######## async_fifo_wr_pkt_admit ########
Figure 1. Signal wires by layer (async_fifo_wr_pkt_admit).
Bar = 20 um. Two of the layers only.
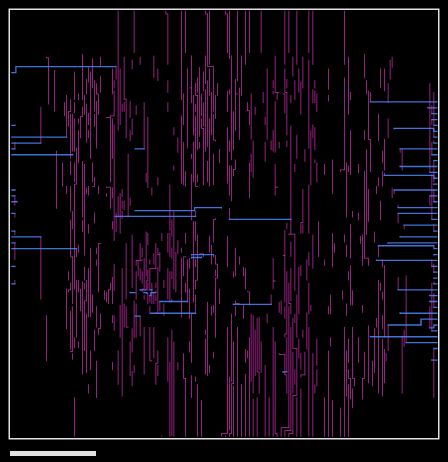
Figure 2. Clock distribution (async_fifo_wr_pkt_admit).
Bar = 20 um.
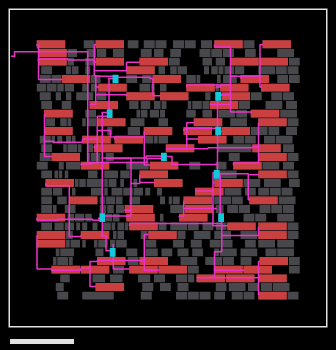
Figure 3. Where the registers sit (async_fifo_wr_pkt_admit).
Bar = 20 um. Other sequential cells in the stronger grey, the rest of the logic in the fainter grey.
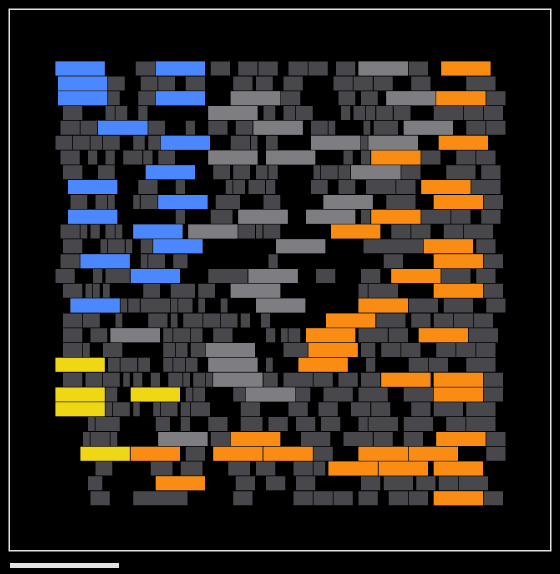
$ cat src/rtl/async_fifo_wr_pkt_admit_pkg.sv
`default_nettype none
// ============================================================================
// Module   : async_fifo_wr_pkt_admit_pkg
// Brief    : Shared state encoding and helpers for the write-side packet admitter
// Revision : 1.0 - initial release
// ============================================================================
package async_fifo_wr_pkt_admit_pkg;

  localparam int         c_STATE_W  = 3;
  localparam logic [2:0] c_ST_IDLE  = 3'd0;
  localparam logic [2:0] c_ST_ADMIT = 3'd1;
  localparam logic [2:0] c_ST_XFER  = 3'd2;
  localparam logic [2:0] c_ST_DRAIN = 3'd3;
  localparam logic [2:0] c_ST_GAP   = 3'd4;

  // Free words in a 2^aw deep FIFO given its fill level.
  function automatic logic [31:0] free_space(input logic [31:0] used, input int unsigned aw);
    free_space = ((32'd1 << aw) - 32'd1) - used;
  endfunction

  // The eop flag sits just above the payload in the FIFO word.
  function automatic int unsigned eop_bit(input int unsigned dw);
    eop_bit = dw;
  endfunction

endpackage
`default_nettype wire

$ cat src/rtl/async_fifo_wr_out_stage.sv
`default_nettype none
// ============================================================================
// Module   : async_fifo_wr_out_stage
// Brief    : One-entry output register feeding the FIFO write port, stalls on full
// Revision : 1.0 - initial release
// ============================================================================
module async_fifo_wr_out_stage #(
  parameter int WIDTH = 33
) (
  input  logic             wrclk,
  input  logic             reset_n,
  input  logic             i_load,
  input  logic [WIDTH-1:0] i_data,
  input  logic             i_wrfull,
  output logic             o_valid,
  output logic [WIDTH-1:0] o_data
);

  logic             r_valid;
  logic [WIDTH-1:0] r_data;

  // Caller only loads when the entry is empty or being written this cycle.
  always_ff @(posedge wrclk or negedge reset_n) begin
    if (!reset_n) begin
      r_valid <= 1'b0;
      r_data  <= '0;
    end else if (i_load) begin
      r_valid <= 1'b1;
      r_data  <= i_data;
    end else if (r_valid && !i_wrfull) begin
      r_valid <= 1'b0;
    end
  end

  assign o_valid = r_valid;
  assign o_data  = r_data;

endmodule
`default_nettype wire

$ cat src/rtl/async_fifo_wr_pkt_admit.sv
`default_nettype none
// ============================================================================
// Module   : async_fifo_wr_pkt_admit
// Brief    : Admits whole packets into an async FIFO only when a max-size packet fits
// Revision : 1.0 - initial release
// ============================================================================
module async_fifo_wr_pkt_admit
  import async_fifo_wr_pkt_admit_pkg::*;
#(
  parameter int FIFO_ADDR_WIDTH = 8,
  parameter int DATA_WIDTH      = 32,
  parameter int MAX_PKT_LEN     = 16,
  parameter int SPACE_MARGIN    = 4,
  parameter int GAP_CYCLES      = 3
) (
  input  logic                       wrclk,
  input  logic                       reset_n,
  input  logic                       i_src_valid,
  output logic                       o_src_ready,
  input  logic [DATA_WIDTH-1:0]      i_src_data,
  input  logic                       i_src_sop,
  input  logic                       i_src_eop,
  output logic                       o_wrreq,
  output logic [DATA_WIDTH:0]        o_wrdata,
  input  logic [FIFO_ADDR_WIDTH-1:0] i_wrusedw,
  input  logic                       i_wrfull,
  output logic [15:0]                o_pkt_cnt,
  output logic [15:0]                o_drop_cnt,
  output logic                       o_trunc_err,
  output logic                       o_orphan_err
);

  localparam int                 c_CNT_W     = $clog2(MAX_PKT_LEN + 1);
  localparam int                 c_GAP_W     = $clog2(GAP_CYCLES + 1);
  localparam int                 c_EOP_BIT   = eop_bit(DATA_WIDTH);
  localparam logic [31:0]        c_ADMIT_MIN = 32'(MAX_PKT_LEN + SPACE_MARGIN);
  localparam logic [c_CNT_W-1:0] c_CNT_MAX   = c_CNT_W'(MAX_PKT_LEN);
  localparam logic [c_GAP_W-1:0] c_GAP_LAST  = c_GAP_W'(GAP_CYCLES - 1);

  logic [c_STATE_W-1:0] r_state, w_state_nxt;
  logic                 r_run;
  logic [c_CNT_W-1:0]   r_word_cnt;
  logic [c_GAP_W-1:0]   r_gap_cnt;
  logic [15:0]          r_pkt_cnt, r_drop_cnt;
  logic                 r_trunc_err, r_orphan_err;

  logic                 w_out_valid, w_admit, w_gap_done, w_accept;
  logic                 w_ready, w_load, w_eop_out, w_trunc, w_orphan, w_drop, w_pkt_done;
  logic [31:0]          w_free;
  logic [c_CNT_W-1:0]   w_cnt_nxt;
  logic [DATA_WIDTH:0]  w_load_data;

  // wrusedw wraps to 0 when full, so wrfull must veto admission as well.
  assign w_free     = free_space(32'(i_wrusedw), FIFO_ADDR_WIDTH);
  assign w_admit    = !i_wrfull && (w_free >= c_ADMIT_MIN);
  assign w_cnt_nxt  = r_word_cnt + c_CNT_W'(1);
  assign w_gap_done = !w_out_valid && (r_gap_cnt == c_GAP_LAST);
  assign w_accept   = i_src_valid && o_src_ready;

  always_ff @(posedge wrclk or negedge reset_n) begin
    if (!reset_n) begin
      r_state <= c_ST_IDLE;
    end else begin
      r_state <= w_state_nxt;
    end
  end

  always_comb begin
    w_state_nxt = r_state;
    case (r_state)
      c_ST_IDLE:  if (i_src_valid && i_src_sop) w_state_nxt = c_ST_ADMIT;
      c_ST_ADMIT: if (w_admit) w_state_nxt = c_ST_XFER;
      c_ST_XFER: begin
        if (w_accept && i_src_eop)                     w_state_nxt = c_ST_GAP;
        else if (w_accept && (w_cnt_nxt == c_CNT_MAX)) w_state_nxt = c_ST_DRAIN;
      end
      c_ST_DRAIN: if (w_accept && i_src_eop) w_state_nxt = c_ST_GAP;
      c_ST_GAP:   if (w_gap_done) w_state_nxt = c_ST_IDLE;
      default:    w_state_nxt = c_ST_IDLE;
    endcase
  end

  always_comb begin
    w_ready    = 1'b0;
    w_load     = 1'b0;
    w_trunc    = 1'b0;
    w_orphan   = 1'b0;
    w_drop     = 1'b0;
    w_pkt_done = 1'b0;
    w_eop_out  = i_src_eop || (w_cnt_nxt == c_CNT_MAX);
    case (r_state)
      c_ST_IDLE: begin
        w_ready  = !(i_src_valid && i_src_sop);
        w_orphan = r_run && i_src_valid && !i_src_sop;
        w_drop   = w_orphan;
      end
      c_ST_XFER: begin
        w_ready    = !w_out_valid || !i_wrfull;
        w_load     = i_src_valid && w_ready;
        w_pkt_done = w_load && w_eop_out;
        w_trunc    = w_load && !i_src_eop && (w_cnt_nxt == c_CNT_MAX);
      end
      c_ST_DRAIN: begin
        w_ready = 1'b1;
        w_drop  = i_src_valid;
      end
      default: begin
        w_ready = 1'b0;
      end
    endcase
  end

  always_comb begin
    w_load_data            = {1'b0, i_src_data};
    w_load_data[c_EOP_BIT] = w_eop_out;
  end

  // Holds ready low for the first cycle out of reset.
  always_ff @(posedge wrclk or negedge reset_n) begin
    if (!reset_n) begin
      r_run        <= 1'b0;
      r_word_cnt   <= '0;
      r_gap_cnt    <= '0;
      r_pkt_cnt    <= '0;
      r_drop_cnt   <= '0;
      r_trunc_err  <= 1'b0;
      r_orphan_err <= 1'b0;
    end else begin
      r_run        <= 1'b1;
      r_trunc_err  <= w_trunc;
      r_orphan_err <= w_orphan;
      if (w_pkt_done) r_pkt_cnt  <= r_pkt_cnt + 16'd1;
      if (w_drop)     r_drop_cnt <= r_drop_cnt + 16'd1;
      if (r_state != c_ST_XFER) r_word_cnt <= '0;
      else if (w_load)          r_word_cnt <= w_cnt_nxt;
      // GAP counts only cycles after the final word has left the out-stage.
      if (r_state == c_ST_GAP && !w_out_valid && !w_gap_done) r_gap_cnt <= r_gap_cnt + c_GAP_W'(1);
      else                                                     r_gap_cnt <= '0;
    end
  end

  async_fifo_wr_out_stage #(
    .WIDTH (DATA_WIDTH + 1)
  ) u_out_stage (
    .wrclk    (wrclk),
    .reset_n  (reset_n),
    .i_load   (w_load),
    .i_data   (w_load_data),
    .i_wrfull (i_wrfull),
    .o_valid  (w_out_valid),
    .o_data   (o_wrdata)
  );

  assign o_src_ready  = w_ready && r_run;
  assign o_wrreq      = w_out_valid;
  assign o_pkt_cnt    = r_pkt_cnt;
  assign o_drop_cnt   = r_drop_cnt;
  assign o_trunc_err  = r_trunc_err;
  assign o_orphan_err = r_orphan_err;

endmodule
`default_nettype wire

$ cat config.mk
export PLATFORM = sky130hd
export DESIGN_NAME = async_fifo_wr_pkt_admit
export DESIGN_NICKNAME = d
export VERILOG_FILES = /design/src/rtl/async_fifo_wr_pkt_admit_pkg.sv /design/src/rtl/async_fifo_wr_out_stage.sv /design/src/rtl/async_fifo_wr_pkt_admit.sv
export SDC_FILE = /design/constraint.sdc
export NUM_CORES = 1
export LEC_CHECK = 0
export CAP_MARGIN = 30
export CORE_MARGIN = 8
export CORE_UTILIZATION = 51
export CTS_BUF_LIST = sky130_fd_sc_hd__clkbuf_2
export DETAILED_ROUTE_END_ITERATION = 8
export PLACE_DENSITY_LB_ADDON = 0.2
export SYNTH_ARGS = -nofsm -noshare
export SYNTH_HDL_FRONTEND = slang
export SYNTH_HIERARCHICAL = 1
export SYNTH_SLANG_ARGS = --single-unit
$ cat constraint.sdc
create_clock -name wrclk -period 3.2 [get_ports wrclk]
set_clock_uncertainty 0.1 [all_clocks]
set_input_delay 0.32 -clock wrclk [delete_from_list [all_inputs] [get_ports wrclk]]
set_output_delay 0.32 -clock wrclk [all_outputs]
set_load 0.01 [all_outputs]
==> datasheet_impl.txt <==
Characteristics after synthesis and place and route

Parameter                              Value

Status
  Outcome .................. finished clean

Final timing
  Slew at the pin closest to its max-slew limit .................. 0.559 ns
  Worst slew margin relative to its limit .................. 61.7%
  Share of the cycle needed by the critical path after routing .................. 86.7%
  Final Slew Violations .................. 0
  Hold Worst Slack .................. 0.0845 ns
  RSZ-0062 raised after global routing .................. no
  Clock period minus worst slack .................. 2.77 ns
  Final setup violating endpoints .................. 0
  Setup TNS Final .................. 0 ns
  Final worst slack .................. 0.425 ns

Min path
  HP Class .................. in -> async

Logic synthesis
  Share of synthesized area spent on multiplexers .................. 14.2%
  Cell type with the highest aggregate area in the netlist .................. dfrtp_1
  Area fraction in full adders, half adders and majority gates .................. 1.42%
  Post-synthesis area per instance .................. 13.3 sq um
  Cells in synth_stat.txt .................. 265
  Largest family of logic cells by area .................. multiplexers
  Syn_nets .................. 315
  Simple-gate share of the synthesized area .................. 13.5%
  Netlist area before placement .................. 3530 sq um
  Number of flops mapped to enable cells by yosys .................. 0
  Main area contributors .................. dfrtp_1 56%, mux2_4 12%, xnor2_1 6.5%
  Most used flip-flop cell .................. dfrtp_1

Power
  Post-layout total power .................. 3.58 mW
  Power group with the largest share .................. combinational cells
  Sequential cell fraction of total power .................. 42.2%
  Power Internal .................. 2.45 mW
  Logic pwr share .................. 43.5%
  Switching pwr .................. 1.13 mW
  Worst IR drop on VDD .................. 350 uV
  Logic power comb .................. 1.56 mW

Critical path
  Critical path fanouts, max .................. 8
  Endpoint required time on the critical path .................. 2.78 ns
  Launching element of the worst setup path .................. r_state[1]
  Worst setup path category .................. reg -> out
  Setup slack, reg-to-reg .................. 0.98 ns
  Kind of launch point of the worst setup path .................. register
  Reg-to-Reg Start .................. r_state[1]
  Count of cells along the worst register-to-register path .................. 5

Global routing
  Vias in the first global route .................. 2573
  GR Overflow Total .................. 0
  Maximum number of pins on one net before global-route repair .................. 80
  First-pass GRT wire length .................. 12800 um

Routing
  Drt initial violations .................. 70
  Via count .................. 2460
  Detailed-route vias per instance .................. 5.26
  Drt first pass iters .................. 4
  Remaining routing DRC violations .................. 0

Floorplan
  Core region area .................. 6760 sq um
  I/O pin total .................. 115
  Taps Inserted .................. 80
  Area of the chip .................. 9830 sq um
  Fraction of the core area occupied by cells at floorplan .................. 52.2%

Placed design
  Instance area at placement .................. 4680 sq um
  Placement-stage worst setup slack .................. 0.643 ns
  HPWL after DPL .................. 5810 um

Cells and area
  Number of ordinary inverters in the final layout .................. 3
  Combinational fraction of the cell area .................. 30.1%
  Finished Cell Area .................. 4820 sq um
  Number of clock buffers in the layout .................. 9
  Cell Count, Final, Fillers Out .................. 468
  Net count, final .................. 433
  Logic area .................. 1450 sq um
  Combinational Gates .................. 175

Clock network
  TritonCTS sink count .................. 79
  Clk pin slew, worst setup/hold paths .................. 0.23 ns
  Number of buffers on the longest clock path .................. 2

Run
  Maxcap violations .................. 0
## Picture notes: Figure 1
[magenta] met2 | wire length: 3820 um
[blue] met3 | wire length: 404 um

## Picture notes: Figure 2
[red] flip-flops | count: 79
[magenta] clock wires | length: 946 um
[cyan] cells driving clock nets | count: 9
flops lie: all over the die
routed clock nets: 10
power attributed to the clock group: 0.511 mW
clock insertion delay at the later pin of the skew report: 0.48 ns
clock power share: 14.3%

## Picture notes: Figure 3
[yellow] r_word_cnt | flops: 5
[orange] u_out_stage/o_data | flops: 33
[blue] o_pkt_cnt | flops: 16
final design utilization: 71.4%
register cell area after layout: 1980 sq um

## cells in the final DEF (no fill, tap or decap), types with 3 or more instances in the layout
cell,synthesis,final
clkinv_2,0,3
and4_1,5,5
mux2_4,29,29
nand3_1,14,14
nand4_1,6,6
nand2b_1,3,3
and3_1,9,9
mux2_2,5,5
clkbuf_2,0,9
xnor2_1,26,26
xor2_1,8,8
inv_1,3,3
nor3_1,3,3
ha_1,4,4
clkdlybuf4s50_1,0,111
dfrtp_1,79,79
nor2_1,11,11
a31oi_1,3,3
nand2_1,20,20
## timing repair
action,in CTS,in global routing
setup buffers,0,0
hold endpoints to repair,79,0
hold buffers,1,0
## worst max-delay path, stage by stage (launching register included)
cell	delay [ns]
dfrtp_1	0.50
a2111oi_0	0.57
nor2_1	0.10
nor2_1	0.14
clkdlybuf4s50_1	0.56
## flip-flops by register name (all words and copies together) (netlist names)
name and count:
o_orphan_err 1, r_gap_cnt 2, o_trunc_err 1, r_run 1, u_out_stage/o_data 33, r_state 3
o_drop_cnt 16, r_word_cnt 5, u_out_stage/o_valid 1, o_pkt_cnt 16
## per-layer routing
layer	GRT usage, %	wire (um)
met2	26.2	3820
met5	0	0
met1	20.8	3670
met4	6.64	79
met3	3.42	403

######## multi_bit_seq_detector ########
**src/rtl/multi_bit_seq_detector_pkg.sv**
```systemverilog
// multi_bit_seq_detector_pkg: shared FSM encoding for the serial pattern detector
package multi_bit_seq_detector_pkg;
  typedef enum logic {ST_FILL, ST_RUN} state_e;
endpackage

```
**src/rtl/seq_det_window_cmp.sv**
```systemverilog
// seq_det_window_cmp: compares every PW-bit window ending inside the beat against the pattern
module seq_det_window_cmp
  import multi_bit_seq_detector_pkg::*;
#(
  parameter int DW = 2,
  parameter int PW = 7
) (
  input  logic [PW-2:0] hist_i,
  input  logic [DW-1:0] data_i,
  input  logic [PW-1:0] pat_i,
  output logic [DW-1:0] hit_o
);
  logic [PW+DW-2:0] s;
  assign s = {hist_i, data_i};
  for (genvar k = 0; k < DW; k++) begin : g_win
    assign hit_o[k] = s[k+PW-1:k] == pat_i;
  end
endmodule

```
**src/rtl/multi_bit_seq_detector.sv**
```systemverilog
// multi_bit_seq_detector: DW-bit-per-beat detector of a programmable PW-bit pattern.
// Define SEQ_DET_CNT_EN to build the saturating match counter; otherwise match_cnt is 0.
module multi_bit_seq_detector
  import multi_bit_seq_detector_pkg::*;
#(
  parameter int DW    = 2,
  parameter int PW    = 7,
  parameter int CNT_W = 8
) (
  input  logic             clk,
  input  logic             rst_n,
  input  logic             clr,
  input  logic             in_vld,
  input  logic [DW-1:0]    in_data,
  input  logic [PW-1:0]    cfg_pat,
  input  logic             cfg_ovlp,
  output logic             match,
  output logic [DW-1:0]    match_pos,
  output logic [CNT_W-1:0] match_cnt
);
  localparam int FW = $clog2(PW+1);
  state_e state_q, state_d;
  logic [PW-2:0] hist_q, hist_d;
  logic [FW-1:0] fill_q, fill_d, gap_q, gap_d;
  logic [DW-1:0] pos_q, pos_d, hit;
  logic [PW+DW-2:0] s;
  int g;
  assign s = {hist_q, in_data};
  seq_det_window_cmp #(.DW(DW), .PW(PW)) u_cmp (
    .hist_i(hist_q),
    .data_i(in_data),
    .pat_i (cfg_pat),
    .hit_o (hit)
  );
  // oldest bit first so a reported hit closes the gap for the younger positions
  always_comb begin
    hist_d  = hist_q;
    fill_d  = fill_q;
    gap_d   = gap_q;
    state_d = state_q;
    pos_d   = '0;
    g       = int'(gap_q);
    for (int k = DW-1; k >= 0; k--) begin
      g = (g + 1 > PW) ? PW : g + 1;
      if (hit[k] && (state_q == ST_RUN || int'(fill_q) + DW - k >= PW) && (cfg_ovlp || g >= PW)) begin
        pos_d[k] = 1'b1;
        g        = 0;
      end
    end
    if (clr) begin
      hist_d  = '0;
      fill_d  = '0;
      gap_d   = FW'(PW);
      state_d = ST_FILL;
      pos_d   = '0;
    end else if (in_vld) begin
      hist_d  = s[PW-2:0];
      fill_d  = (int'(fill_q) + DW >= PW) ? FW'(PW) : fill_q + FW'(DW);
      gap_d   = FW'(g);
      state_d = (fill_d == FW'(PW)) ? ST_RUN : state_q;
    end else begin
      pos_d = '0;
    end
  end
  always_ff @(posedge clk or negedge rst_n) begin
    if (!rst_n) begin
      state_q <= ST_FILL;
      hist_q  <= '0;
      fill_q  <= '0;
      gap_q   <= FW'(PW);
      pos_q   <= '0;
    end else begin
      state_q <= state_d;
      hist_q  <= hist_d;
      fill_q  <= fill_d;
      gap_q   <= gap_d;
      pos_q   <= pos_d;
    end
  end
  assign match     = |pos_q;
  assign match_pos = pos_q;
`ifdef SEQ_DET_CNT_EN
  localparam int SW = CNT_W + $clog2(DW+1);
  logic [CNT_W-1:0] cnt_q, cnt_d;
  logic [SW-1:0] sum;
  assign sum   = SW'(cnt_q) + SW'($countones(pos_d));
  assign cnt_d = clr ? '0 : (sum > SW'({CNT_W{1'b1}})) ? '1 : sum[CNT_W-1:0];
  always_ff @(posedge clk or negedge rst_n) begin
    if (!rst_n) cnt_q <= '0;
    else        cnt_q <= cnt_d;
  end
  assign match_cnt = cnt_q;
`else
  assign match_cnt = '0;
`endif
endmodule

```
**config.mk**
```make
export PLATFORM = sky130hd
export DESIGN_NAME = multi_bit_seq_detector
export DESIGN_NICKNAME = d
export VERILOG_FILES = /design/src/rtl/multi_bit_seq_detector_pkg.sv /design/src/rtl/seq_det_window_cmp.sv /design/src/rtl/multi_bit_seq_detector.sv
export SDC_FILE = /design/constraint.sdc
export NUM_CORES = 1
export LEC_CHECK = 0
export CAP_MARGIN = 40
export CORE_MARGIN = 5
export CORE_UTILIZATION = 45
export DETAILED_ROUTE_END_ITERATION = 10
export PLACE_DENSITY = 0.71
export SLEW_MARGIN = 15
export SYNTH_ARGS = -nofsm -noshare
export SYNTH_HDL_FRONTEND = slang
export SYNTH_SLANG_ARGS = --single-unit
```
**constraint.sdc**
```tcl
create_clock -name clk -period 3 [get_ports clk]
set_input_delay 0.75 -clock clk [delete_from_list [all_inputs] [get_ports clk]]
set_output_delay 0.75 -clock clk [all_outputs]
set_load 0.03 [all_outputs]
```
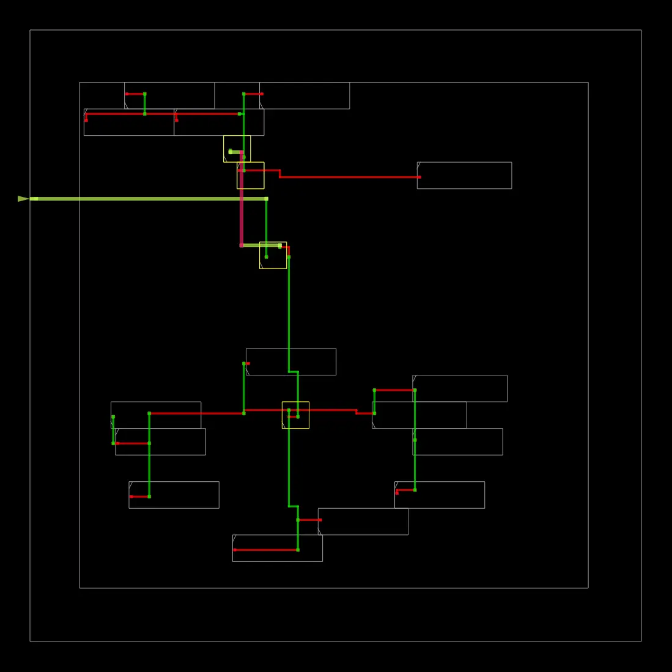
Figure 4: multi_bit_seq_detector, clock routing.
Worst Clk Skew: 0.00878 ns
TritonCTS Buffers: 3
clock insertion delay at the later pin of the skew report: 0.29 ns

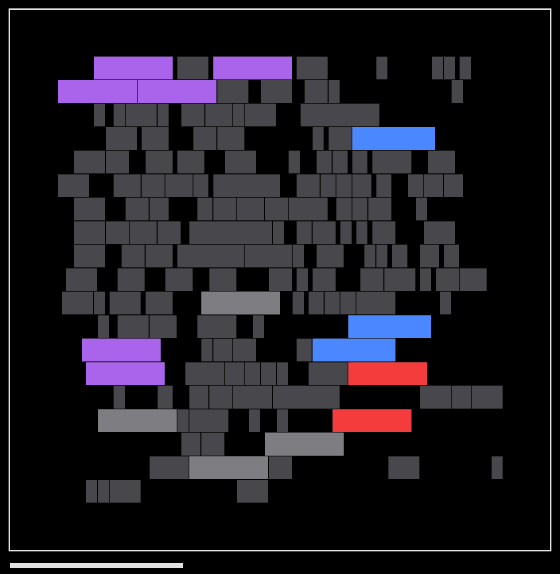
Figure 5: multi_bit_seq_detector, where the registers sit.
Bar = 20 um. Other sequential cells in the stronger grey, the rest of the logic in the fainter grey.
[purple] hist_q | flops: 6
[red] match_pos | flops: 2
[blue] gap_q | flops: 3
not coloured: 4

==> datasheet_impl.txt <==
Characteristics after synthesis and place and route

Parameter                              Value

Logic synthesis
  Yosys chip area .................. 1240 sq um
  Portion of synthesized cell area occupied by the leading cell type .................. 24.2%
  Number of flops mapped to enable cells by yosys .................. 0
  Share of synthesized area occupied by flip-flops and latches .................. 30.6%
  Cell type with the highest aggregate area in the netlist .................. dfrtp_1
  Area fraction in full adders, half adders and majority gates .................. 6.06%
  Count leader, synth .................. xor2_1
  Share of synthesized area spent on multiplexers .................. 6.46%
  Post-synthesis instance total .................. 136
  Netlist area before placement .................. 1240 sq um
  Compound-gate portion of the synthesized area .................. 18.0%
  Commonest cells in the synthesized netlist .................. 15 x xor2_1, 13 x nor2_1, 12 x dfrtp_1, 9 x a21oi_1, 9 x nand2_1

Global routing
  Met2 layer usage reported by global route .................. 23.2%
  Grt met1 use .................. 15.0%
  Vias in the first global route .................. 1021
  Maximum number of pins on one net before global-route repair .................. 16
  Met3 usage .................. 2.52%

Cells and area
  Cell Count, Final, Fillers Out .................. 193
  Growth of design area from synthesis to finish .................. 24.1%
  Net count, final .................. 183
  FILL cells .................. 244
  Share of final-layout standard cells stronger than drive strength 1 .................. 19.1%
  Flip-flop count of the largest register after layout .................. 6
  Most frequent logic cell in the layout .................. clkdlybuf4s50_1
  Final design utilization .................. 57.2%
  Antenna fix cells .................. 0

Clock network
  Cts hold-fix bufs .................. 0
  Clk pin slew, worst setup/hold paths .................. 0.10 ns
  Number of buffers on the longest clock path .................. 2
  CTS root buf .................. clkbuf_4
  TritonCTS clock tree .................. built
  TritonCTS sink count .................. 15

Routing
  Detailed-route vias per instance .................. 5.25
  Via count .................. 1013
  Mean routed wirelength per cell .................. 13.6 um
  Drt first pass iters .................. 5
  Drt initial violations .................. 41

Critical path
  Critical path fanouts, max .................. 8
  Worst setup path category .................. reg -> reg
  Reg-to-Reg Start .................. fill_q[1]
  Kind of launch point of the worst setup path .................. register
  CP max stage delay .................. 0.49 ns

Power
  Lkg Pwr .................. 0.702 nW
  Cell area power density .................. 419 nW/um^2

Floorplan
  Fraction of the core area occupied by cells at floorplan .................. 46.1%
  Overall die width .................. 62.5 um
  I/O pin total .................. 25
  Number of placement rows .................. 19

Status
  Outcome .................. finished clean

Run
  Maxcap violations .................. 0
  Tool warnings .................. 28

Placed design
  Placement-stage worst setup slack .................. -0.261 ns
  HPWL after DPL .................. 1960 um
  Instance area at placement .................. 1460 sq um
  GPL Wtd Cong .................. 0.836

Final timing
  Peak Freq .................. 349 MHz
  Final hold violations .................. 0
  Hold Worst Slack .................. 0.556 ns
  Slew at the pin closest to its max-slew limit .................. 0.696 ns
power breakdown:
part           internal (mW)  switching, mW
Sequential             0.218         0.0232
Combinational          0.134          0.148
Clock                 0.0507         0.0713
Total                  0.403          0.242
what timing repair did:
item / 4_1_cts / 5_1_grt
setup endpoints to repair: 0 / 4
gates resized: 0 / 8
setup buffers: 0 / 1
worst min path at each step:
stage | start | to | cells after the start
2_1_floorplan | rst_n | fill_q[0] | 0
3_3_place_gp | hist_q[5] | hist_q[5] | 2
3_5_place_dp | hist_q[5] | hist_q[5] | 2
4_1_cts | hist_q[5] | hist_q[5] | 2
5_1_grt | hist_q[5] | hist_q[5] | 2
6_report | hist_q[5] | hist_q[5] | 2
layout make-up:
type | count | area (sq um) | share of cell area (%)
Sequential cell | 15 | 379 | 24.7
Inverter | 5 | 18.8 | 1.22
Timing Repair Buffer | 27 | 243 | 15.8
Clock inverter | 1 | 7.51 | 0.488
Tap cell | 31 | 38.8 | 2.52
Clock buffer | 3 | 22.5 | 1.46
Multi-Input combinational cell | 111 | 828 | 53.9
routing by layer:
metal  up-vias  share of wire, %
li1        507                 -
met2        19                55
met5         -                 0
met4         0              0.88
met1       483                41
met3         4               3.7

######## counter_seq_ctrl ########
Figure 6. Clock routing (counter_seq_ctrl).
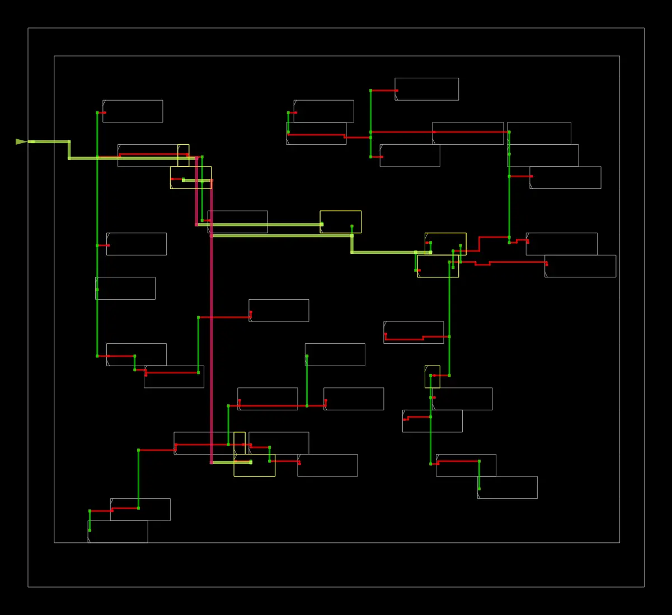
**src/rtl/counter_seq_ctrl.sv**
```systemverilog
// Triangle-sweep sequencer for one up/down counter: clear, count up to up_limit, down to dn_limit, repeat.
// Define CNT_SEQ_DWELL_EN to add the dwell input, which holds the counter at each turning point.
module counter_seq_ctrl #(
  parameter int WIDTH = 5,
  parameter int CYC_W = 8
) (
  input  logic             clk,
  input  logic             rst,
  input  logic             start,
  input  logic             stop,
  input  logic [WIDTH-1:0] up_limit,
  input  logic [WIDTH-1:0] dn_limit,
  input  logic [CYC_W-1:0] num_cycles,
`ifdef CNT_SEQ_DWELL_EN
  input  logic [7:0]       dwell,
`endif
  input  logic [WIDTH-1:0] count,
  input  logic             ovflw,
  output logic             cnt_rst_n,
  output logic             cnt_act,
  output logic             cnt_up_dwn_n,
  output logic             busy,
  output logic             done,
  output logic             err,
  output logic [CYC_W-1:0] cycles_done
);

  typedef enum logic [2:0] {
    IDLE,
    CLEAR,
    UP,
    DOWN
`ifdef CNT_SEQ_DWELL_EN
    , DWELL
`endif
  } state_t;

  state_t           state;
  logic [WIDTH-1:0] l_up;
  logic [WIDTH-1:0] l_dn;
  logic [CYC_W-1:0] l_n;
  logic [CYC_W-1:0] cycles_next;
  logic             at_peak;
  logic             at_floor;
  logic             last_pair;
  logic             abort;

`ifdef CNT_SEQ_DWELL_EN
  logic [7:0]       l_dwell;
  logic [7:0]       dwell_cnt;
  logic             dwell_up;
  logic             dwell_on;
  assign dwell_on = (l_dwell != 8'd0);
`endif

  assign cycles_next = cycles_done + CYC_W'(1);
  assign at_peak     = (state == UP) && (count == l_up);
  assign at_floor    = (state == DOWN) && (count == l_dn);
  assign last_pair   = (cycles_next == l_n);
  assign abort       = (state != IDLE) && (stop || ovflw);

  // Counter controls are decoded from the present count so the turn lands exactly on a limit.
  always_comb begin
    cnt_rst_n    = !rst && (state != CLEAR);
    cnt_act      = 1'b0;
    cnt_up_dwn_n = 1'b1;
    case (state)
      UP: begin
        cnt_act = 1'b1;
        if (at_peak) begin
          cnt_up_dwn_n = 1'b0;
`ifdef CNT_SEQ_DWELL_EN
          if (dwell_on) cnt_act = 1'b0;
`endif
        end
      end
      DOWN: begin
        cnt_act      = 1'b1;
        cnt_up_dwn_n = 1'b0;
        if (at_floor) begin
          if (last_pair) begin
            cnt_act = 1'b0;
          end else begin
            cnt_up_dwn_n = 1'b1;
`ifdef CNT_SEQ_DWELL_EN
            if (dwell_on) cnt_act = 1'b0;
`endif
          end
        end
      end
`ifdef CNT_SEQ_DWELL_EN
      // The last dwell cycle already steps the counter in the new direction.
      DWELL: begin
        cnt_act      = (dwell_cnt == 8'd0);
        cnt_up_dwn_n = dwell_up;
      end
`endif
      default: ;
    endcase
    if (rst || abort) cnt_act = 1'b0;
    if (rst) cnt_up_dwn_n = 1'b1;
  end

  always_ff @(posedge clk) begin
    if (rst) begin
      state       <= IDLE;
      busy        <= 1'b0;
      done        <= 1'b0;
      err         <= 1'b0;
      cycles_done <= '0;
      l_up        <= '0;
      l_dn        <= '0;
      l_n         <= '0;
`ifdef CNT_SEQ_DWELL_EN
      l_dwell     <= '0;
      dwell_cnt   <= '0;
      dwell_up    <= 1'b0;
`endif
    end else begin
      done <= 1'b0;
      if (abort) begin
        state <= IDLE;
        busy  <= 1'b0;
        if (!stop) err <= 1'b1;
      end else begin
        case (state)
          IDLE: begin
            if (start) begin
              if ((up_limit <= dn_limit) || (num_cycles == '0)) begin
                err <= 1'b1;
              end else begin
                l_up        <= up_limit;
                l_dn        <= dn_limit;
                l_n         <= num_cycles;
`ifdef CNT_SEQ_DWELL_EN
                l_dwell     <= dwell;
`endif
                err         <= 1'b0;
                cycles_done <= '0;
                busy        <= 1'b1;
                state       <= CLEAR;
              end
            end
          end
          CLEAR: state <= UP;
          UP: begin
            if (at_peak) begin
`ifdef CNT_SEQ_DWELL_EN
              if (dwell_on) begin
                dwell_cnt <= l_dwell - 8'd1;
                dwell_up  <= 1'b0;
                state     <= DWELL;
              end else begin
                state <= DOWN;
              end
`else
              state <= DOWN;
`endif
            end
          end
          DOWN: begin
            if (at_floor) begin
              cycles_done <= cycles_next;
              if (last_pair) begin
                done  <= 1'b1;
                busy  <= 1'b0;
                state <= IDLE;
              end else begin
`ifdef CNT_SEQ_DWELL_EN
                if (dwell_on) begin
                  dwell_cnt <= l_dwell - 8'd1;
                  dwell_up  <= 1'b1;
                  state     <= DWELL;
                end else begin
                  state <= UP;
                end
`else
                state <= UP;
`endif
              end
            end
          end
`ifdef CNT_SEQ_DWELL_EN
          DWELL: begin
            if (dwell_cnt == 8'd0) state <= dwell_up ? UP : DOWN;
            else dwell_cnt <= dwell_cnt - 8'd1;
          end
`endif
          default: begin
            state <= IDLE;
            busy  <= 1'b0;
          end
        endcase
      end
    end
  end

endmodule

```
**config.mk**
```make
export PLATFORM = sky130hd
export DESIGN_NAME = counter_seq_ctrl
export DESIGN_NICKNAME = d
export VERILOG_FILES = /design/src/rtl/counter_seq_ctrl.sv
export SDC_FILE = /design/constraint.sdc
export NUM_CORES = 1
export LEC_CHECK = 0
export ABC_AREA = 1
export CAP_MARGIN = 30
export CORE_ASPECT_RATIO = 0.9
export CORE_MARGIN = 3
export CORE_UTILIZATION = 45
export CTS_CLUSTER_DIAMETER = 200
export DETAILED_ROUTE_END_ITERATION = 8
export PLACE_DENSITY = 0.8
export SLEW_MARGIN = 20
export SYNTH_ARGS = -nofsm -noshare
export SYNTH_HDL_FRONTEND = slang
export SYNTH_SLANG_ARGS = --single-unit
```
**constraint.sdc**
```tcl
create_clock -name clk -period 2.33 [get_ports clk]
set_clock_uncertainty 0.15 [all_clocks]
set_input_delay 0.466 -clock clk [delete_from_list [all_inputs] [get_ports clk]]
set_output_delay 0.466 -clock clk [all_outputs]
set_load 0.05 [all_outputs]
```
==> datasheet_impl.txt <==
Characteristics after synthesis and place and route

Parameter                              Value

Routing
  Routed length on met2 .................. 2800 um
  Met1 wire length .................. 2270 um
  Drt initial violations .................. 126
  Detailed-route vias per instance .................. 5.06

Floorplan
  Area of the chip .................. 5200 sq um
  Number of placement rows .................. 22

Status
  Failing checks .................. setup timing
  Outcome .................. finished, violations left

Power
  Sequential cell fraction of total power .................. 26.2%
  Worst IR drop on VDD .................. 845 uV

Final timing
  Slew at the pin closest to its max-slew limit .................. 0.507 ns
  Final worst slack .................. -0.303 ns
  Final setup violating endpoints .................. 3

Logic synthesis
  Fraction of registers with async set/reset .................. 0%
  Cell type with the highest aggregate area in the netlist .................. dfxtp_1
  Synthesized-area fraction occupied by xor and xnor cells .................. 4.90%
  Count of yosys warnings during synthesis .................. 0

Clock network
  Cts hold-fix bufs .................. 0
  Count of H-tree levels built during CTS .................. 2

Cells and area
  Commonest cells after routing, fill and taps aside .................. 52 x nand2_1, 46 x inv_1, 33 x clkdlybuf4s50_1, 32 x a21oi_1
  Most frequent logic cell in the layout .................. nand2_1
About Figure 6:
TritonCTS Buffers: 5
number of sequential storage elements: 31
TritonCTS sink count: 31
clock insertion delay at the later pin of the skew report: 0.28 ns
number of clock buffers in the layout: 7

[state kept, by name (all words and copies together), names as in the netlist]
name,flops
l_dn,5
done,1
cycles_done,8
err,1
busy,1
l_n,8
state,2
l_up,5
[final cells by class]
cell class                      count  area, sq um
Multi-Input combinational cell    207         1280
Fill cell                         342         1200
Timing Repair Buffer               67          682
Sequential cell                    31          642
Inverter                           51          198
Clock buffer                        7         76.3
Tap cell                           60         75.1
Clock inverter                      1         5.00
[power groups by stage]
stage,sequential (mW),clock [mW],combinational (mW)
after floorplan,0.830,0,0.789
after global placement,0.728,0,1.28
after detailed placement,0.733,0,1.31
after CTS,0.720,0.413,1.39
after global routing,0.731,0.440,1.77
final,0.720,0.407,1.62
[timing repair]
item,4_1_cts,5_1_grt
gates resized,6,26
setup endpoints to repair,4,28
pin swaps,9,14
buffers inserted,4,3
gates cloned,0,3
[metrics by stage]
step	setup slack [ns]	total power [mW]	instance area (sq um)	hold slack, ns	std cells
after CTS	-0.272	2.52	2800	0.308	418
final	-0.303	2.75	2960	0.308	424
after global placement	-0.202	2.01	2670	0.294	406
after floorplan	0.00416	1.62	2030	0.285	293
after detailed placement	-0.301	2.04	2670	0.298	406
after global routing	-0.418	2.94	2960	0.329	424

######## apb_slave_flat ########
File: src/rtl/apb_slave_pkg.sv
// Shared types and constants for the APB3 completer and its register-file memory.
package apb_slave_pkg;

  localparam int unsigned DEF_AW    = 8;
  localparam int unsigned DEF_DW    = 8;
  localparam int unsigned DEF_DEPTH = 64;
  localparam int unsigned DEF_WAIT  = 1;

  localparam int unsigned CNT_W = 4;

  localparam logic        RESP_OKAY  = 1'b0;
  localparam logic        RESP_ERR   = 1'b1;
  localparam int unsigned RD_DEFAULT = 0;

  typedef enum logic {
    IDLE   = 1'b0,
    ACCESS = 1'b1
  } state_e;

  // Word address outside the implemented memory.
  function automatic logic addr_err(input int unsigned addr, input int unsigned depth);
    return (addr >= depth) ? RESP_ERR : RESP_OKAY;
  endfunction

endpackage

File: src/rtl/apb_slave_if.sv
// APB3 bus between one master decode output and one completer.
interface apb_slave_if
  import apb_slave_pkg::*;
#(
  parameter int unsigned AW = DEF_AW,
  parameter int unsigned DW = DEF_DW
) ();

  logic          psel;
  logic          penable;
  logic          pwrite;
  logic [AW-1:0] paddr;
  logic [DW-1:0] pwdata;
  logic [DW-1:0] prdata;
  logic          pready;
  logic          pslverr;

  modport master (
    output psel, penable, pwrite, paddr, pwdata,
    input  prdata, pready, pslverr
  );

  modport slave (
    input  psel, penable, pwrite, paddr, pwdata,
    output prdata, pready, pslverr
  );

endinterface

File: src/rtl/apb_slave_mem.sv
// DEPTH x DW register file: async clear, one synchronous write port, one combinational read port.
module apb_slave_mem
  import apb_slave_pkg::*;
#(
  parameter int unsigned AW    = DEF_AW,
  parameter int unsigned DW    = DEF_DW,
  parameter int unsigned DEPTH = DEF_DEPTH
) (
  input  logic          clk,
  input  logic          rst_n,
  input  logic          we,
  input  logic [AW-1:0] waddr,
  input  logic [DW-1:0] wdata,
  input  logic [AW-1:0] raddr,
  output logic [DW-1:0] rdata_c
);

  localparam int unsigned IW = (DEPTH > 1) ? $clog2(DEPTH) : 1;

  logic [DW-1:0] mem [DEPTH];

  always_ff @(posedge clk or negedge rst_n) begin
    if (!rst_n) begin
      for (int i = 0; i < int'(DEPTH); i++) mem[i] <= '0;
    end else if (we && !addr_err(32'(waddr), DEPTH)) begin
      mem[IW'(waddr)] <= wdata;
    end
  end

  // Out-of-range reads never index the array.
  always_comb begin
    rdata_c = DW'(RD_DEFAULT);
    if (!addr_err(32'(raddr), DEPTH)) rdata_c = mem[IW'(raddr)];
  end

endmodule

File: src/rtl/apb_slave.sv
// APB3 completer: latches the setup phase, counts wait states, then answers from the register file.
module apb_slave
  import apb_slave_pkg::*;
#(
  parameter int unsigned AW          = DEF_AW,
  parameter int unsigned DW          = DEF_DW,
  parameter int unsigned DEPTH       = DEF_DEPTH,
  parameter int unsigned WAIT_CYCLES = DEF_WAIT
) (
  input logic       pclk,
  input logic       presetn,
  apb_slave_if.slave bus
);

  state_e           state, state_nxt;
  logic [CNT_W-1:0] cnt, cnt_nxt;
  logic [AW-1:0]    addr, addr_nxt;
  logic             wr, wr_nxt;
  logic [DW-1:0]    wdata, wdata_nxt;
  logic             pready_q, pready_nxt;
  logic             pslverr_q, pslverr_nxt;
  logic [DW-1:0]    prdata_q, prdata_nxt;

  logic             setup_c, done_c, xfer_wr_c, err_c, we_c;
  logic [AW-1:0]    raddr_c;
  logic [DW-1:0]    rdata_c, resp_data_c;

  assign setup_c = bus.psel && !bus.penable;
  assign done_c  = bus.psel && bus.penable && pready_q;

  // In IDLE the response is formed from the live setup inputs (zero-wait case).
  assign raddr_c     = (state == IDLE) ? bus.paddr  : addr;
  assign xfer_wr_c   = (state == IDLE) ? bus.pwrite : wr;
  assign err_c       = addr_err(32'(raddr_c), DEPTH);
  assign resp_data_c = (xfer_wr_c || err_c) ? DW'(RD_DEFAULT) : rdata_c;
  assign we_c        = (state == ACCESS) && done_c && wr && !err_c;

  apb_slave_mem #(
    .AW    (AW),
    .DW    (DW),
    .DEPTH (DEPTH)
  ) u_mem (
    .clk     (pclk),
    .rst_n   (presetn),
    .we      (we_c),
    .waddr   (addr),
    .wdata   (wdata),
    .raddr   (raddr_c),
    .rdata_c (rdata_c)
  );

  // State and datapath registers.
  always_ff @(posedge pclk or negedge presetn) begin
    if (!presetn) begin
      state     <= IDLE;
      cnt       <= '0;
      addr      <= '0;
      wr        <= 1'b0;
      wdata     <= '0;
      pready_q  <= 1'b0;
      pslverr_q <= 1'b0;
      prdata_q  <= '0;
    end else begin
      state     <= state_nxt;
      cnt       <= cnt_nxt;
      addr      <= addr_nxt;
      wr        <= wr_nxt;
      wdata     <= wdata_nxt;
      pready_q  <= pready_nxt;
      pslverr_q <= pslverr_nxt;
      prdata_q  <= prdata_nxt;
    end
  end

  // Next state.
  always_comb begin
    state_nxt = state;
    case (state)
      IDLE:    if (setup_c) state_nxt = ACCESS;
      ACCESS:  if (!bus.psel || done_c) state_nxt = IDLE;
      default: state_nxt = IDLE;
    endcase
  end

  // Next values of counter, latched request and registered response.
  always_comb begin
    cnt_nxt     = cnt;
    addr_nxt    = addr;
    wr_nxt      = wr;
    wdata_nxt   = wdata;
    pready_nxt  = pready_q;
    pslverr_nxt = pslverr_q;
    prdata_nxt  = prdata_q;
    case (state)
      IDLE: begin
        if (setup_c) begin
          addr_nxt  = bus.paddr;
          wr_nxt    = bus.pwrite;
          wdata_nxt = bus.pwdata;
          cnt_nxt   = CNT_W'(WAIT_CYCLES);
          if (WAIT_CYCLES == 0) begin
            pready_nxt  = 1'b1;
            pslverr_nxt = err_c;
            prdata_nxt  = resp_data_c;
          end
        end
      end
      ACCESS: begin
        if (!bus.psel || done_c) begin
          cnt_nxt     = '0;
          pready_nxt  = 1'b0;
          pslverr_nxt = 1'b0;
          prdata_nxt  = '0;
        end else if (cnt != '0) begin
          cnt_nxt = cnt - CNT_W'(1);
          if (cnt == CNT_W'(1)) begin
            pready_nxt  = 1'b1;
            pslverr_nxt = err_c;
            prdata_nxt  = resp_data_c;
          end
        end
      end
      default: ;
    endcase
  end

  assign bus.pready  = pready_q;
  assign bus.pslverr = pslverr_q;
  assign bus.prdata  = prdata_q;

endmodule

File: src/flat_wrapper.sv
// flat-port wrapper written by rule: the top's interface ports become plain ports
module apb_slave_flat import apb_slave_pkg::*;
#(
  parameter int unsigned AW          = DEF_AW,
  parameter int unsigned DW          = DEF_DW,
  parameter int unsigned DEPTH       = DEF_DEPTH,
  parameter int unsigned WAIT_CYCLES = DEF_WAIT
)
  (pclk, presetn, bus_psel, bus_penable, bus_pwrite, bus_paddr, bus_pwdata, bus_prdata, bus_pready, bus_pslverr);
  apb_slave_if #(.AW(AW), .DW(DW)) bus_i ();
  input logic pclk;
  input logic presetn;
  input wire logic [$bits(bus_i.psel)-1:0] bus_psel;
  input wire logic [$bits(bus_i.penable)-1:0] bus_penable;
  input wire logic [$bits(bus_i.pwrite)-1:0] bus_pwrite;
  input wire logic [$bits(bus_i.paddr)-1:0] bus_paddr;
  input wire logic [$bits(bus_i.pwdata)-1:0] bus_pwdata;
  output wire logic [$bits(bus_i.prdata)-1:0] bus_prdata;
  output wire logic [$bits(bus_i.pready)-1:0] bus_pready;
  output wire logic [$bits(bus_i.pslverr)-1:0] bus_pslverr;
  assign bus_i.psel = bus_psel;
  assign bus_i.penable = bus_penable;
  assign bus_i.pwrite = bus_pwrite;
  assign bus_i.paddr = bus_paddr;
  assign bus_i.pwdata = bus_pwdata;
  assign bus_prdata = bus_i.prdata;
  assign bus_pready = bus_i.pready;
  assign bus_pslverr = bus_i.pslverr;
  apb_slave #(.AW(AW), .DW(DW), .DEPTH(DEPTH), .WAIT_CYCLES(WAIT_CYCLES)) u_core (.pclk(pclk), .presetn(presetn), .bus(bus_i));
endmodule
File: config.mk
export PLATFORM = sky130hd
export DESIGN_NAME = apb_slave_flat
export DESIGN_NICKNAME = d
export VERILOG_FILES = /design/src/rtl/apb_slave_pkg.sv /design/src/rtl/apb_slave_if.sv /design/src/rtl/apb_slave_mem.sv /design/src/rtl/apb_slave.sv /design/src/flat_wrapper.sv
export SDC_FILE = /design/constraint.sdc
export NUM_CORES = 1
export LEC_CHECK = 0
export CORE_MARGIN = 3
export CORE_UTILIZATION = 43
export CTS_CLUSTER_SIZE = 30
export DETAILED_ROUTE_END_ITERATION = 16
export PLACE_DENSITY = 0.57
export SKIP_CTS_REPAIR_TIMING = 1
export SLEW_MARGIN = 20
export SYNTH_ARGS = -nofsm -noshare
export SYNTH_HDL_FRONTEND = slang
export SYNTH_HIERARCHICAL = 1
export SYNTH_SLANG_ARGS = --single-unit
export TNS_END_PERCENT = 100
File: constraint.sdc
create_clock -name pclk -period 3.82 [get_ports pclk]
set_clock_uncertainty 0.05 [all_clocks]
set_input_delay 0.573 -clock pclk [delete_from_list [all_inputs] [get_ports pclk]]
set_output_delay 0.573 -clock pclk [all_outputs]
set_load 0.01 [all_outputs]
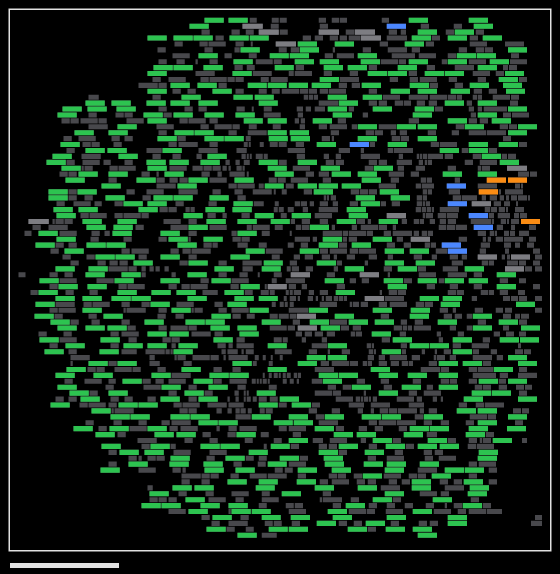
Figure 7: apb_slave_flat, where the registers sit.
Bar = 50 um. Other sequential cells in the stronger grey, the rest of the logic in the fainter grey.
[green] u_core/u_mem/mem | flops: 512 | where: all over the die
[blue] u_core/addr | flops: 8
[orange] u_core/cnt | flops: 4
not coloured: 20
register share of the cell area: 47.6%
power in sequential cells: 6.25 mW

==> datasheet_impl.txt <==
Characteristics after synthesis and place and route

Parameter                              Value

Clock network
  TritonCTS clock tree .................. built
  Clk pin slew, worst setup/hold paths .................. 0.06 ns

Critical path
  Worst setup path category .................. reg -> reg
  Launching element of the worst setup path .................. u_core/state
  Cell type with the highest occurrence count on the critical path .................. buf_4
  Endpoint of the most critical register-to-register path .................. u_core/bus.prdata[5]
  Count of cells along the worst register-to-register path .................. 8
  Kind of launch point of the worst setup path .................. register
  Endpoint required time on the critical path .................. 4.28 ns

Placed design
  Instance area at placement .................. 26700 sq um
  GPL Wtd Cong .................. 0.831

Min path
  Worst Hold End .................. u_core/u_mem/mem[378]
  HP Class .................. reg -> reg

Cells and area
  Combinational fraction of the cell area .................. 38.6%
  Number of clock buffers in the layout .................. 91
  Share of final-layout standard cells stronger than drive strength 1 .................. 52.8%
  Net count, final .................. 1694
  Logic area .................. 11100 sq um
  Flip-flop count of the largest register after layout .................. 512

Global routing
  GR Overflow Total .................. 0
  First-pass GRT wire length .................. 99100 um

Power
  Switching pwr .................. 3.91 mW
  Worst IR drop on VDD .................. 372 uV
  Cell area power density .................. 483 nW/um^2

Logic synthesis
  Most used flip-flop cell .................. dfrtp_1
  Fraction of registers with async set/reset .................. 100%
  Yosys chip area .................. 25200 sq um
  Count of yosys warnings during synthesis .................. 6

Run
  Tool warnings .................. 27

Status
  Outcome .................. finished clean

Final timing
  Hold Worst Slack .................. 0.444 ns
  Final worst slack .................. 0.598 ns
  Peak Freq .................. 310 MHz

Routing
  Via count .................. 14554
worst reg2reg max path, cell delays in order, from the launching register on:
cell      delay, ns
dfrtp_1        0.41
buf_4          0.20
mux2_8         0.49
buf_4          0.45
mux4_2         0.39
o22ai_1        0.41
a211oi_1       0.22
a22o_1         0.28
a22o_2         0.21
layout by cell type (no fill, tap or decap), drive strengths merged, types with 10 or more instances in the layout:
master / instances
clkinv: 13
nor2: 31
buf: 76
a22o: 15
mux2: 544
mux2i: 31
dfrtp: 544
clkdlybuf4s50: 29
a211oi: 11
o21ai: 16
mux4: 121
clkbuf: 91
nand2: 58
and2: 10
o22ai: 22
logic make-up (layout without fill, tap and decap cells):
| family | Yosys count | in the layout | synth area share (%) |
|---|---|---|---|
| mux | 696 | 696 | 36.5 |
| flops | 544 | 544 | 54.0 |
| simple gates | 155 | 155 | 4.12 |
| buf+inv | 122 | 220 | 2.24 |
| compound gates | 103 | 103 | 3.09 |
| fa+ha+maj | 2 | 2 | 0.0992 |
metal layers:
metal  vias up  GRT usage, %  wire (um)
met5         -             0          0
met4         0          5.51       1500
met3        94          3.58       3160
met2       331          33.7      30300
met1      7918          32.1      30800
li1       6211             -          -

######## pc_unit ########
==> config.mk <==
export PLATFORM = sky130hd
export DESIGN_NAME = pc_unit
export DESIGN_NICKNAME = d
export VERILOG_FILES = /design/src/rtl/pc_unit.sv
export SDC_FILE = /design/constraint.sdc
export NUM_CORES = 1
export LEC_CHECK = 0
export CORE_UTILIZATION = 35
export DETAILED_ROUTE_END_ITERATION = 10
export PLACE_DENSITY_LB_ADDON = 0.12
export SYNTH_ARGS = -nofsm -noshare
export SYNTH_HDL_FRONTEND = slang
export SYNTH_SLANG_ARGS = --single-unit
export TNS_END_PERCENT = 1
==> constraint.sdc <==
create_clock -name i_clk -period 2.06 [get_ports i_clk]
set_input_delay 0.206 -clock i_clk [delete_from_list [all_inputs] [get_ports i_clk]]
set_output_delay 0.206 -clock i_clk [all_outputs]
set_load 0.02 [all_outputs]
==> src/rtl/pc_unit.sv <==
// pc_unit: program-counter unit for the single-cycle core.
// Owns the PC register and selects the next PC from the sequential, branch,
// jump, trap-entry and trap-return paths. It also tracks the saved exception
// PC and trap cause, and enters a halted state on a double fault.
// Optional feature macro: PC_COMPRESSED_EN. When it is defined, 16-bit
// instructions use a 2-byte increment and only target bit 0 must be clear.
module pc_unit #(
  parameter int               XLEN         = 32,
  parameter logic [XLEN-1:0]  RESET_VECTOR = 32'h0000_0000,
  parameter logic [XLEN-1:0]  TRAP_VECTOR  = 32'h0000_0100
) (
  input  logic             i_clk,
  input  logic             i_rst_n,
  input  logic             i_stall,
  input  logic             i_branch_taken,
  input  logic [XLEN-1:0]  i_branch_target,
  input  logic             i_jump,
  input  logic [XLEN-1:0]  i_jump_target,
  input  logic             i_trap_req,
  input  logic             i_mret,
`ifdef PC_COMPRESSED_EN
  input  logic             i_compressed,
`endif
  output logic [XLEN-1:0]  o_pc,
  output logic [XLEN-1:0]  o_pc_seq,
  output logic             o_valid,
  output logic [XLEN-1:0]  o_epc,
  output logic [1:0]       o_cause,
  output logic             o_in_trap,
  output logic             o_trap_ack,
  output logic             o_halted
);

  typedef enum logic [1:0] {
    BOOT    = 2'd0,
    RUN     = 2'd1,
    HANDLER = 2'd2,
    HALT    = 2'd3
  } state_t;

  localparam logic [1:0] CAUSE_NONE = 2'd0;
  localparam logic [1:0] CAUSE_EXT  = 2'd1;
  localparam logic [1:0] CAUSE_MIS  = 2'd2;

  localparam logic [XLEN-1:0] INC_WORD = XLEN'(4);
`ifdef PC_COMPRESSED_EN
  localparam logic [XLEN-1:0] INC_HALF = XLEN'(2);
`endif

  // A redirect target is unusable if it breaks the fetch alignment rule.
  function automatic logic target_misaligned(input logic [1:0] low_bits);
`ifdef PC_COMPRESSED_EN
    return low_bits[0];
`else
    return |low_bits;
`endif
  endfunction

  state_t           state_q, state_d;
  logic [XLEN-1:0]  pc_q, pc_d;
  logic [XLEN-1:0]  epc_q, epc_d;
  logic [1:0]       cause_q, cause_d;
  logic             ack_q, ack_d;

  logic [XLEN-1:0]  pc_seq;
  logic [XLEN-1:0]  sel_target;
  logic             redirect;
  logic             mis_trap;

  // Sequential address: wraps modulo 2^XLEN naturally.
  always_comb begin
`ifdef PC_COMPRESSED_EN
    pc_seq = pc_q + (i_compressed ? INC_HALF : INC_WORD);
`else
    pc_seq = pc_q + INC_WORD;
`endif
  end

  // Jump takes precedence over branch when choosing which target to validate.
  always_comb begin
    sel_target = i_jump ? i_jump_target : i_branch_target;
    redirect   = i_jump | i_branch_taken;
    mis_trap   = redirect & target_misaligned(sel_target[1:0]);
  end

  // Next-state and next-PC selection; a stall leaves every register as is
  // and drops the acknowledge.
  always_comb begin
    state_d = state_q;
    pc_d    = pc_q;
    epc_d   = epc_q;
    cause_d = cause_q;
    ack_d   = 1'b0;
    if (!i_stall) begin
      unique case (state_q)
        BOOT: begin
          // PC already holds the reset vector; just start fetching.
          state_d = RUN;
        end
        RUN, HANDLER: begin
          if (i_trap_req || mis_trap) begin
            // External request outranks a misaligned target in the same cycle.
            ack_d = i_trap_req;
            if (state_q == RUN) begin
              epc_d   = pc_q;
              cause_d = i_trap_req ? CAUSE_EXT : CAUSE_MIS;
              pc_d    = TRAP_VECTOR;
              state_d = HANDLER;
            end else begin
              // Trap while already handling one: freeze PC/EPC/cause.
              state_d = HALT;
            end
          end else if (i_mret && (state_q == HANDLER)) begin
            pc_d    = epc_q;
            state_d = RUN;
          end else if (i_jump) begin
            pc_d = i_jump_target;
          end else if (i_branch_taken) begin
            pc_d = i_branch_target;
          end else begin
            pc_d = pc_seq;
          end
        end
        HALT: begin
          // Only reset leaves this state.
          state_d = HALT;
        end
        default: begin
          state_d = BOOT;
        end
      endcase
    end
  end

  // State, PC and trap bookkeeping registers with asynchronous reset.
  always_ff @(posedge i_clk or negedge i_rst_n) begin
    if (!i_rst_n) begin
      state_q <= BOOT;
      pc_q    <= RESET_VECTOR;
      epc_q   <= '0;
      cause_q <= CAUSE_NONE;
      ack_q   <= 1'b0;
    end else begin
      state_q <= state_d;
      pc_q    <= pc_d;
      epc_q   <= epc_d;
      cause_q <= cause_d;
      ack_q   <= ack_d;
    end
  end

  // Status flags decode directly from the state register.
  always_comb begin
    o_pc       = pc_q;
    o_pc_seq   = pc_seq;
    o_epc      = epc_q;
    o_cause    = cause_q;
    o_trap_ack = ack_q;
    o_valid    = (state_q == RUN) || (state_q == HANDLER);
    o_in_trap  = (state_q == HANDLER);
    o_halted   = (state_q == HALT);
  end

endmodule

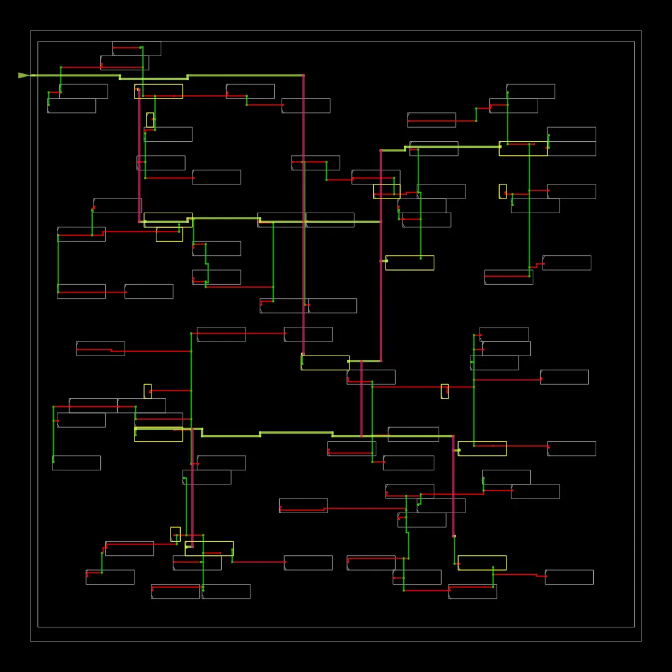
Figure 8: pc_unit, clock routing.
power attributed to the clock group: 1.49 mW
TritonCTS sink count: 69
number of sequential storage elements: 69

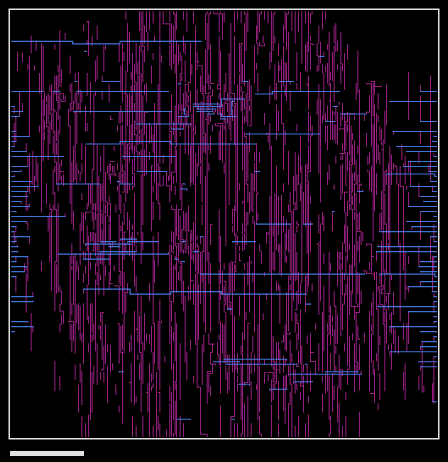
Figure 9: pc_unit, signal wires by layer.
Bar = 20 um. Two of the layers only.
[blue] met3 | wire length: 1070 um
[magenta] met2 | wire length: 8600 um
via count: 5170
total detailed-routing wirelength: 18000 um

==> datasheet_impl.txt <==
Characteristics after synthesis and place and route

Parameter                              Value

Cells and area
  Cell Count, Final, Fillers Out .................. 947
  Final-layout non-clock buffer area share .................. 34.6%
  Largest class .................. multi-input combinational cells
  Final design utilization .................. 61.0%
  Antenna fix cells .................. 0
  Buffers outside the clock class .................. 300
  Combinational Gates .................. 377

Power
  Sequential cell fraction of total power .................. 24.2%
  Switching share of power .................. 41.9%
  Cell area power density .................. 1260 nW/um^2
  Worst IR drop on VDD .................. 791 uV

Min path
  HP Class .................. in -> async

Logic synthesis
  Commonest cells in the synthesized netlist .................. 69 x dfrtp_1, 45 x nand2_1, 38 x nor2_1, 36 x o21ai_0, 27 x mux2_2
  Area fraction in full adders, half adders and majority gates .................. 1.64%
  Cells in synth_stat.txt .................. 497
  Post-synthesis area per instance .................. 9.20 sq um
  Netlist area before placement .................. 4570 sq um
  Simple-gate share of the synthesized area .................. 19.6%
  Syn_nets .................. 574
  Number of flops mapped to enable cells by yosys .................. 0
  Main area contributors .................. dfrtp_1 38%, mux2_2 6.6%, xnor2_1 4.0%
  Portion of synthesized cell area occupied by the leading cell type .................. 37.7%
  Yosys chip area .................. 4570 sq um
  Largest family of logic cells by area .................. AND-OR/OR-AND gates
  Cell type with the highest aggregate area in the netlist .................. dfrtp_1

Placed design
  Placement-stage worst setup slack .................. -0.268 ns
  Count of port buffers added during placement .................. 172

Routing
  Met1 wire length .................. 7910 um
  Detailed-route vias per instance .................. 5.46
  Mean routed wirelength per cell .................. 19.0 um
  Drt first pass iters .................. 6
  Drt initial violations .................. 399
  Remaining routing DRC violations .................. 0

Final timing
  Setup TNS Final .................. -1.57 ns
  Share of the cycle needed by the critical path after routing .................. 109%
  Clock period minus worst slack .................. 2.25 ns
  Worst Clk Skew .................. 0.00830 ns
  Final hold violations .................. 0
  Slew at the pin closest to its max-slew limit .................. 0.502 ns
  Peak Freq .................. 444 MHz
  Final setup violating endpoints .................. 18
  Final worst slack .................. -0.191 ns

Clock network
  Clock insertion delay at the later pin of the skew report .................. 0.35 ns
  Cell resize tally after clock tree synthesis .................. 144
  TritonCTS clock tree .................. built
  Number of buffers on the longest clock path .................. 2

Critical path
  Reg-to-Reg Start .................. state_q[0]
  Kind of launch point of the worst setup path .................. register
  Worst setup path category .................. reg -> out
  Setup slack, reg-to-reg .................. -0.01 ns

Global routing
  Vias in the first global route .................. 5021
  Met3 usage .................. 5.76%
  First-pass GRT wire length .................. 27500 um
  Grt met1 use .................. 35.5%

Floorplan
  Area of the chip .................. 13500 sq um

Run
  Maxcap violations .................. 0
  Tool warnings .................. 33

Status
  Failing checks .................. setup timing
  Outcome .................. finished, violations left
## power by group through the flow
stage / sequential [mW] / combinational, mW / clock [mW]
floorplan: 2.99 / 2.23 / 0
global placement: 2.32 / 5.78 / 0
detailed placement: 2.34 / 5.84 / 0
CTS: 2.33 / 5.85 / 1.51
global route: 2.41 / 6.26 / 1.58
finish: 2.35 / 5.88 / 1.49
## layout by cell type, fill, tap and decap left out, types with 4 or more instances in the layout
master and n:
a211o_1 5, a21o_1 8, a21oi_1 16, a221o_1 8, a221oi_1 15, a22o_1 6, a31oi_1 5, and3_1 4
buf_12 4, buf_2 5, buf_4 137, buf_6 6, clkbuf_1 4, clkbuf_16 9, clkdlybuf4s50_1 142, dfrtp_1 67
dlygate4sd2_1 4, ha_1 4, inv_1 11, mux2_2 27, mux2i_1 5, nand2_1 43, nand3_1 17, nand4_1 14
nor2_1 37, nor3_1 13, o21ai_0 32, o21ai_1 7, o22ai_1 4, o31ai_1 5, xnor2_1 13, xnor2_2 8
xor2_1 5
## worst max-delay path, cell delays in order (launching register included)
cell      delay (ns)
dfrtp_2         0.39
ha_4            0.14
nand4_1         0.12
buf_6           0.17
nor4_4          0.11
buf_4           0.19
nand4b_1        0.18
xnor2_2         0.21
buf_4           0.17

######## clk_rst_sequencer_flat ########
Figure 10. Clock distribution (clk_rst_sequencer_flat).
Bar = 20 um.
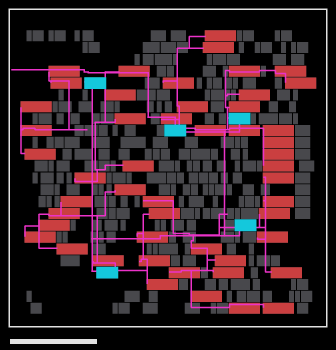
Figure 11. Signal wires by layer (clk_rst_sequencer_flat).
Bar = 20 um. Two of the layers only.
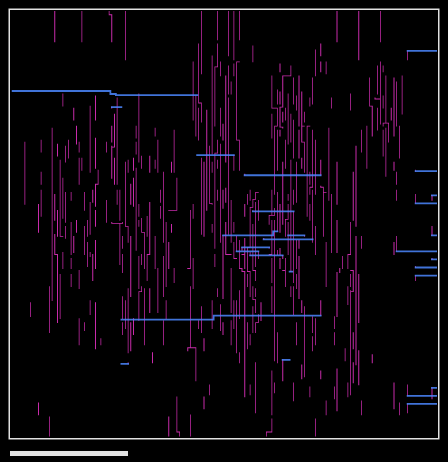
`src/rtl/clk_rst_sequencer_if.sv`:
```
// rtl/clk_rst_sequencer_if.sv - MMCM lock/request inputs and staged reset/status outputs of the sequencer
interface clk_rst_sequencer_if;
  logic        mmcm_locked;
  logic        sw_rst_req;
  logic        mmcm_resetn;
  logic        rst_core_n;
  logic        rst_da_n;
  logic        seq_done;
  logic        seq_fail;
  logic [2:0]  retry_cnt;
  logic [2:0]  seq_state;
  logic [15:0] lock_loss_cnt;

  modport master (
    input  mmcm_locked,
    input  sw_rst_req,
    output mmcm_resetn,
    output rst_core_n,
    output rst_da_n,
    output seq_done,
    output seq_fail,
    output retry_cnt,
    output seq_state,
    output lock_loss_cnt
  );

  modport slave (
    output mmcm_locked,
    output sw_rst_req,
    input  mmcm_resetn,
    input  rst_core_n,
    input  rst_da_n,
    input  seq_done,
    input  seq_fail,
    input  retry_cnt,
    input  seq_state,
    input  lock_loss_cnt
  );
endinterface

```
`src/rtl/clk_rst_sequencer.sv`:
```
// rtl/clk_rst_sequencer.sv - MMCM reset/lock supervisor with staged core then DA reset release
// Optional lock-loss event counter is built only when CLK_RST_SEQ_LOSS_CNT_EN is defined.
module clk_rst_sequencer #(
  parameter int MMCM_RST_CYC = 16,
  parameter int LOCK_TIMEOUT = 100000,
  parameter int STABLE_CYC   = 1024,
  parameter int STAGE_GAP    = 64,
  parameter int MAX_RETRY    = 7
) (
  input  logic                clk_100m,
  input  logic                sys_rst,
  clk_rst_sequencer_if.master bus
);

  typedef enum logic [2:0] {
    S_IDLE      = 3'd0,
    S_MMCM_RST  = 3'd1,
    S_WAIT_LOCK = 3'd2,
    S_STABLE    = 3'd3,
    S_REL_CORE  = 3'd4,
    S_REL_DA    = 3'd5,
    S_RUN       = 3'd6,
    S_FAIL      = 3'd7
  } state_e;

  localparam int RST_W = (MMCM_RST_CYC > 1) ? $clog2(MMCM_RST_CYC) : 1;
  localparam int TO_W  = (LOCK_TIMEOUT > 1) ? $clog2(LOCK_TIMEOUT) : 1;
  localparam int STB_W = (STABLE_CYC   > 1) ? $clog2(STABLE_CYC)   : 1;
  localparam int GAP_W = (STAGE_GAP    > 1) ? $clog2(STAGE_GAP)    : 1;

  localparam logic [RST_W-1:0] RST_LAST = RST_W'(MMCM_RST_CYC - 1);
  localparam logic [TO_W-1:0]  TO_LAST  = TO_W'(LOCK_TIMEOUT - 1);
  localparam logic [STB_W-1:0] STB_LAST = STB_W'(STABLE_CYC - 1);
  localparam logic [GAP_W-1:0] GAP_LAST = GAP_W'(STAGE_GAP - 1);

  state_e           state_q, state_d;
  logic [1:0]       sync_q;
  logic             locked_s;
  logic [RST_W-1:0] rst_cnt_q, rst_cnt_d;
  logic [TO_W-1:0]  to_cnt_q, to_cnt_d;
  logic [STB_W-1:0] stb_cnt_q, stb_cnt_d;
  logic [GAP_W-1:0] gap_cnt_q, gap_cnt_d;
  logic [2:0]       retry_q, retry_d;
  logic             mmcm_resetn_q, rst_core_q, rst_da_q, done_q, fail_q;
  logic             restart;
  logic             lock_lost;

  always_ff @(posedge clk_100m) begin
    if (sys_rst) begin
      sync_q <= 2'b00;
    end else begin
      sync_q <= {sync_q[0], bus.mmcm_locked};
    end
  end

  assign locked_s  = sync_q[1];
  assign restart   = bus.sw_rst_req && (state_q != S_IDLE);
  assign lock_lost = !locked_s && (state_q inside {S_REL_CORE, S_REL_DA, S_RUN});

  always_comb begin
    state_d = state_q;
    retry_d = retry_q;
    case (state_q)
      S_IDLE:      state_d = S_MMCM_RST;
      S_MMCM_RST:  if (rst_cnt_q == RST_LAST) state_d = S_WAIT_LOCK;
      S_WAIT_LOCK: begin
        if (locked_s) begin
          state_d = S_STABLE;
        end else if (to_cnt_q == TO_LAST) begin
          retry_d = (retry_q == 3'b111) ? retry_q : retry_q + 3'd1;
          state_d = (retry_d == 3'(MAX_RETRY)) ? S_FAIL : S_MMCM_RST;
        end
      end
      S_STABLE: begin
        if (!locked_s) state_d = S_WAIT_LOCK;
        else if (stb_cnt_q >= STB_LAST) state_d = S_REL_CORE;
      end
      S_REL_CORE: begin
        if (lock_lost) state_d = S_MMCM_RST;
        else if (gap_cnt_q == GAP_LAST) state_d = S_REL_DA;
      end
      S_REL_DA: state_d = lock_lost ? S_MMCM_RST : S_RUN;
      S_RUN:    if (lock_lost) state_d = S_MMCM_RST;
      S_FAIL:   state_d = S_FAIL;
      default:  state_d = S_IDLE;
    endcase
    if (restart) begin
      state_d = S_MMCM_RST;
      retry_d = 3'd0;
    end
    if (state_d == S_RUN) retry_d = 3'd0;
  end

  // Phase counters restart whenever their state is (re)entered, including a software restart.
  always_comb begin
    rst_cnt_d = '0;
    to_cnt_d  = '0;
    stb_cnt_d = '0;
    gap_cnt_d = '0;
    if (state_d == S_MMCM_RST && state_q == S_MMCM_RST && !restart) rst_cnt_d = rst_cnt_q + 1'b1;
    if (state_d == S_WAIT_LOCK && state_q == S_WAIT_LOCK) to_cnt_d = to_cnt_q + 1'b1;
    if (state_d == S_REL_CORE && state_q == S_REL_CORE) gap_cnt_d = gap_cnt_q + 1'b1;
    // The WAIT_LOCK cycle that saw lock is the first of the stable run.
    if (state_d == S_STABLE) begin
      stb_cnt_d = (state_q == S_STABLE) ? stb_cnt_q + 1'b1 : STB_W'(1);
    end
  end

  always_ff @(posedge clk_100m) begin
    if (sys_rst) begin
      state_q       <= S_IDLE;
      rst_cnt_q     <= '0;
      to_cnt_q      <= '0;
      stb_cnt_q     <= '0;
      gap_cnt_q     <= '0;
      retry_q       <= 3'd0;
      mmcm_resetn_q <= 1'b0;
      rst_core_q    <= 1'b0;
      rst_da_q      <= 1'b0;
      done_q        <= 1'b0;
      fail_q        <= 1'b0;
    end else begin
      state_q       <= state_d;
      rst_cnt_q     <= rst_cnt_d;
      to_cnt_q      <= to_cnt_d;
      stb_cnt_q     <= stb_cnt_d;
      gap_cnt_q     <= gap_cnt_d;
      retry_q       <= retry_d;
      mmcm_resetn_q <= (state_d != S_IDLE) && (state_d != S_MMCM_RST);
      rst_core_q    <= state_d inside {S_REL_CORE, S_REL_DA, S_RUN};
      rst_da_q      <= state_d inside {S_REL_DA, S_RUN};
      done_q        <= (state_d == S_RUN);
      fail_q        <= (state_d == S_FAIL);
    end
  end

  assign bus.mmcm_resetn = mmcm_resetn_q;
  assign bus.rst_core_n  = rst_core_q;
  assign bus.rst_da_n    = rst_da_q;
  assign bus.seq_done    = done_q;
  assign bus.seq_fail    = fail_q;
  assign bus.retry_cnt   = retry_q;
  assign bus.seq_state   = state_q;

`ifdef CLK_RST_SEQ_LOSS_CNT_EN
  logic [15:0] loss_cnt_q, loss_cnt_d;

  always_comb begin
    loss_cnt_d = loss_cnt_q;
    if (lock_lost && !restart && loss_cnt_q != 16'hFFFF) loss_cnt_d = loss_cnt_q + 16'd1;
  end

  always_ff @(posedge clk_100m) begin
    if (sys_rst) begin
      loss_cnt_q <= 16'd0;
    end else begin
      loss_cnt_q <= loss_cnt_d;
    end
  end

  assign bus.lock_loss_cnt = loss_cnt_q;
`else
  assign bus.lock_loss_cnt = 16'd0;
`endif

endmodule

```
`src/flat_wrapper.sv`:
```
// flat-port wrapper written by rule: the top's interface ports become plain ports
module clk_rst_sequencer_flat 
#(
  parameter int MMCM_RST_CYC = 16,
  parameter int LOCK_TIMEOUT = 100000,
  parameter int STABLE_CYC   = 1024,
  parameter int STAGE_GAP    = 64,
  parameter int MAX_RETRY    = 7
)
  (clk_100m, sys_rst, bus_mmcm_locked, bus_sw_rst_req, bus_mmcm_resetn, bus_rst_core_n, bus_rst_da_n, bus_seq_done, bus_seq_fail, bus_retry_cnt, bus_seq_state, bus_lock_loss_cnt);
  clk_rst_sequencer_if bus_i ();
  input  logic clk_100m;
  input  logic sys_rst;
  input wire logic [$bits(bus_i.mmcm_locked)-1:0] bus_mmcm_locked;
  input wire logic [$bits(bus_i.sw_rst_req)-1:0] bus_sw_rst_req;
  output wire logic [$bits(bus_i.mmcm_resetn)-1:0] bus_mmcm_resetn;
  output wire logic [$bits(bus_i.rst_core_n)-1:0] bus_rst_core_n;
  output wire logic [$bits(bus_i.rst_da_n)-1:0] bus_rst_da_n;
  output wire logic [$bits(bus_i.seq_done)-1:0] bus_seq_done;
  output wire logic [$bits(bus_i.seq_fail)-1:0] bus_seq_fail;
  output wire logic [$bits(bus_i.retry_cnt)-1:0] bus_retry_cnt;
  output wire logic [$bits(bus_i.seq_state)-1:0] bus_seq_state;
  output wire logic [$bits(bus_i.lock_loss_cnt)-1:0] bus_lock_loss_cnt;
  assign bus_i.mmcm_locked = bus_mmcm_locked;
  assign bus_i.sw_rst_req = bus_sw_rst_req;
  assign bus_mmcm_resetn = bus_i.mmcm_resetn;
  assign bus_rst_core_n = bus_i.rst_core_n;
  assign bus_rst_da_n = bus_i.rst_da_n;
  assign bus_seq_done = bus_i.seq_done;
  assign bus_seq_fail = bus_i.seq_fail;
  assign bus_retry_cnt = bus_i.retry_cnt;
  assign bus_seq_state = bus_i.seq_state;
  assign bus_lock_loss_cnt = bus_i.lock_loss_cnt;
  clk_rst_sequencer #(.MMCM_RST_CYC(MMCM_RST_CYC), .LOCK_TIMEOUT(LOCK_TIMEOUT), .STABLE_CYC(STABLE_CYC), .STAGE_GAP(STAGE_GAP), .MAX_RETRY(MAX_RETRY)) u_core (.clk_100m(clk_100m), .sys_rst(sys_rst), .bus(bus_i));
endmodule
```
`config.mk`:
```
export PLATFORM = sky130hd
export DESIGN_NAME = clk_rst_sequencer_flat
export DESIGN_NICKNAME = d
export VERILOG_FILES = /design/src/rtl/clk_rst_sequencer_if.sv /design/src/rtl/clk_rst_sequencer.sv /design/src/flat_wrapper.sv
export SDC_FILE = /design/constraint.sdc
export NUM_CORES = 1
export LEC_CHECK = 0
export CORE_MARGIN = 2
export CORE_UTILIZATION = 50
export CTS_BUF_LIST = sky130_fd_sc_hd__clkbuf_4 sky130_fd_sc_hd__clkbuf_8 sky130_fd_sc_hd__clkbuf_16
export DETAILED_ROUTE_END_ITERATION = 16
export GPL_TIMING_DRIVEN = 0
export PLACE_DENSITY = 0.79
export SYNTH_ARGS = -nofsm -noshare
export SYNTH_HDL_FRONTEND = slang
export SYNTH_SLANG_ARGS = --single-unit
```
`constraint.sdc`:
```
create_clock -name clk_100m -period 4.6 [get_ports clk_100m]
set_clock_uncertainty 0.2 [all_clocks]
set_input_delay 0.92 -clock clk_100m [delete_from_list [all_inputs] [get_ports clk_100m]]
set_output_delay 0.92 -clock clk_100m [all_outputs]
set_load 0.02 [all_outputs]
```
==> datasheet_impl.txt <==
Characteristics after synthesis and place and route

Parameter                              Value

Cells and area
  Register share of the cell area .................. 37.1%
  Cell Count, Final, Fillers Out .................. 351
  Buffers outside the clock class .................. 37
  Final-layout non-clock buffer area share .................. 11.2%
  Fraction of area in clock buffers and inverters .................. 3.33%
  Register cell area after layout .................. 1000 sq um
  Most frequent logic cell in the layout .................. dfxtp_1
  Commonest cells after routing, fill and taps aside .................. 50 x dfxtp_1, 42 x nor2_1, 20 x xor2_1, 18 x nand3_1, 17 x buf_4

Clock network
  Number of post-CTS setup repair buffers .................. 0
  TritonCTS Buffers .................. 5
  TritonCTS sink count .................. 50

Power
  Power group with the largest share .................. sequential cells

Routing
  Met3 Routed Length .................. 169 um

Logic synthesis
  Synthesized-area fraction occupied by xor and xnor cells .................. 11.6%
  Main area contributors .................. dfxtp_1 43%, xor2_1 7.5%, nor2_1 6.7%

Floorplan
  I/O pin total .................. 31

Status
  Outcome .................. finished clean

Global routing
  Met2 layer usage reported by global route .................. 28.2%

Placed design
  Instance area at placement .................. 2610 sq um
About Figure 10:
[cyan] cells driving clock nets | count: 5
[magenta] clock wires | length: 594 um
[red] flip-flops | count: 50
flops lie: all over the die
routed clock nets: 6
power attributed to the clock group: 0.257 mW
clock power share: 35.3%
clock insertion delay at the later pin of the skew report: 0.32 ns

About Figure 11:
[magenta] met2 | wire length: 1870 um
[blue] met3 | wire length: 169 um

==> registers in the layout, indices dropped and copies added, names as in the netlist <==
signal and cells:
u_core.bus.seq_fail 1, u_core.bus.seq_state 3, u_core.bus.mmcm_resetn 1, u_core.gap_cnt_q 6, u_core.sync_q 2, u_core.bus.seq_done 1
u_core.stb_cnt_q 10, u_core.bus.rst_da_n 1, u_core.to_cnt_q 17, u_core.bus.rst_core_n 1, u_core.rst_cnt_q 4, u_core.bus.retry_cnt 3
==> worst max path at each step <==
stage | start | endpoint | slack [ns] | cells after the start
finish | bus_sw_rst_req | u_core.bus.retry_cnt[1] | 1.48 | 5
global route | bus_sw_rst_req | u_core.bus.retry_cnt[1] | 1.25 | 5
CTS | bus_sw_rst_req | u_core.bus.retry_cnt[1] | 1.50 | 5
detailed placement | bus_sw_rst_req | u_core.bus.retry_cnt[1] | 1.21 | 5
global placement | bus_sw_rst_req | u_core.bus.retry_cnt[1] | 1.21 | 5
floorplan | u_core.bus.retry_cnt[0] | u_core.to_cnt_q[11] | 1.87 | 9
==> worst max-delay path: stages <==
cell	delay (ns)
clkdlybuf4s50_1	0.53
a2111oi_0	0.69
o211ai_2	0.36
nor4_1	0.48
nor3_1	0.13

######## axis_rr_arbiter ########
Figure 12. Clock routing (axis_rr_arbiter).
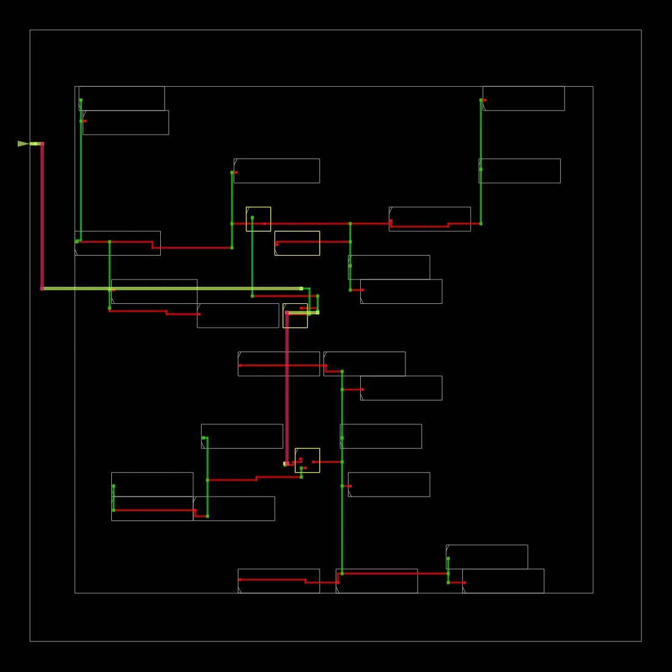
`src/rtl/axis_rr_arbiter_pkg.sv`:
```
// Shared AXI-Stream definitions for the round-robin arbiter slice.
//
// Contents:
//   - default stream widths used as parameter defaults by the stream blocks
//   - burst counter width (large enough for bursts of up to 255 beats)
//   - arbiter FSM state encoding
//   - idx_width(): width of an index able to address n inputs
package axis_rr_arbiter_pkg;

  localparam int AXIS_DATA_WIDTH_DEFAULT = 8;
  localparam int AXIS_USER_WIDTH_DEFAULT = 4;
  localparam int AXIS_NUM_INPUTS_DEFAULT = 4;

  // Burst counter width; covers BURST_LEN up to 255.
  localparam int CNT_W = 8;

  typedef enum logic {
    ST_IDLE  = 1'b0,  // no input owns the output, arbitration happens here
    ST_GRANT = 1'b1   // one input owns the output until its burst ends
  } arb_state_t;

  function automatic int idx_width(input int n);
    return (n > 1) ? $clog2(n) : 1;
  endfunction

endpackage

```
`src/rtl/rr_priority_pick.sv`:
```
// Round-robin priority search.
//
// Finds the first asserted request starting at (last + 1) mod NUM_INPUTS and
// wrapping around, so the input at 'last' is considered last of all.
// Purely combinational.
//
// Ports:
//   req    in   NUM_INPUTS bits  request vector
//   last   in   IDX_W bits       index that was served most recently
//   found  out  1 bit            at least one request is asserted
//   index  out  IDX_W bits       selected input (0 when found = 0)
import axis_rr_arbiter_pkg::*;

module rr_priority_pick #(
  parameter int NUM_INPUTS = AXIS_NUM_INPUTS_DEFAULT,
  parameter int IDX_W      = idx_width(NUM_INPUTS)
) (
  input  logic [NUM_INPUTS-1:0] req,
  input  logic [IDX_W-1:0]      last,
  output logic                  found,
  output logic [IDX_W-1:0]      index
);

  always_comb begin
    int cand;
    found = 1'b0;
    index = '0;
    cand  = 0;
    for (int k = 1; k <= NUM_INPUTS; k++) begin
      cand = int'(last) + k;
      if (cand >= NUM_INPUTS) begin
        cand = cand - NUM_INPUTS;
      end
      if (!found && req[cand[IDX_W-1:0]]) begin
        found = 1'b1;
        index = cand[IDX_W-1:0];
      end
    end
  end

endmodule

```
`src/rtl/axis_rr_arbiter.sv`:
```
// AXI-Stream round-robin arbiter with burst-limited grants.
//
// Merges NUM_INPUTS slave streams onto one master stream. An input keeps the
// output for up to BURST_LEN accepted beats, or until it stops offering data
// while it could be accepted. Arbitration takes one IDLE cycle; the search
// starts just after the previously served input. The output is a single
// copy register: one beat of latency, m_tuser carries the source index.
//
// FSM:
//   state    | meaning
//   ---------+-----------------------------------------------------------
//   ST_IDLE  | no grant, s_tready all zero, round-robin search this cycle
//   ST_GRANT | input 'grant' may push beats while the output has room
//
// Ports:
//   clock     in   1 bit                    rising-edge clock
//   reset     in   1 bit                    asynchronous, active-high
//   s_tdata   in   NUM_INPUTS*DATA_WIDTH    input i at [i*DATA_WIDTH +: DATA_WIDTH]
//   s_tvalid  in   NUM_INPUTS               per-input valid
//   s_tready  out  NUM_INPUTS               per-input ready (granted input only)
//   m_tdata   out  DATA_WIDTH               registered beat
//   m_tuser   out  USER_WIDTH               source index of m_tdata
//   m_tvalid  out  1 bit                    output valid
//   m_tready  in   1 bit                    output ready
import axis_rr_arbiter_pkg::*;

module axis_rr_arbiter #(
  parameter int DATA_WIDTH = AXIS_DATA_WIDTH_DEFAULT,
  parameter int NUM_INPUTS = AXIS_NUM_INPUTS_DEFAULT,
  parameter int USER_WIDTH = AXIS_USER_WIDTH_DEFAULT,
  parameter int BURST_LEN  = 4
) (
  input  logic                             clock,
  input  logic                             reset,
  input  logic [NUM_INPUTS*DATA_WIDTH-1:0] s_tdata,
  input  logic [NUM_INPUTS-1:0]            s_tvalid,
  output logic [NUM_INPUTS-1:0]            s_tready,
  output logic [DATA_WIDTH-1:0]            m_tdata,
  output logic [USER_WIDTH-1:0]            m_tuser,
  output logic                             m_tvalid,
  input  logic                             m_tready
);

  localparam int IDX_W = idx_width(NUM_INPUTS);
  localparam logic [CNT_W-1:0] BURST_LAST = CNT_W'(BURST_LEN - 1);
  localparam logic [IDX_W-1:0] LAST_INIT  = IDX_W'(NUM_INPUTS - 1);

  arb_state_t state, state_next;

  logic [IDX_W-1:0] grant, grant_next;
  logic [IDX_W-1:0] last_grant, last_grant_next;
  logic [CNT_W-1:0] count, count_next;

  logic             pick_found;
  logic [IDX_W-1:0] pick_index;

  logic [DATA_WIDTH-1:0] lane [NUM_INPUTS];
  logic [DATA_WIDTH-1:0] sel_data;

  logic out_room;
  logic accept;

  for (genvar i = 0; i < NUM_INPUTS; i++) begin : g_lane
    assign lane[i] = s_tdata[i*DATA_WIDTH +: DATA_WIDTH];
  end

  assign sel_data = lane[grant];

  // The copy register can take a new beat when empty or draining this cycle.
  assign out_room = !m_tvalid || m_tready;

  rr_priority_pick #(
    .NUM_INPUTS (NUM_INPUTS),
    .IDX_W      (IDX_W)
  ) u_pick (
    .req   (s_tvalid),
    .last  (last_grant),
    .found (pick_found),
    .index (pick_index)
  );

  always_ff @(posedge clock or posedge reset) begin
    if (reset) begin
      state      <= ST_IDLE;
      grant      <= '0;
      last_grant <= LAST_INIT;
      count      <= '0;
    end else begin
      state      <= state_next;
      grant      <= grant_next;
      last_grant <= last_grant_next;
      count      <= count_next;
    end
  end

  always_comb begin
    state_next      = state;
    grant_next      = grant;
    last_grant_next = last_grant;
    count_next      = count;
    s_tready        = '0;
    accept          = 1'b0;
    case (state)
      ST_IDLE: begin
        if (pick_found) begin
          state_next = ST_GRANT;
          grant_next = pick_index;
          count_next = '0;
        end
      end
      ST_GRANT: begin
        s_tready[grant] = out_room;
        // Back-pressure (out_room = 0) freezes both grant and count.
        if (out_room) begin
          if (s_tvalid[grant]) begin
            accept     = 1'b1;
            count_next = count + 1'b1;
            if (count == BURST_LAST) begin
              state_next      = ST_IDLE;
              last_grant_next = grant;
            end
          end else begin
            // Granted input went quiet while it could have sent: give up.
            state_next      = ST_IDLE;
            last_grant_next = grant;
          end
        end
      end
      default: begin
        state_next = ST_IDLE;
      end
    endcase
  end

  // Single-stage copy register on the master side.
  always_ff @(posedge clock or posedge reset) begin
    if (reset) begin
      m_tdata  <= '0;
      m_tuser  <= '0;
      m_tvalid <= 1'b0;
    end else if (accept) begin
      m_tdata  <= sel_data;
      m_tuser  <= USER_WIDTH'(grant);
      m_tvalid <= 1'b1;
    end else if (m_tready) begin
      m_tvalid <= 1'b0;
    end
  end

endmodule

```
`config.mk`:
```
export PLATFORM = sky130hd
export DESIGN_NAME = axis_rr_arbiter
export DESIGN_NICKNAME = d
export VERILOG_FILES = /design/src/rtl/axis_rr_arbiter_pkg.sv /design/src/rtl/rr_priority_pick.sv /design/src/rtl/axis_rr_arbiter.sv
export SDC_FILE = /design/constraint.sdc
export NUM_CORES = 1
export LEC_CHECK = 0
export CAP_MARGIN = 15
export CORE_MARGIN = 5
export CORE_UTILIZATION = 40
export DETAILED_ROUTE_END_ITERATION = 16
export GPL_ROUTABILITY_DRIVEN = 0
export GPL_TIMING_DRIVEN = 0
export PLACE_DENSITY_LB_ADDON = 0.08
export SETUP_SLACK_MARGIN = 0.3
export SLEW_MARGIN = 20
export SYNTH_ARGS = -nofsm -noshare
export SYNTH_HDL_FRONTEND = slang
export SYNTH_SLANG_ARGS = --single-unit
```
`constraint.sdc`:
```
create_clock -name clock -period 1.9 [get_ports clock]
set_input_delay 0.475 -clock clock [delete_from_list [all_inputs] [get_ports clock]]
set_output_delay 0.475 -clock clock [all_outputs]
set_load 0.05 [all_outputs]
```
==> datasheet_impl.txt <==
Characteristics after synthesis and place and route

Parameter                              Value

Logic synthesis
  Number of flops mapped to enable cells by yosys .................. 0
  Count leader, synth .................. dfrtp_1
  Fraction of registers with async set/reset .................. 100%
  Synthesized-area fraction occupied by xor and xnor cells .................. 0.631%

Critical path
  Worst setup path category .................. reg -> out
  Kind of launch point of the worst setup path .................. register
  Master of the slowest instance on the critical path .................. dfrtp_1
  Endpoint type of the worst setup path .................. primary output
  Reg-to-Reg Start .................. grant[0]
  Capture point of the critical path .................. s_tready[1]
  Setup slack, reg-to-reg .................. 0.08 ns

Cells and area
  Final design utilization .................. 73.9%
  FILL cells .................. 242
  Antenna fix cells .................. 0
  Net count, final .................. 238

Final timing
  Slew at the pin closest to its max-slew limit .................. 0.917 ns
  Final worst slack .................. 0.00757 ns

Min path
  Launch point of the worst hold path .................. m_tuser[0]
  HP Class .................. reg -> reg

Routing
  Via count .................. 1274
  Total detailed-routing wirelength .................. 4160 um
  Met1 wire length .................. 1630 um
  Drt first pass iters .................. 4
  Mean routed wirelength per cell .................. 17.1 um

Clock network
  TritonCTS clock tree .................. built
  Count of H-tree levels built during CTS .................. 1

Power
  Switching pwr .................. 1.75 mW

Placed design
  Instance area at placement .................. 2080 sq um

Global routing
  Initial antenna violation count .................. 0

Status
  Outcome .................. finished clean

Run
  Tool warnings .................. 29
Notes on Figure 12 above:
TritonCTS sink count: 24
TritonCTS Buffers: 3

## registers in the layout, summed over array words and instances, names as in the netlist
name        flops
m_tvalid        1
m_tuser         2
m_tdata         8
last_grant      2
state           1
grant           2
count           8
## worst max-delay path: cells and delay by family, from the launching register on
kind                   cells  cell delay, ns
AND/OR/NAND/NOR            1            0.16
buffers and inverters      4            0.56
flip-flops                 1            0.37
## cells in the final DEF, fill, tap and decap left out, types with 4 or more instances in the layout
master | netlist | routed
clkdlybuf4s50_1 | 0 | 33
dfrtp_1 | 22 | 19
buf_4 | 2 | 14
nand2_1 | 13 | 12
mux2_4 | 0 | 10
mux4_2 | 9 | 9
clkdlybuf4s15_2 | 0 | 7
buf_6 | 1 | 7
inv_1 | 6 | 5
dlygate4sd2_1 | 0 | 5
buf_12 | 0 | 4
nor2_1 | 6 | 4
o31ai_1 | 4 | 4
mux2i_1 | 4 | 4
## final cells by class
class	count	share of cell area, %
repair buffers	72	30.1
multi-input cells	82	35.5
plain buffers	9	4.92
well taps	46	2.33
inverters	6	1.07
clock buffers	4	1.47
flip-flops and latches	24	24.6

######## bi_mem_req_port ########
Figure 13. Clock distribution (bi_mem_req_port).
Bar = 20 um.
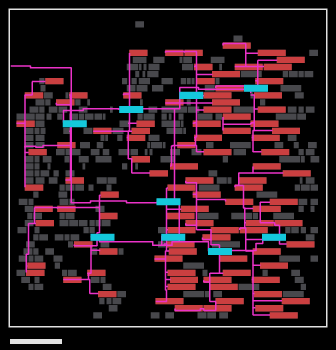
Figure 14. Clock routing (bi_mem_req_port).
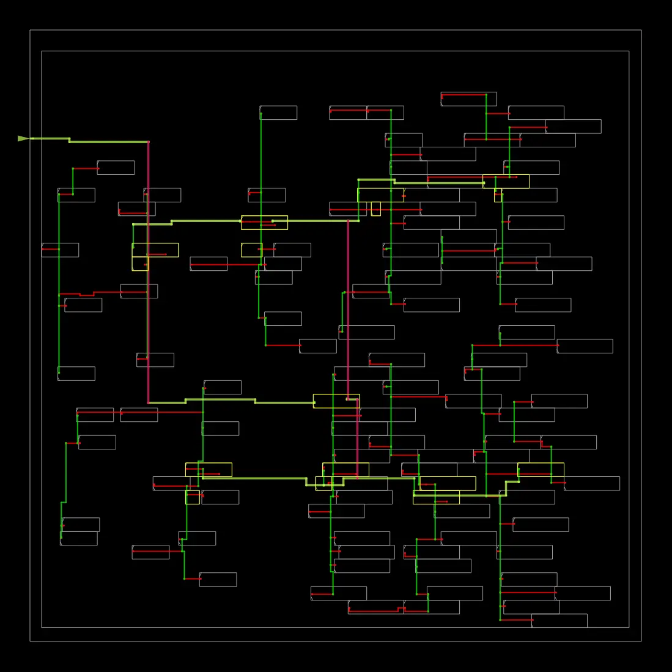
Figure 15. Placed cells, one colour a class (bi_mem_req_port).
Fill, decap, tap and diode cells in grey.
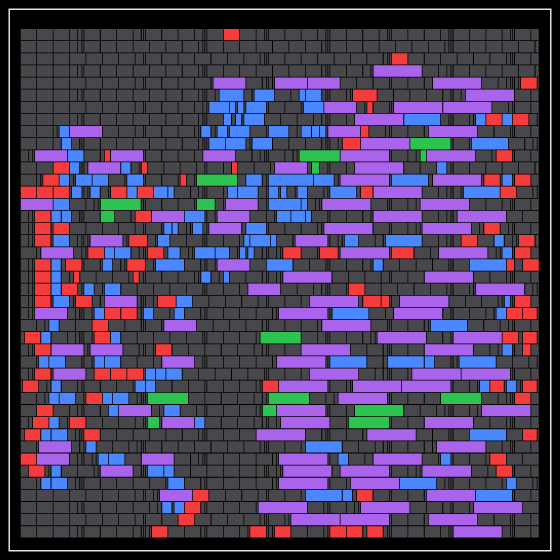
[src/rtl/bi_mem_pkg.sv]
// Shared types for the BiMem request port: issue-register state and the
// default-sized request layout.
package bi_mem_pkg;

  localparam int unsigned ReqWidth  = 16;
  localparam int unsigned ReqHeight = 16;
  localparam int unsigned ReqAw     = $clog2(ReqHeight);

  typedef struct packed {
    logic             write;
    logic [ReqAw-1:0] addr;
    logic [ReqWidth-1:0] wdata;
  } req_t;

  typedef enum logic {
    ST_EMPTY,
    ST_PENDING
  } issue_state_e;

endpackage

[src/rtl/bi_mem_rsp_fifo.sv]
// Response buffer: synchronous FIFO, outputs driven straight from state
// (head word forced to zero while empty).
module bi_mem_rsp_fifo #(
  parameter int unsigned WIDTH = 16,
  parameter int unsigned DEPTH = 4,
  localparam int unsigned PtrW = (DEPTH > 1) ? $clog2(DEPTH) : 1,
  localparam int unsigned CntW = $clog2(DEPTH + 1)
) (
  input  logic            clk_i,
  input  logic            rst_i,
  input  logic            push_i,
  input  logic [WIDTH-1:0] wdata_i,
  input  logic            pop_i,
  output logic [WIDTH-1:0] rdata_o,
  output logic            full_o,
  output logic            empty_o,
  output logic [CntW-1:0] count_o
);

  logic [WIDTH-1:0] mem_q [DEPTH];
  logic [PtrW-1:0]  rptr_q, wptr_q;
  logic [CntW-1:0]  count_q;
  logic             do_push, do_pop;

  function automatic logic [PtrW-1:0] ptr_inc(input logic [PtrW-1:0] p);
    return (p == PtrW'(DEPTH - 1)) ? '0 : p + PtrW'(1);
  endfunction

  assign empty_o = (count_q == '0);
  assign full_o  = (count_q == CntW'(DEPTH));
  assign count_o = count_q;
  assign rdata_o = empty_o ? '0 : mem_q[rptr_q];

  // A push into a full FIFO is fine when the head leaves in the same cycle.
  assign do_pop  = pop_i && !empty_o;
  assign do_push = push_i && (!full_o || do_pop);

  always_ff @(posedge clk_i) begin
    if (rst_i) begin
      rptr_q  <= '0;
      wptr_q  <= '0;
      count_q <= '0;
    end else begin
      if (do_push) wptr_q <= ptr_inc(wptr_q);
      if (do_pop)  rptr_q <= ptr_inc(rptr_q);
      count_q <= count_q + CntW'(do_push) - CntW'(do_pop);
    end
  end

  always_ff @(posedge clk_i) begin
    if (do_push && !rst_i) mem_q[wptr_q] <= wdata_i;
  end

endmodule

[src/rtl/bi_mem_req_port.sv]
// Valid/ready front end for BiMem: one-entry issue register, read-in-flight
// flag and credit counter guarding a response FIFO.
module bi_mem_req_port
  import bi_mem_pkg::*;
#(
  parameter int unsigned WIDTH     = 16,
  parameter int unsigned HEIGHT    = 16,
  parameter int unsigned RSP_DEPTH = 4,
  localparam int unsigned AW       = $clog2(HEIGHT)
) (
  input  logic             clk_i,
  input  logic             rst_i,
  input  logic             req_valid_i,
  output logic             req_ready_o,
  input  logic             req_write_i,
  input  logic [AW-1:0]    req_addr_i,
  input  logic [WIDTH-1:0] req_wdata_i,
  output logic             rsp_valid_o,
  input  logic             rsp_ready_i,
  output logic [WIDTH-1:0] rsp_rdata_o,
  output logic             mem_enable_o,
  output logic             mem_isWrite_o,
  output logic [AW-1:0]    mem_addr_o,
  output logic [WIDTH-1:0] mem_writeData_o,
  input  logic [WIDTH-1:0] mem_readData_i,
  input  logic             mem_hold_i
);

  localparam int unsigned CntW = $clog2(RSP_DEPTH + 1);

  typedef struct packed {
    logic             write;
    logic [AW-1:0]    addr;
    logic [WIDTH-1:0] wdata;
  } port_req_t;

  issue_state_e    state_q, state_d;
  port_req_t       req_q, req_d;
  logic            inflight_q, inflight_d;
  logic [CntW-1:0] cnt_q, cnt_d, cnt_after_pop;
  logic            taken, accept, rsp_pop, cnt_next_free;
  logic            fifo_empty, fifo_full;
  logic [CntW-1:0] fifo_count;

  assign taken         = (state_q == ST_PENDING) && !mem_hold_i;
  assign rsp_pop       = rsp_valid_o && rsp_ready_i;
  assign cnt_after_pop = cnt_q - CntW'(rsp_pop);
  assign cnt_next_free = cnt_after_pop < CntW'(RSP_DEPTH);
  assign req_ready_o   = ((state_q == ST_EMPTY) || taken) && (req_write_i || cnt_next_free);
  assign accept        = req_valid_i && req_ready_o;

  always_comb begin
    state_d    = state_q;
    req_d      = req_q;
    inflight_d = taken && !req_q.write;
    // Credit is held from read accept until its response is popped.
    cnt_d      = cnt_after_pop + CntW'(accept && !req_write_i);
    if (accept) begin
      state_d     = ST_PENDING;
      req_d.write = req_write_i;
      req_d.addr  = req_addr_i;
      req_d.wdata = req_wdata_i;
    end else if (taken) begin
      state_d = ST_EMPTY;
    end
  end

  always_ff @(posedge clk_i) begin
    if (rst_i) begin
      state_q    <= ST_EMPTY;
      req_q      <= '0;
      inflight_q <= 1'b0;
      cnt_q      <= '0;
    end else begin
      state_q    <= state_d;
      req_q      <= req_d;
      inflight_q <= inflight_d;
      cnt_q      <= cnt_d;
    end
  end

  assign mem_enable_o    = (state_q == ST_PENDING);
  assign mem_isWrite_o   = req_q.write;
  assign mem_addr_o      = req_q.addr;
  assign mem_writeData_o = req_q.wdata;
  assign rsp_valid_o     = !fifo_empty;

  bi_mem_rsp_fifo #(
    .WIDTH (WIDTH),
    .DEPTH (RSP_DEPTH)
  ) u_rsp_fifo (
    .clk_i   (clk_i),
    .rst_i   (rst_i),
    .push_i  (inflight_q),
    .wdata_i (mem_readData_i),
    .pop_i   (rsp_pop),
    .rdata_o (rsp_rdata_o),
    .full_o  (fifo_full),
    .empty_o (fifo_empty),
    .count_o (fifo_count)
  );

  assert property (@(posedge clk_i) disable iff (rst_i)
    cnt_q == CntW'((state_q == ST_PENDING) && !req_q.write) + CntW'(inflight_q) + fifo_count);
  assert property (@(posedge clk_i) disable iff (rst_i)
    inflight_q |-> (!fifo_full || rsp_pop));

endmodule
[config.mk]
export PLATFORM = sky130hd
export DESIGN_NAME = bi_mem_req_port
export DESIGN_NICKNAME = d
export VERILOG_FILES = /design/src/rtl/bi_mem_pkg.sv /design/src/rtl/bi_mem_rsp_fifo.sv /design/src/rtl/bi_mem_req_port.sv
export SDC_FILE = /design/constraint.sdc
export NUM_CORES = 1
export LEC_CHECK = 0
export CORE_MARGIN = 2
export CORE_UTILIZATION = 30
export DETAILED_ROUTE_END_ITERATION = 16
export GPL_TIMING_DRIVEN = 0
export MAX_ROUTING_LAYER = met4
export PLACE_DENSITY = 0.52
export SYNTH_ARGS = -nofsm -noshare
export SYNTH_HDL_FRONTEND = slang
export SYNTH_HIERARCHICAL = 1
export SYNTH_SLANG_ARGS = --single-unit
[constraint.sdc]
create_clock -name clk_i -period 3.4 [get_ports clk_i]
set_input_delay 0.68 -clock clk_i [delete_from_list [all_inputs] [get_ports clk_i]]
set_output_delay 0.68 -clock clk_i [all_outputs]
set_load 0.1 [all_outputs]
==> datasheet_impl.txt <==
Characteristics after synthesis and place and route

Parameter                              Value

Cells and area
  Net count, final .................. 415
  Cell Count, Final, Fillers Out .................. 543
  Growth of design area from synthesis to finish .................. 34.3%

Final timing
  Setup TNS Final .................. 0 ns
  Peak Freq .................. 308 MHz
  RSZ-0062 raised after global routing .................. no
  Share of the cycle needed by the critical path after routing .................. 95.6%

Clock network
  Count of H-tree levels built during CTS .................. 3
  Number of buffers on the longest clock path .................. 2
  Number of post-CTS setup repair buffers .................. 0

Status
  Outcome .................. finished clean

Global routing
  Vias in the first global route .................. 2511
  Maximum number of pins on one net before global-route repair .................. 18
  Initial antenna violation count .................. 0
  Grt met1 use .................. 14.7%
  Total routing usage reported by global routing .................. 12.5%
  Met3 usage .................. 5.59%
  GR Overflow Total .................. 0

Critical path
  Worst path top cell family by delay .................. buffers and inverters
  Endpoint of the most critical register-to-register path .................. u_rsp_fifo/count_o[2]
  CP max stage delay .................. 0.86 ns
  Worst path arrival time .................. 2.57 ns
  Depth of the critical timing path with buffers and inverters included .................. 5
  Reg-to-Reg Start .................. u_rsp_fifo/count_o[1]

Routing
  Detailed-route vias per instance .................. 4.29
  Highest layer used for signal routing .................. met4

Logic synthesis
  Netlist area before placement .................. 4120 sq um
  Post-synthesis instance total .................. 265

Min path
  HP Class .................. reg -> reg

Floorplan
  Area of the chip .................. 14700 sq um
  Number of placement rows .................. 42
  Core region area .................. 13300 sq um

Placed design
  Dpl cells .................. 526
  HPWL after DPL .................. 5710 um

Power
  Lkg Pwr .................. 1.94 nW
## Picture notes: Figure 13
[magenta] clock wires | length: 1220 um
[red] flip-flops | count: 99
[cyan] cells driving clock nets | count: 9
routed clock nets: 10
flops lie: all over the die

## Picture notes: Figure 14
number of clock buffers in the layout: 9
TritonCTS sink count: 99
Worst Clk Skew: 0.00850 ns
TritonCTS Buffers: 9
number of sequential storage elements: 99

## Picture notes: Figure 15
[blue] all other logic | cells: 153
[red] other buffers and delay cells | cells: 99
[green] clock drivers and dummy loads | cells: 16
[purple] flip-flops | cells: 99

[final cells by class]
| cell class | count | area, sq um | area share, % |
|---|---|---|---|
| plain buffers | 13 | 83.8 | 1.52 |
| clock buffers | 9 | 225 | 4.08 |
| clock inverters | 7 | 75.1 | 1.36 |
| inverters | 9 | 33.8 | 0.611 |
| multi-input cells | 144 | 1410 | 25.6 |
| flip-flops and latches | 99 | 2620 | 47.5 |
| well taps | 176 | 220 | 3.98 |
| repair buffers | 86 | 852 | 15.4 |
[state kept, by name (all words and copies together), names as in the netlist, named ones only]
name and cells:
u_rsp_fifo/count_o 3, u_rsp_fifo/rptr_q 2, cnt_q 3, mem_addr_o 4, u_rsp_fifo/mem_q 64, mem_isWrite_o 1, mem_writeData_o 16, inflight_q 1
u_rsp_fifo/wptr_q 2, mem_enable_o 1
[per-stage QoR]
stage / hold slack [ns] / util (%) / cell area (sq um) / setup WS, ns
after floorplan: 0.463 / - / 4120 / 0.0959
after global placement: 0.455 / 38.7 / 5150 / -1.19
after detailed placement: 0.460 / 39.2 / 5220 / -1.08
after CTS: 0.477 / 41.5 / 5520 / 0.00206
after global routing: 0.494 / 41.6 / 5530 / 0.000830
final: 0.475 / 41.6 / 5530 / 0.151

######## seg_scan ########
Figure 16. Clock distribution (seg_scan).
Bar = 20 um.
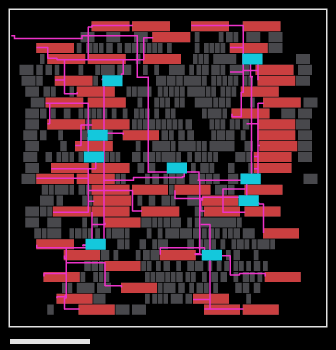
Figure 17. Placed cells, one colour a class (seg_scan).
Fill, decap, tap and diode cells in grey.
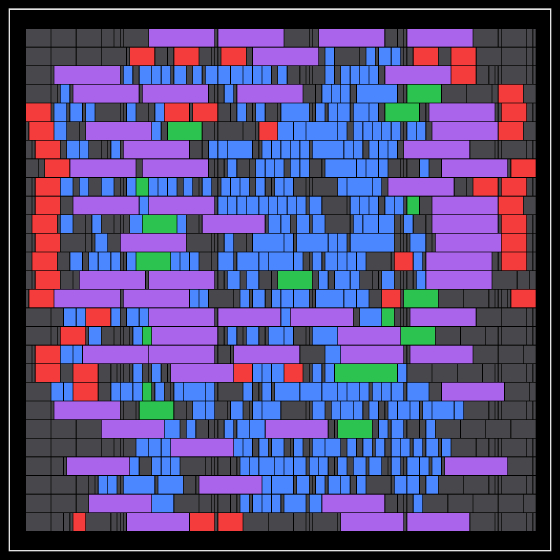
Figure 18. Clock routing (seg_scan).
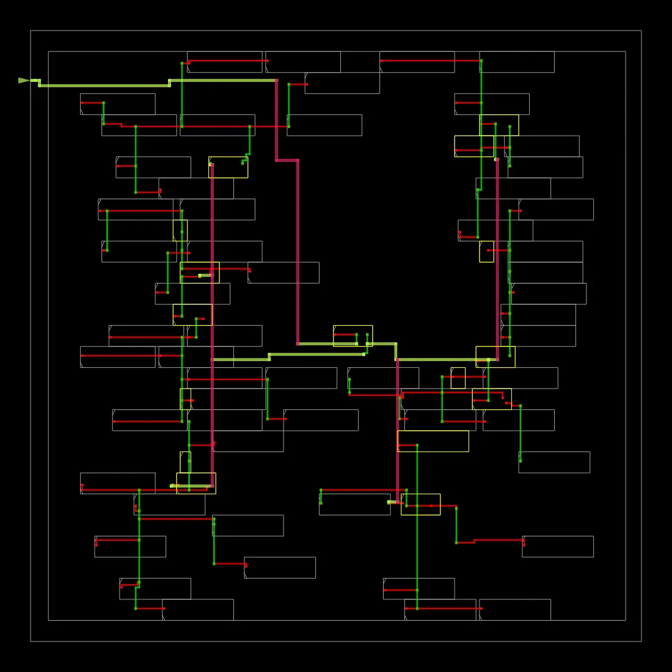
`src/rtl/seg_scan.sv`:
```
// seg_scan: 6-digit common-anode 7-segment scanner for the stopwatch BCD time word.
// A slot timer steps a digit index. The BCD word is captured into a shadow register once
// per frame, so a single frame never mixes old and new digits. Each slot begins with a
// short all-off dead time to suppress ghosting between digits.
// Optional feature macro: LEADING_ZERO_BLANK_EN (blank leading zeros on digits 5..3).
module seg_scan #(
  parameter logic [15:0] CNT_SCAN = 16'd49_999,
  parameter logic [7:0]  DEAD_CYC = 8'd50,
  parameter logic [5:0]  DP_MASK  = 6'b010100
) (
  input  logic        clk,
  input  logic        rst_n,
  input  logic [23:0] din,
  output logic [7:0]  seg,
  output logic [5:0]  sel
);

  logic [15:0] timer_q, timer_d;
  logic [2:0]  idx_q, idx_d;
  logic [23:0] shadow_q, shadow_d;
  logic [7:0]  seg_q, seg_d;
  logic [5:0]  sel_q, sel_d;

  logic        tick_s;
  logic        dead_s;
  logic [3:0]  nib_s;
  logic [5:0]  sel_act_s;
  logic        dp_en_s;
  logic        blank_lz_s;
  logic        blank_s;

  // Segment pattern {g,f,e,d,c,b,a}, active low; non-BCD codes decode to all off.
  function automatic logic [6:0] dec7(input logic [3:0] n);
    logic [6:0] r;
    case (n)
      4'd0:    r = 7'h40;
      4'd1:    r = 7'h79;
      4'd2:    r = 7'h24;
      4'd3:    r = 7'h30;
      4'd4:    r = 7'h19;
      4'd5:    r = 7'h12;
      4'd6:    r = 7'h02;
      4'd7:    r = 7'h78;
      4'd8:    r = 7'h00;
      4'd9:    r = 7'h10;
      default: r = 7'h7f;
    endcase
    return r;
  endfunction

  // Slot timer, digit index and the frame-end shadow capture.
  always_comb begin
    tick_s   = (timer_q == CNT_SCAN);
    timer_d  = timer_q + 16'd1;
    idx_d    = idx_q;
    shadow_d = shadow_q;
    if (tick_s) begin
      timer_d = 16'd0;
      if (idx_q == 3'd5) begin
        idx_d    = 3'd0;
        shadow_d = din;
      end else begin
        idx_d = idx_q + 3'd1;
      end
    end else begin
      idx_d = idx_q;
    end
  end

  // Select the current digit's nibble, its enable pattern and its decimal-point flag.
  always_comb begin
    nib_s     = 4'hf;
    sel_act_s = 6'h3f;
    dp_en_s   = 1'b0;
    case (idx_q)
      3'd0: begin nib_s = shadow_q[3:0];   sel_act_s = 6'b111110; dp_en_s = DP_MASK[0]; end
      3'd1: begin nib_s = shadow_q[7:4];   sel_act_s = 6'b111101; dp_en_s = DP_MASK[1]; end
      3'd2: begin nib_s = shadow_q[11:8];  sel_act_s = 6'b111011; dp_en_s = DP_MASK[2]; end
      3'd3: begin nib_s = shadow_q[15:12]; sel_act_s = 6'b110111; dp_en_s = DP_MASK[3]; end
      3'd4: begin nib_s = shadow_q[19:16]; sel_act_s = 6'b101111; dp_en_s = DP_MASK[4]; end
      3'd5: begin nib_s = shadow_q[23:20]; sel_act_s = 6'b011111; dp_en_s = DP_MASK[5]; end
      default: begin nib_s = 4'hf; sel_act_s = 6'h3f; dp_en_s = 1'b0; end
    endcase
  end

  // Leading-zero blanking of the minutes/seconds-tens digits, judged on the shadow word only.
  always_comb begin
    blank_lz_s = 1'b0;
`ifdef LEADING_ZERO_BLANK_EN
    case (idx_q)
      3'd5:    blank_lz_s = (shadow_q[23:20] == 4'd0);
      3'd4:    blank_lz_s = (shadow_q[23:16] == 8'd0);
      3'd3:    blank_lz_s = (shadow_q[23:12] == 12'd0);
      default: blank_lz_s = 1'b0;
    endcase
`else
    blank_lz_s = 1'b0;
`endif
  end

  // Next output values: dark during dead time, otherwise one enabled digit with its pattern.
  always_comb begin
    dead_s  = (timer_q < {8'd0, DEAD_CYC});
    blank_s = (nib_s > 4'd9) || blank_lz_s;
    seg_d   = 8'hff;
    sel_d   = 6'h3f;
    if (dead_s) begin
      seg_d = 8'hff;
      sel_d = 6'h3f;
    end else begin
      sel_d = sel_act_s;
      if (blank_s) begin
        seg_d = 8'hff;
      end else begin
        seg_d = {~dp_en_s, dec7(nib_s)};
      end
    end
  end

  // State and registered display outputs; async reset blanks everything immediately.
  always_ff @(posedge clk or negedge rst_n) begin
    if (!rst_n) begin
      timer_q  <= 16'd0;
      idx_q    <= 3'd0;
      shadow_q <= 24'hffffff;
      seg_q    <= 8'hff;
      sel_q    <= 6'h3f;
    end else begin
      timer_q  <= timer_d;
      idx_q    <= idx_d;
      shadow_q <= shadow_d;
      seg_q    <= seg_d;
      sel_q    <= sel_d;
    end
  end

  assign seg = seg_q;
  assign sel = sel_q;

endmodule

```
`config.mk`:
```
export PLATFORM = sky130hd
export DESIGN_NAME = seg_scan
export DESIGN_NICKNAME = d
export VERILOG_FILES = /design/src/rtl/seg_scan.sv
export SDC_FILE = /design/constraint.sdc
export NUM_CORES = 1
export LEC_CHECK = 0
export ABC_AREA = 1
export CORE_MARGIN = 2
export CORE_UTILIZATION = 53
export DETAILED_ROUTE_END_ITERATION = 7
export PLACE_DENSITY = 0.77
export SLEW_MARGIN = 10
export SYNTH_ARGS = -nofsm -noshare
export SYNTH_HDL_FRONTEND = slang
export SYNTH_SLANG_ARGS = --single-unit
```
`constraint.sdc`:
```
create_clock -name clk -period 2.2 [get_ports clk]
set_input_delay 0.33 -clock clk [delete_from_list [all_inputs] [get_ports clk]]
set_output_delay 0.33 -clock clk [all_outputs]
set_load 0.01 [all_outputs]
```
==> datasheet_impl.txt <==
Characteristics after synthesis and place and route

Parameter                              Value

Global routing
  Maximum number of pins on one net before global-route repair .................. 30
  Met2 layer usage reported by global route .................. 35.3%
  Met3 usage .................. 5.23%
  Most crowded layer after global routing .................. met2
  Total routing usage reported by global routing .................. 22.2%

Critical path
  Worst path top cell family by delay .................. simple AND/OR/NAND/NOR gates
  Cell type with the highest occurrence count on the critical path .................. nand2_1
  Setup slack, reg-to-reg .................. 0.27 ns
  Launching element of the worst setup path .................. idx_q[0]
  Count of cells along the worst register-to-register path .................. 14
  CP max stage delay .................. 0.51 ns
  Reg-to-Reg Start .................. idx_q[0]
  Worst path buffer plus inverter count .................. 3
  Endpoint type of the worst setup path .................. register
  Endpoint of the most critical register-to-register path .................. seg[4]
  Worst setup path category .................. reg -> reg

Run
  Tool warnings .................. 29

Logic synthesis
  Distinct cell type count of the synthesized netlist .................. 32
  Cell type with the highest aggregate area in the netlist .................. dfstp_2
  Compound-gate portion of the synthesized area .................. 3.41%
  Post-synthesis instance total .................. 369
  Commonest cells in the synthesized netlist .................. 124 x nand2_1, 42 x nand3_1, 41 x inv_1, 38 x dfstp_2, 29 x nor2_1

Clock network
  Number of post-CTS setup repair buffers .................. 0
  Cts hold-fix bufs .................. 0
  Clk pin slew, worst setup/hold paths .................. 0.07 ns

Cells and area
  Cell Count, Final, Fillers Out .................. 491
  Final design utilization .................. 65.9%
  Commonest cells after routing, fill and taps aside .................. 124 x nand2_1, 42 x nand3_1, 41 x inv_1, 38 x clkdlybuf4s50_1, 38 x dfstp_2
  Antenna fix cells .................. 0

Floorplan
  Fraction of the core area occupied by cells at floorplan .................. 54.3%
  I/O pin total .................. 40

Routing
  Routed length on met2 .................. 2750 um
  Residual antenna-violating net count after detailed routing .................. 0
  Highest layer used for signal routing .................. met4

Final timing
  Worst slew margin relative to its limit .................. 51.5%
  RSZ-0062 raised after global routing .................. no
  Final hold violations .................. 0
  Setup TNS Final .................. 0 ns
  Final Slew Violations .................. 0

Power
  Lkg Pwr .................. 1.80 nW

Status
  Outcome .................. finished clean

Placed design
  GPL Wtd Cong .................. 0.878
  Placement-stage worst setup slack .................. 0.311 ns

Min path
  HP Class .................. in -> async
## Picture notes: Figure 16
[magenta] clock wires | length: 716 um
[cyan] cells driving clock nets | count: 9
[red] flip-flops | count: 57
flops lie: all over the die
routed clock nets: 10

## Picture notes: Figure 17
[red] other buffers and delay cells | cells: 44
[blue] all other logic | cells: 302
[green] clock drivers and dummy loads | cells: 16
[purple] flip-flops | cells: 57
Finished Cell Area: 3600 sq um
register share of the cell area: 40.9%

## Picture notes: Figure 18
power attributed to the clock group: 0.897 mW
number of clock buffers in the layout: 13
clock insertion delay at the later pin of the skew report: 0.34 ns

## worst min path at each step
stage / from / end / slack (ns) / cells past startpoint
finish: rst_n / timer_q[1] / 0.006 / 1
global route: rst_n / timer_q[2] / 0.05 / 1
CTS: rst_n / timer_q[2] / 0.03 / 1
detailed placement: rst_n / timer_q[2] / 0.40 / 1
global placement: rst_n / timer_q[1] / 0.37 / 1
floorplan: rst_n / idx_q[0] / 0.03 / 0
## report_power, final
part           leakage [nW]  switching [mW]  internal, mW  total, mW
Combinational          1.05          0.0259        0.0399     0.0658
Clock                0.0983           0.395         0.502      0.897
Sequential            0.651               0          1.05       1.05
Total                  1.80           0.421          1.59       2.02
## area by class of cell
class	instances	area [sq um]
Fill cell	487	1870
Sequential cell	57	1470
Multi-Input combinational cell	257	1260
Timing Repair Buffer	44	423
Inverter	45	176
Clock buffer	13	170
Tap cell	72	90.1
Clock inverter	3	15.0
## flip-flops by register name, summed over array words and instances (netlist names)
name      count
sel           6
shadow_q     24
seg           8
timer_q      16
idx_q         3

######## fifo_rd_ctrl ########
--- src/rtl/fifo_pkg.sv ---
// Shared constants and Gray-code helpers for the async FIFO read and write controllers.
package fifo_pkg;

  localparam int unsigned ADDR_WIDTH_DEF = 3;
  localparam int unsigned DATA_WIDTH_DEF = 8;

  // Helpers operate on a zero-extended code word so any pointer width up to CODE_W fits.
  localparam int unsigned CODE_W = 32;

  // Binary to reflected Gray code.
  function automatic logic [CODE_W-1:0] bin2gray(input logic [CODE_W-1:0] bin);
    return bin ^ (bin >> 1);
  endfunction

  // Reflected Gray code to binary (prefix XOR from the MSB down).
  function automatic logic [CODE_W-1:0] gray2bin(input logic [CODE_W-1:0] gray);
    logic [CODE_W-1:0] bin;
    bin[CODE_W-1] = gray[CODE_W-1];
    for (int i = CODE_W - 2; i >= 0; i--) begin
      bin[i] = bin[i+1] ^ gray[i];
    end
    return bin;
  endfunction

endpackage

--- src/rtl/fifo_rd_ctrl_rptr_empty_gen.sv ---
// Read pointer (binary and Gray), RAM read address and empty flag generation.
module rptr_empty_gen
  import fifo_pkg::*;
#(
  parameter int unsigned ADDR_WIDTH = ADDR_WIDTH_DEF
) (
  input  logic                  clk_i,
  input  logic                  rst_i,
  input  logic                  pop_i,
  input  logic [ADDR_WIDTH:0]   rq2_wptr_i,
  output logic [ADDR_WIDTH:0]   rbin_o,
  output logic [ADDR_WIDTH-1:0] raddr_o,
  output logic [ADDR_WIDTH:0]   rptr_o,
  output logic                  rempty_o
);

  localparam int unsigned PW = ADDR_WIDTH + 1;

  logic [PW-1:0] rbin_q;
  logic [PW-1:0] rbin_d;
  logic [PW-1:0] rgray_q;
  logic [PW-1:0] rgray_d;
  logic          rempty_q;
  logic          rempty_d;

  // Next pointer values; empty when the advanced read pointer meets the synced write pointer.
  always_comb begin
    rbin_d   = rbin_q + PW'(pop_i);
    rgray_d  = PW'(bin2gray(CODE_W'(rbin_d)));
    rempty_d = (rgray_d == rq2_wptr_i);
  end

  // Pointer and flag registers with synchronous reset.
  always_ff @(posedge clk_i) begin
    if (rst_i) begin
      rbin_q   <= '0;
      rgray_q  <= '0;
      rempty_q <= 1'b1;
    end else begin
      rbin_q   <= rbin_d;
      rgray_q  <= rgray_d;
      rempty_q <= rempty_d;
    end
  end

  assign rbin_o   = rbin_q;
  assign raddr_o  = rbin_q[ADDR_WIDTH-1:0];
  assign rptr_o   = rgray_q;
  assign rempty_o = rempty_q;

endmodule

--- src/rtl/fifo_rd_ctrl.sv ---
// Async FIFO read-side controller: pointer/empty generation, FWFT output register, fill level.
module fifo_rd_ctrl
  import fifo_pkg::*;
#(
  parameter int unsigned ADDR_WIDTH = ADDR_WIDTH_DEF,
  parameter int unsigned DATA_WIDTH = DATA_WIDTH_DEF
) (
  input  logic                  rclk,
  input  logic                  rrst,
  input  logic [ADDR_WIDTH:0]   rq2_wptr,
  input  logic [DATA_WIDTH-1:0] mem_rdata,
  input  logic                  rd_ready,
  output logic                  rd_valid,
  output logic [DATA_WIDTH-1:0] rd_data,
  output logic [ADDR_WIDTH-1:0] raddr,
  output logic [ADDR_WIDTH:0]   rptr,
  output logic                  rempty,
  output logic [ADDR_WIDTH:0]   rlevel
);

  localparam int unsigned PW = ADDR_WIDTH + 1;

  logic                  pop_c;
  logic [PW-1:0]         rbin;
  logic [PW-1:0]         rbin_next_c;
  logic [PW-1:0]         wbin_c;
  logic                  rd_valid_q;
  logic                  rd_valid_d;
  logic [DATA_WIDTH-1:0] rd_data_q;
  logic [DATA_WIDTH-1:0] rd_data_d;
  logic [PW-1:0]         rlevel_q;
  logic [PW-1:0]         rlevel_d;

  rptr_empty_gen #(
    .ADDR_WIDTH (ADDR_WIDTH)
  ) u_rptr_empty_gen (
    .clk_i      (rclk),
    .rst_i      (rrst),
    .pop_i      (pop_c),
    .rq2_wptr_i (rq2_wptr),
    .rbin_o     (rbin),
    .raddr_o    (raddr),
    .rptr_o     (rptr),
    .rempty_o   (rempty)
  );

  // Pop when RAM has a word and the output register is free or being drained.
  always_comb begin
    pop_c       = !rempty && (!rd_valid_q || rd_ready);
    rbin_next_c = rbin + PW'(pop_c);
    wbin_c      = PW'(gray2bin(CODE_W'(rq2_wptr)));
  end

  // Output register and level next-state; level uses the synced write pointer so it never overstates.
  always_comb begin
    rd_valid_d = rd_valid_q;
    rd_data_d  = rd_data_q;
    rlevel_d   = wbin_c - rbin_next_c;
    if (pop_c) begin
      rd_valid_d = 1'b1;
      rd_data_d  = mem_rdata;
    end else if (rd_ready) begin
      rd_valid_d = 1'b0;
    end
  end

  // Output and level registers with synchronous reset; a held word is dropped on reset.
  always_ff @(posedge rclk) begin
    if (rrst) begin
      rd_valid_q <= 1'b0;
      rd_data_q  <= '0;
      rlevel_q   <= '0;
    end else begin
      rd_valid_q <= rd_valid_d;
      rd_data_q  <= rd_data_d;
      rlevel_q   <= rlevel_d;
    end
  end

  assign rd_valid = rd_valid_q;
  assign rd_data  = rd_data_q;
  assign rlevel   = rlevel_q;

endmodule

--- config.mk ---
export PLATFORM = sky130hd
export DESIGN_NAME = fifo_rd_ctrl
export DESIGN_NICKNAME = d
export VERILOG_FILES = /design/src/rtl/fifo_pkg.sv /design/src/rtl/fifo_rd_ctrl_rptr_empty_gen.sv /design/src/rtl/fifo_rd_ctrl.sv
export SDC_FILE = /design/constraint.sdc
export NUM_CORES = 1
export LEC_CHECK = 0
export CAP_MARGIN = 20
export CORE_MARGIN = 2
export CORE_UTILIZATION = 40
export CTS_CLUSTER_SIZE = 25
export DETAILED_ROUTE_END_ITERATION = 10
export PLACE_DENSITY_LB_ADDON = 0.05
export SLEW_MARGIN = 20
export SYNTH_ARGS = -nofsm -noshare
export SYNTH_HDL_FRONTEND = slang
export SYNTH_SLANG_ARGS = --single-unit
export TNS_END_PERCENT = 100
--- constraint.sdc ---
create_clock -name rclk -period 4.7 [get_ports rclk]
set_clock_uncertainty 0.15 [all_clocks]
set_input_delay 0.705 -clock rclk [delete_from_list [all_inputs] [get_ports rclk]]
set_output_delay 0.705 -clock rclk [all_outputs]
set_load 0.005 [all_outputs]
==> datasheet_impl.txt <==
Characteristics after synthesis and place and route

Parameter                              Value

Critical path
  Setup slack, reg-to-reg .................. 2.28 ns
  Reg-to-Reg Start .................. rd_valid
  Critical path fanouts, max .................. 10
  Launching element of the worst setup path .................. rd_ready

Logic synthesis
  Syn_nets .................. 118
  Netlist area before placement .................. 1000 sq um
  Post-synthesis instance total .................. 98
  Area fraction in full adders, half adders and majority gates .................. 6.25%
  Number of flops mapped to enable cells by yosys .................. 0
  Share of synthesized area occupied by flip-flops and latches .................. 42.0%
  Compound-gate portion of the synthesized area .................. 3.62%

Power
  Lkg Pwr .................. 0.583 nW
  Power in sequential cells .................. 0.207 mW
  Switching pwr .................. 0.118 mW
  Sequential cell fraction of total power .................. 47.3%

Routing
  Drt initial violations .................. 6
  Highest layer used for signal routing .................. met4
  Routed length on met2 .................. 857 um
  Residual antenna-violating net count after detailed routing .................. 0

Global routing
  GR Overflow Total .................. 0
  Vias in the first global route .................. 699
  Met3 usage .................. 3.06%

Status
  Outcome .................. finished clean

Cells and area
  Flip-flop count of the largest register after layout .................. 8

Run
  Maxcap violations .................. 0

Final timing
  Final setup violating endpoints .................. 0
  RSZ-0062 raised after global routing .................. no
  Peak Freq .................. 336 MHz

Clock network
  Clock insertion delay at the later pin of the skew report .................. 0.30 ns
  TritonCTS Buffers .................. 3
  Cell resize tally after clock tree synthesis .................. 0
  TritonCTS clock tree .................. built
  Cts hold-fix bufs .................. 0
  Number of buffers on the longest clock path .................. 2

Min path
  Count of cells along the worst hold path .................. 1
## area by class of cell
| class | count | area, sq um |
|---|---|---|
| fill | 216 | 1020 |
| tap | 30 | 37.5 |
| timing repair buffer | 36 | 358 |
| clock buffer | 3 | 22.5 |
| multi-input combinational | 72 | 561 |
| inverter | 1 | 3.75 |
| clock inverter | 1 | 5.00 |
| sequential | 21 | 420 |
## worst max-delay path: stages
cell and delay (ns):
clkdlybuf4s50_1 0.45, nand2b_1 0.11, nor2b_1 0.13, buf_4 0.21, ha_1 0.17, ha_1 0.25, xor2_2 0.35, mux2i_1 0.13
a32oi_1 0.18, mux2_2 0.34
## cells in the mapped netlist (all sizes together), types with 2 or more instances
| cell type | instances |
|---|---|
| ha | 5 |
| nor3 | 2 |
| and2 | 2 |
| mux2 | 2 |
| mux2i | 10 |
| a21oi | 3 |
| nand2 | 3 |
| nor2b | 5 |
| xnor2 | 11 |
| clkbuf | 3 |
| xor2 | 4 |
| xor3 | 2 |
| dfxtp | 21 |
| nor2 | 16 |
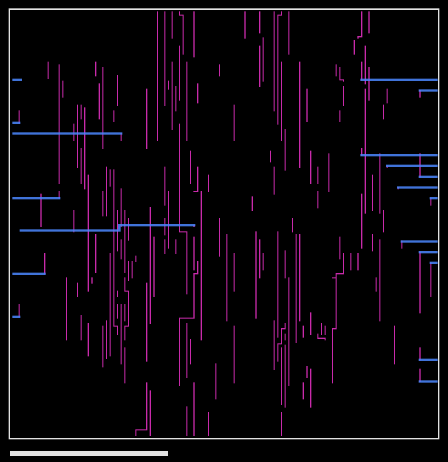
Figure 19: fifo_rd_ctrl, signal wires by layer.
Bar = 20 um. Two of the layers only.
[blue] met3 | wire length: 94.1 um
[magenta] met2 | wire length: 857 um

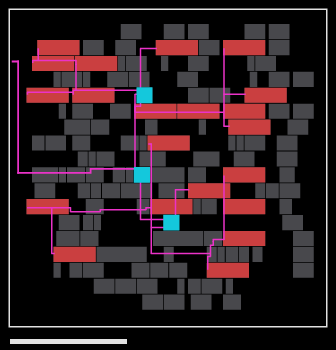
Figure 20: fifo_rd_ctrl, clock distribution.
Bar = 20 um.
[cyan] cells driving clock nets | count: 3
[red] flip-flops | count: 21
[magenta] clock wires | length: 247 um
routed clock nets: 4

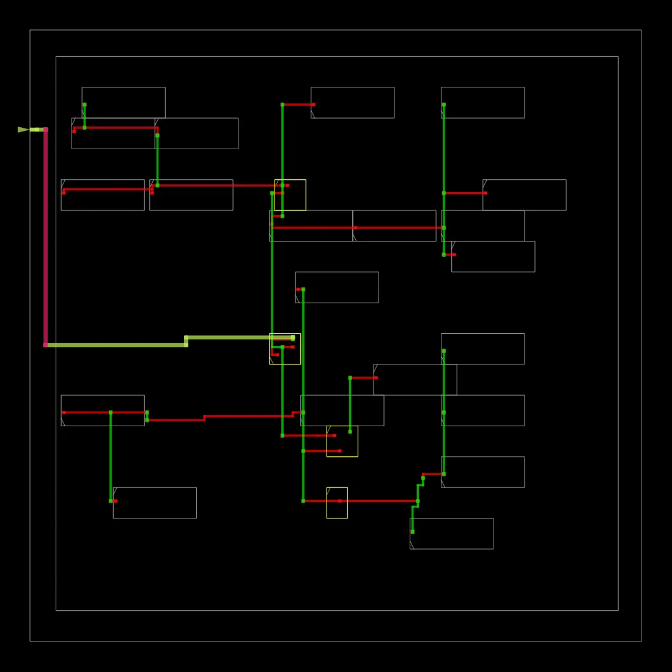
Figure 21: fifo_rd_ctrl, clock routing.
TritonCTS sink count: 21
power attributed to the clock group: 0.0849 mW



==> notes/layouts.md <==
Pictures saved along the way, in no particular order.

Clock routing.
panel A
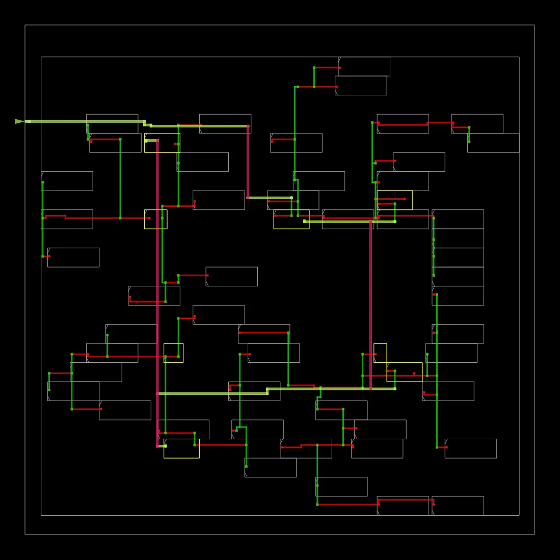
panel B
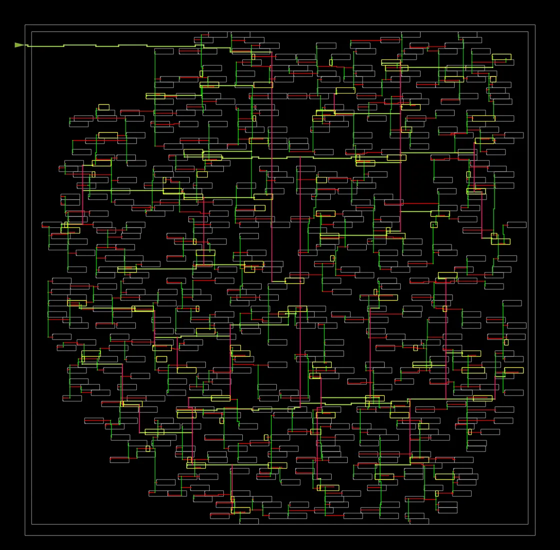
panel C
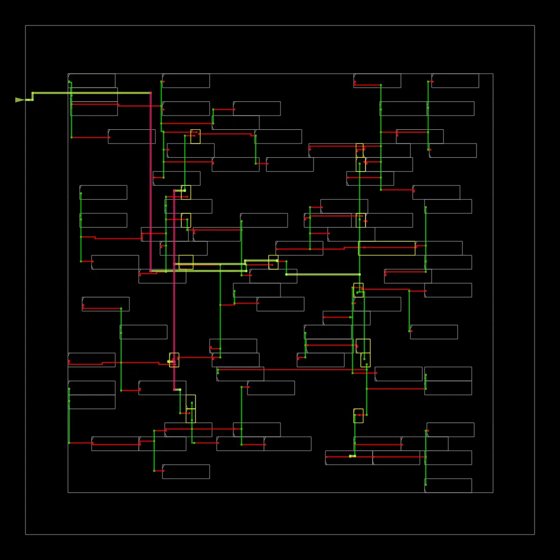
clk_rst_sequencer_flat -> panel A
apb_slave_flat -> panel B
async_fifo_wr_pkt_admit -> panel C


==> layout pictures side by side <==
Signal wires by layer.
image #1
Bar = 20 um. Two of the layers only.
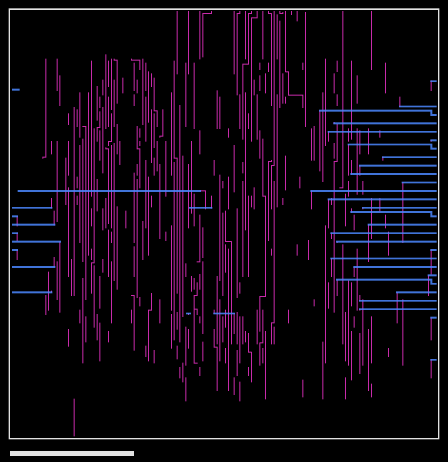
image #2
Bar = 20 um. Two of the layers only.
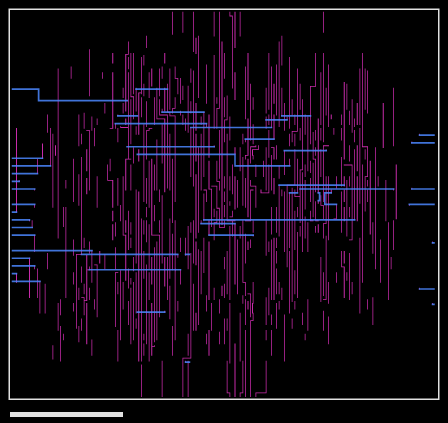
image #3
Bar = 50 um. Two of the layers only.
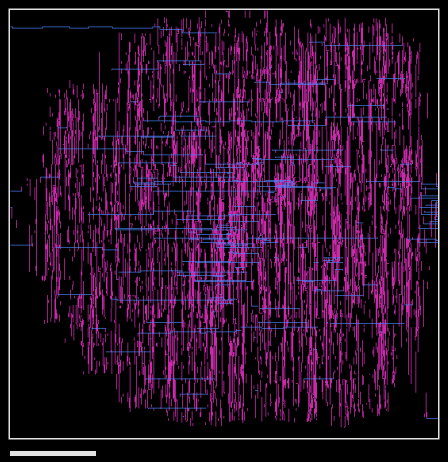
image #4
Bar = 20 um. Two of the layers only.
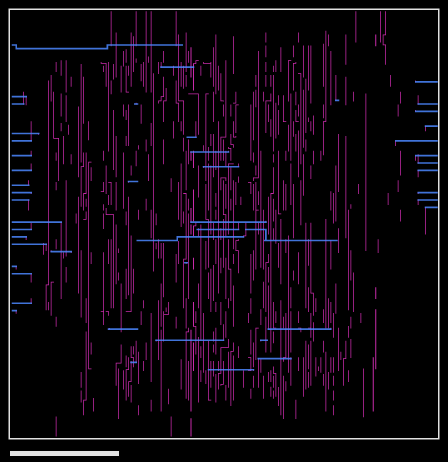
image #5
Bar = 20 um. Two of the layers only.
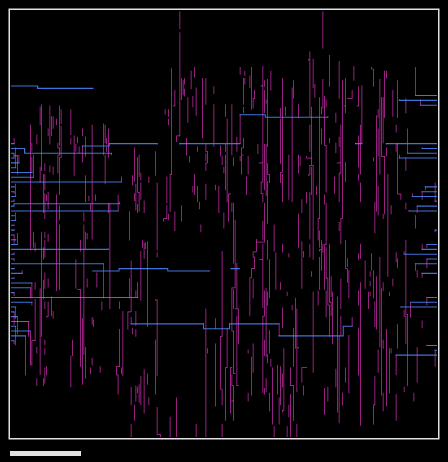
image #6
Bar = 20 um. Two of the layers only.
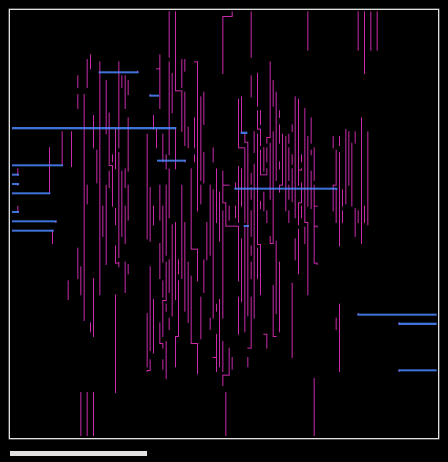
For axis_rr_arbiter, see image #1.
For counter_seq_ctrl, see image #2.
For seg_scan, see image #4.
For bi_mem_req_port, see image #5.
For multi_bit_seq_detector, see image #6.
For apb_slave_flat, see image #3.

Power and IR drop assume default switching activity.
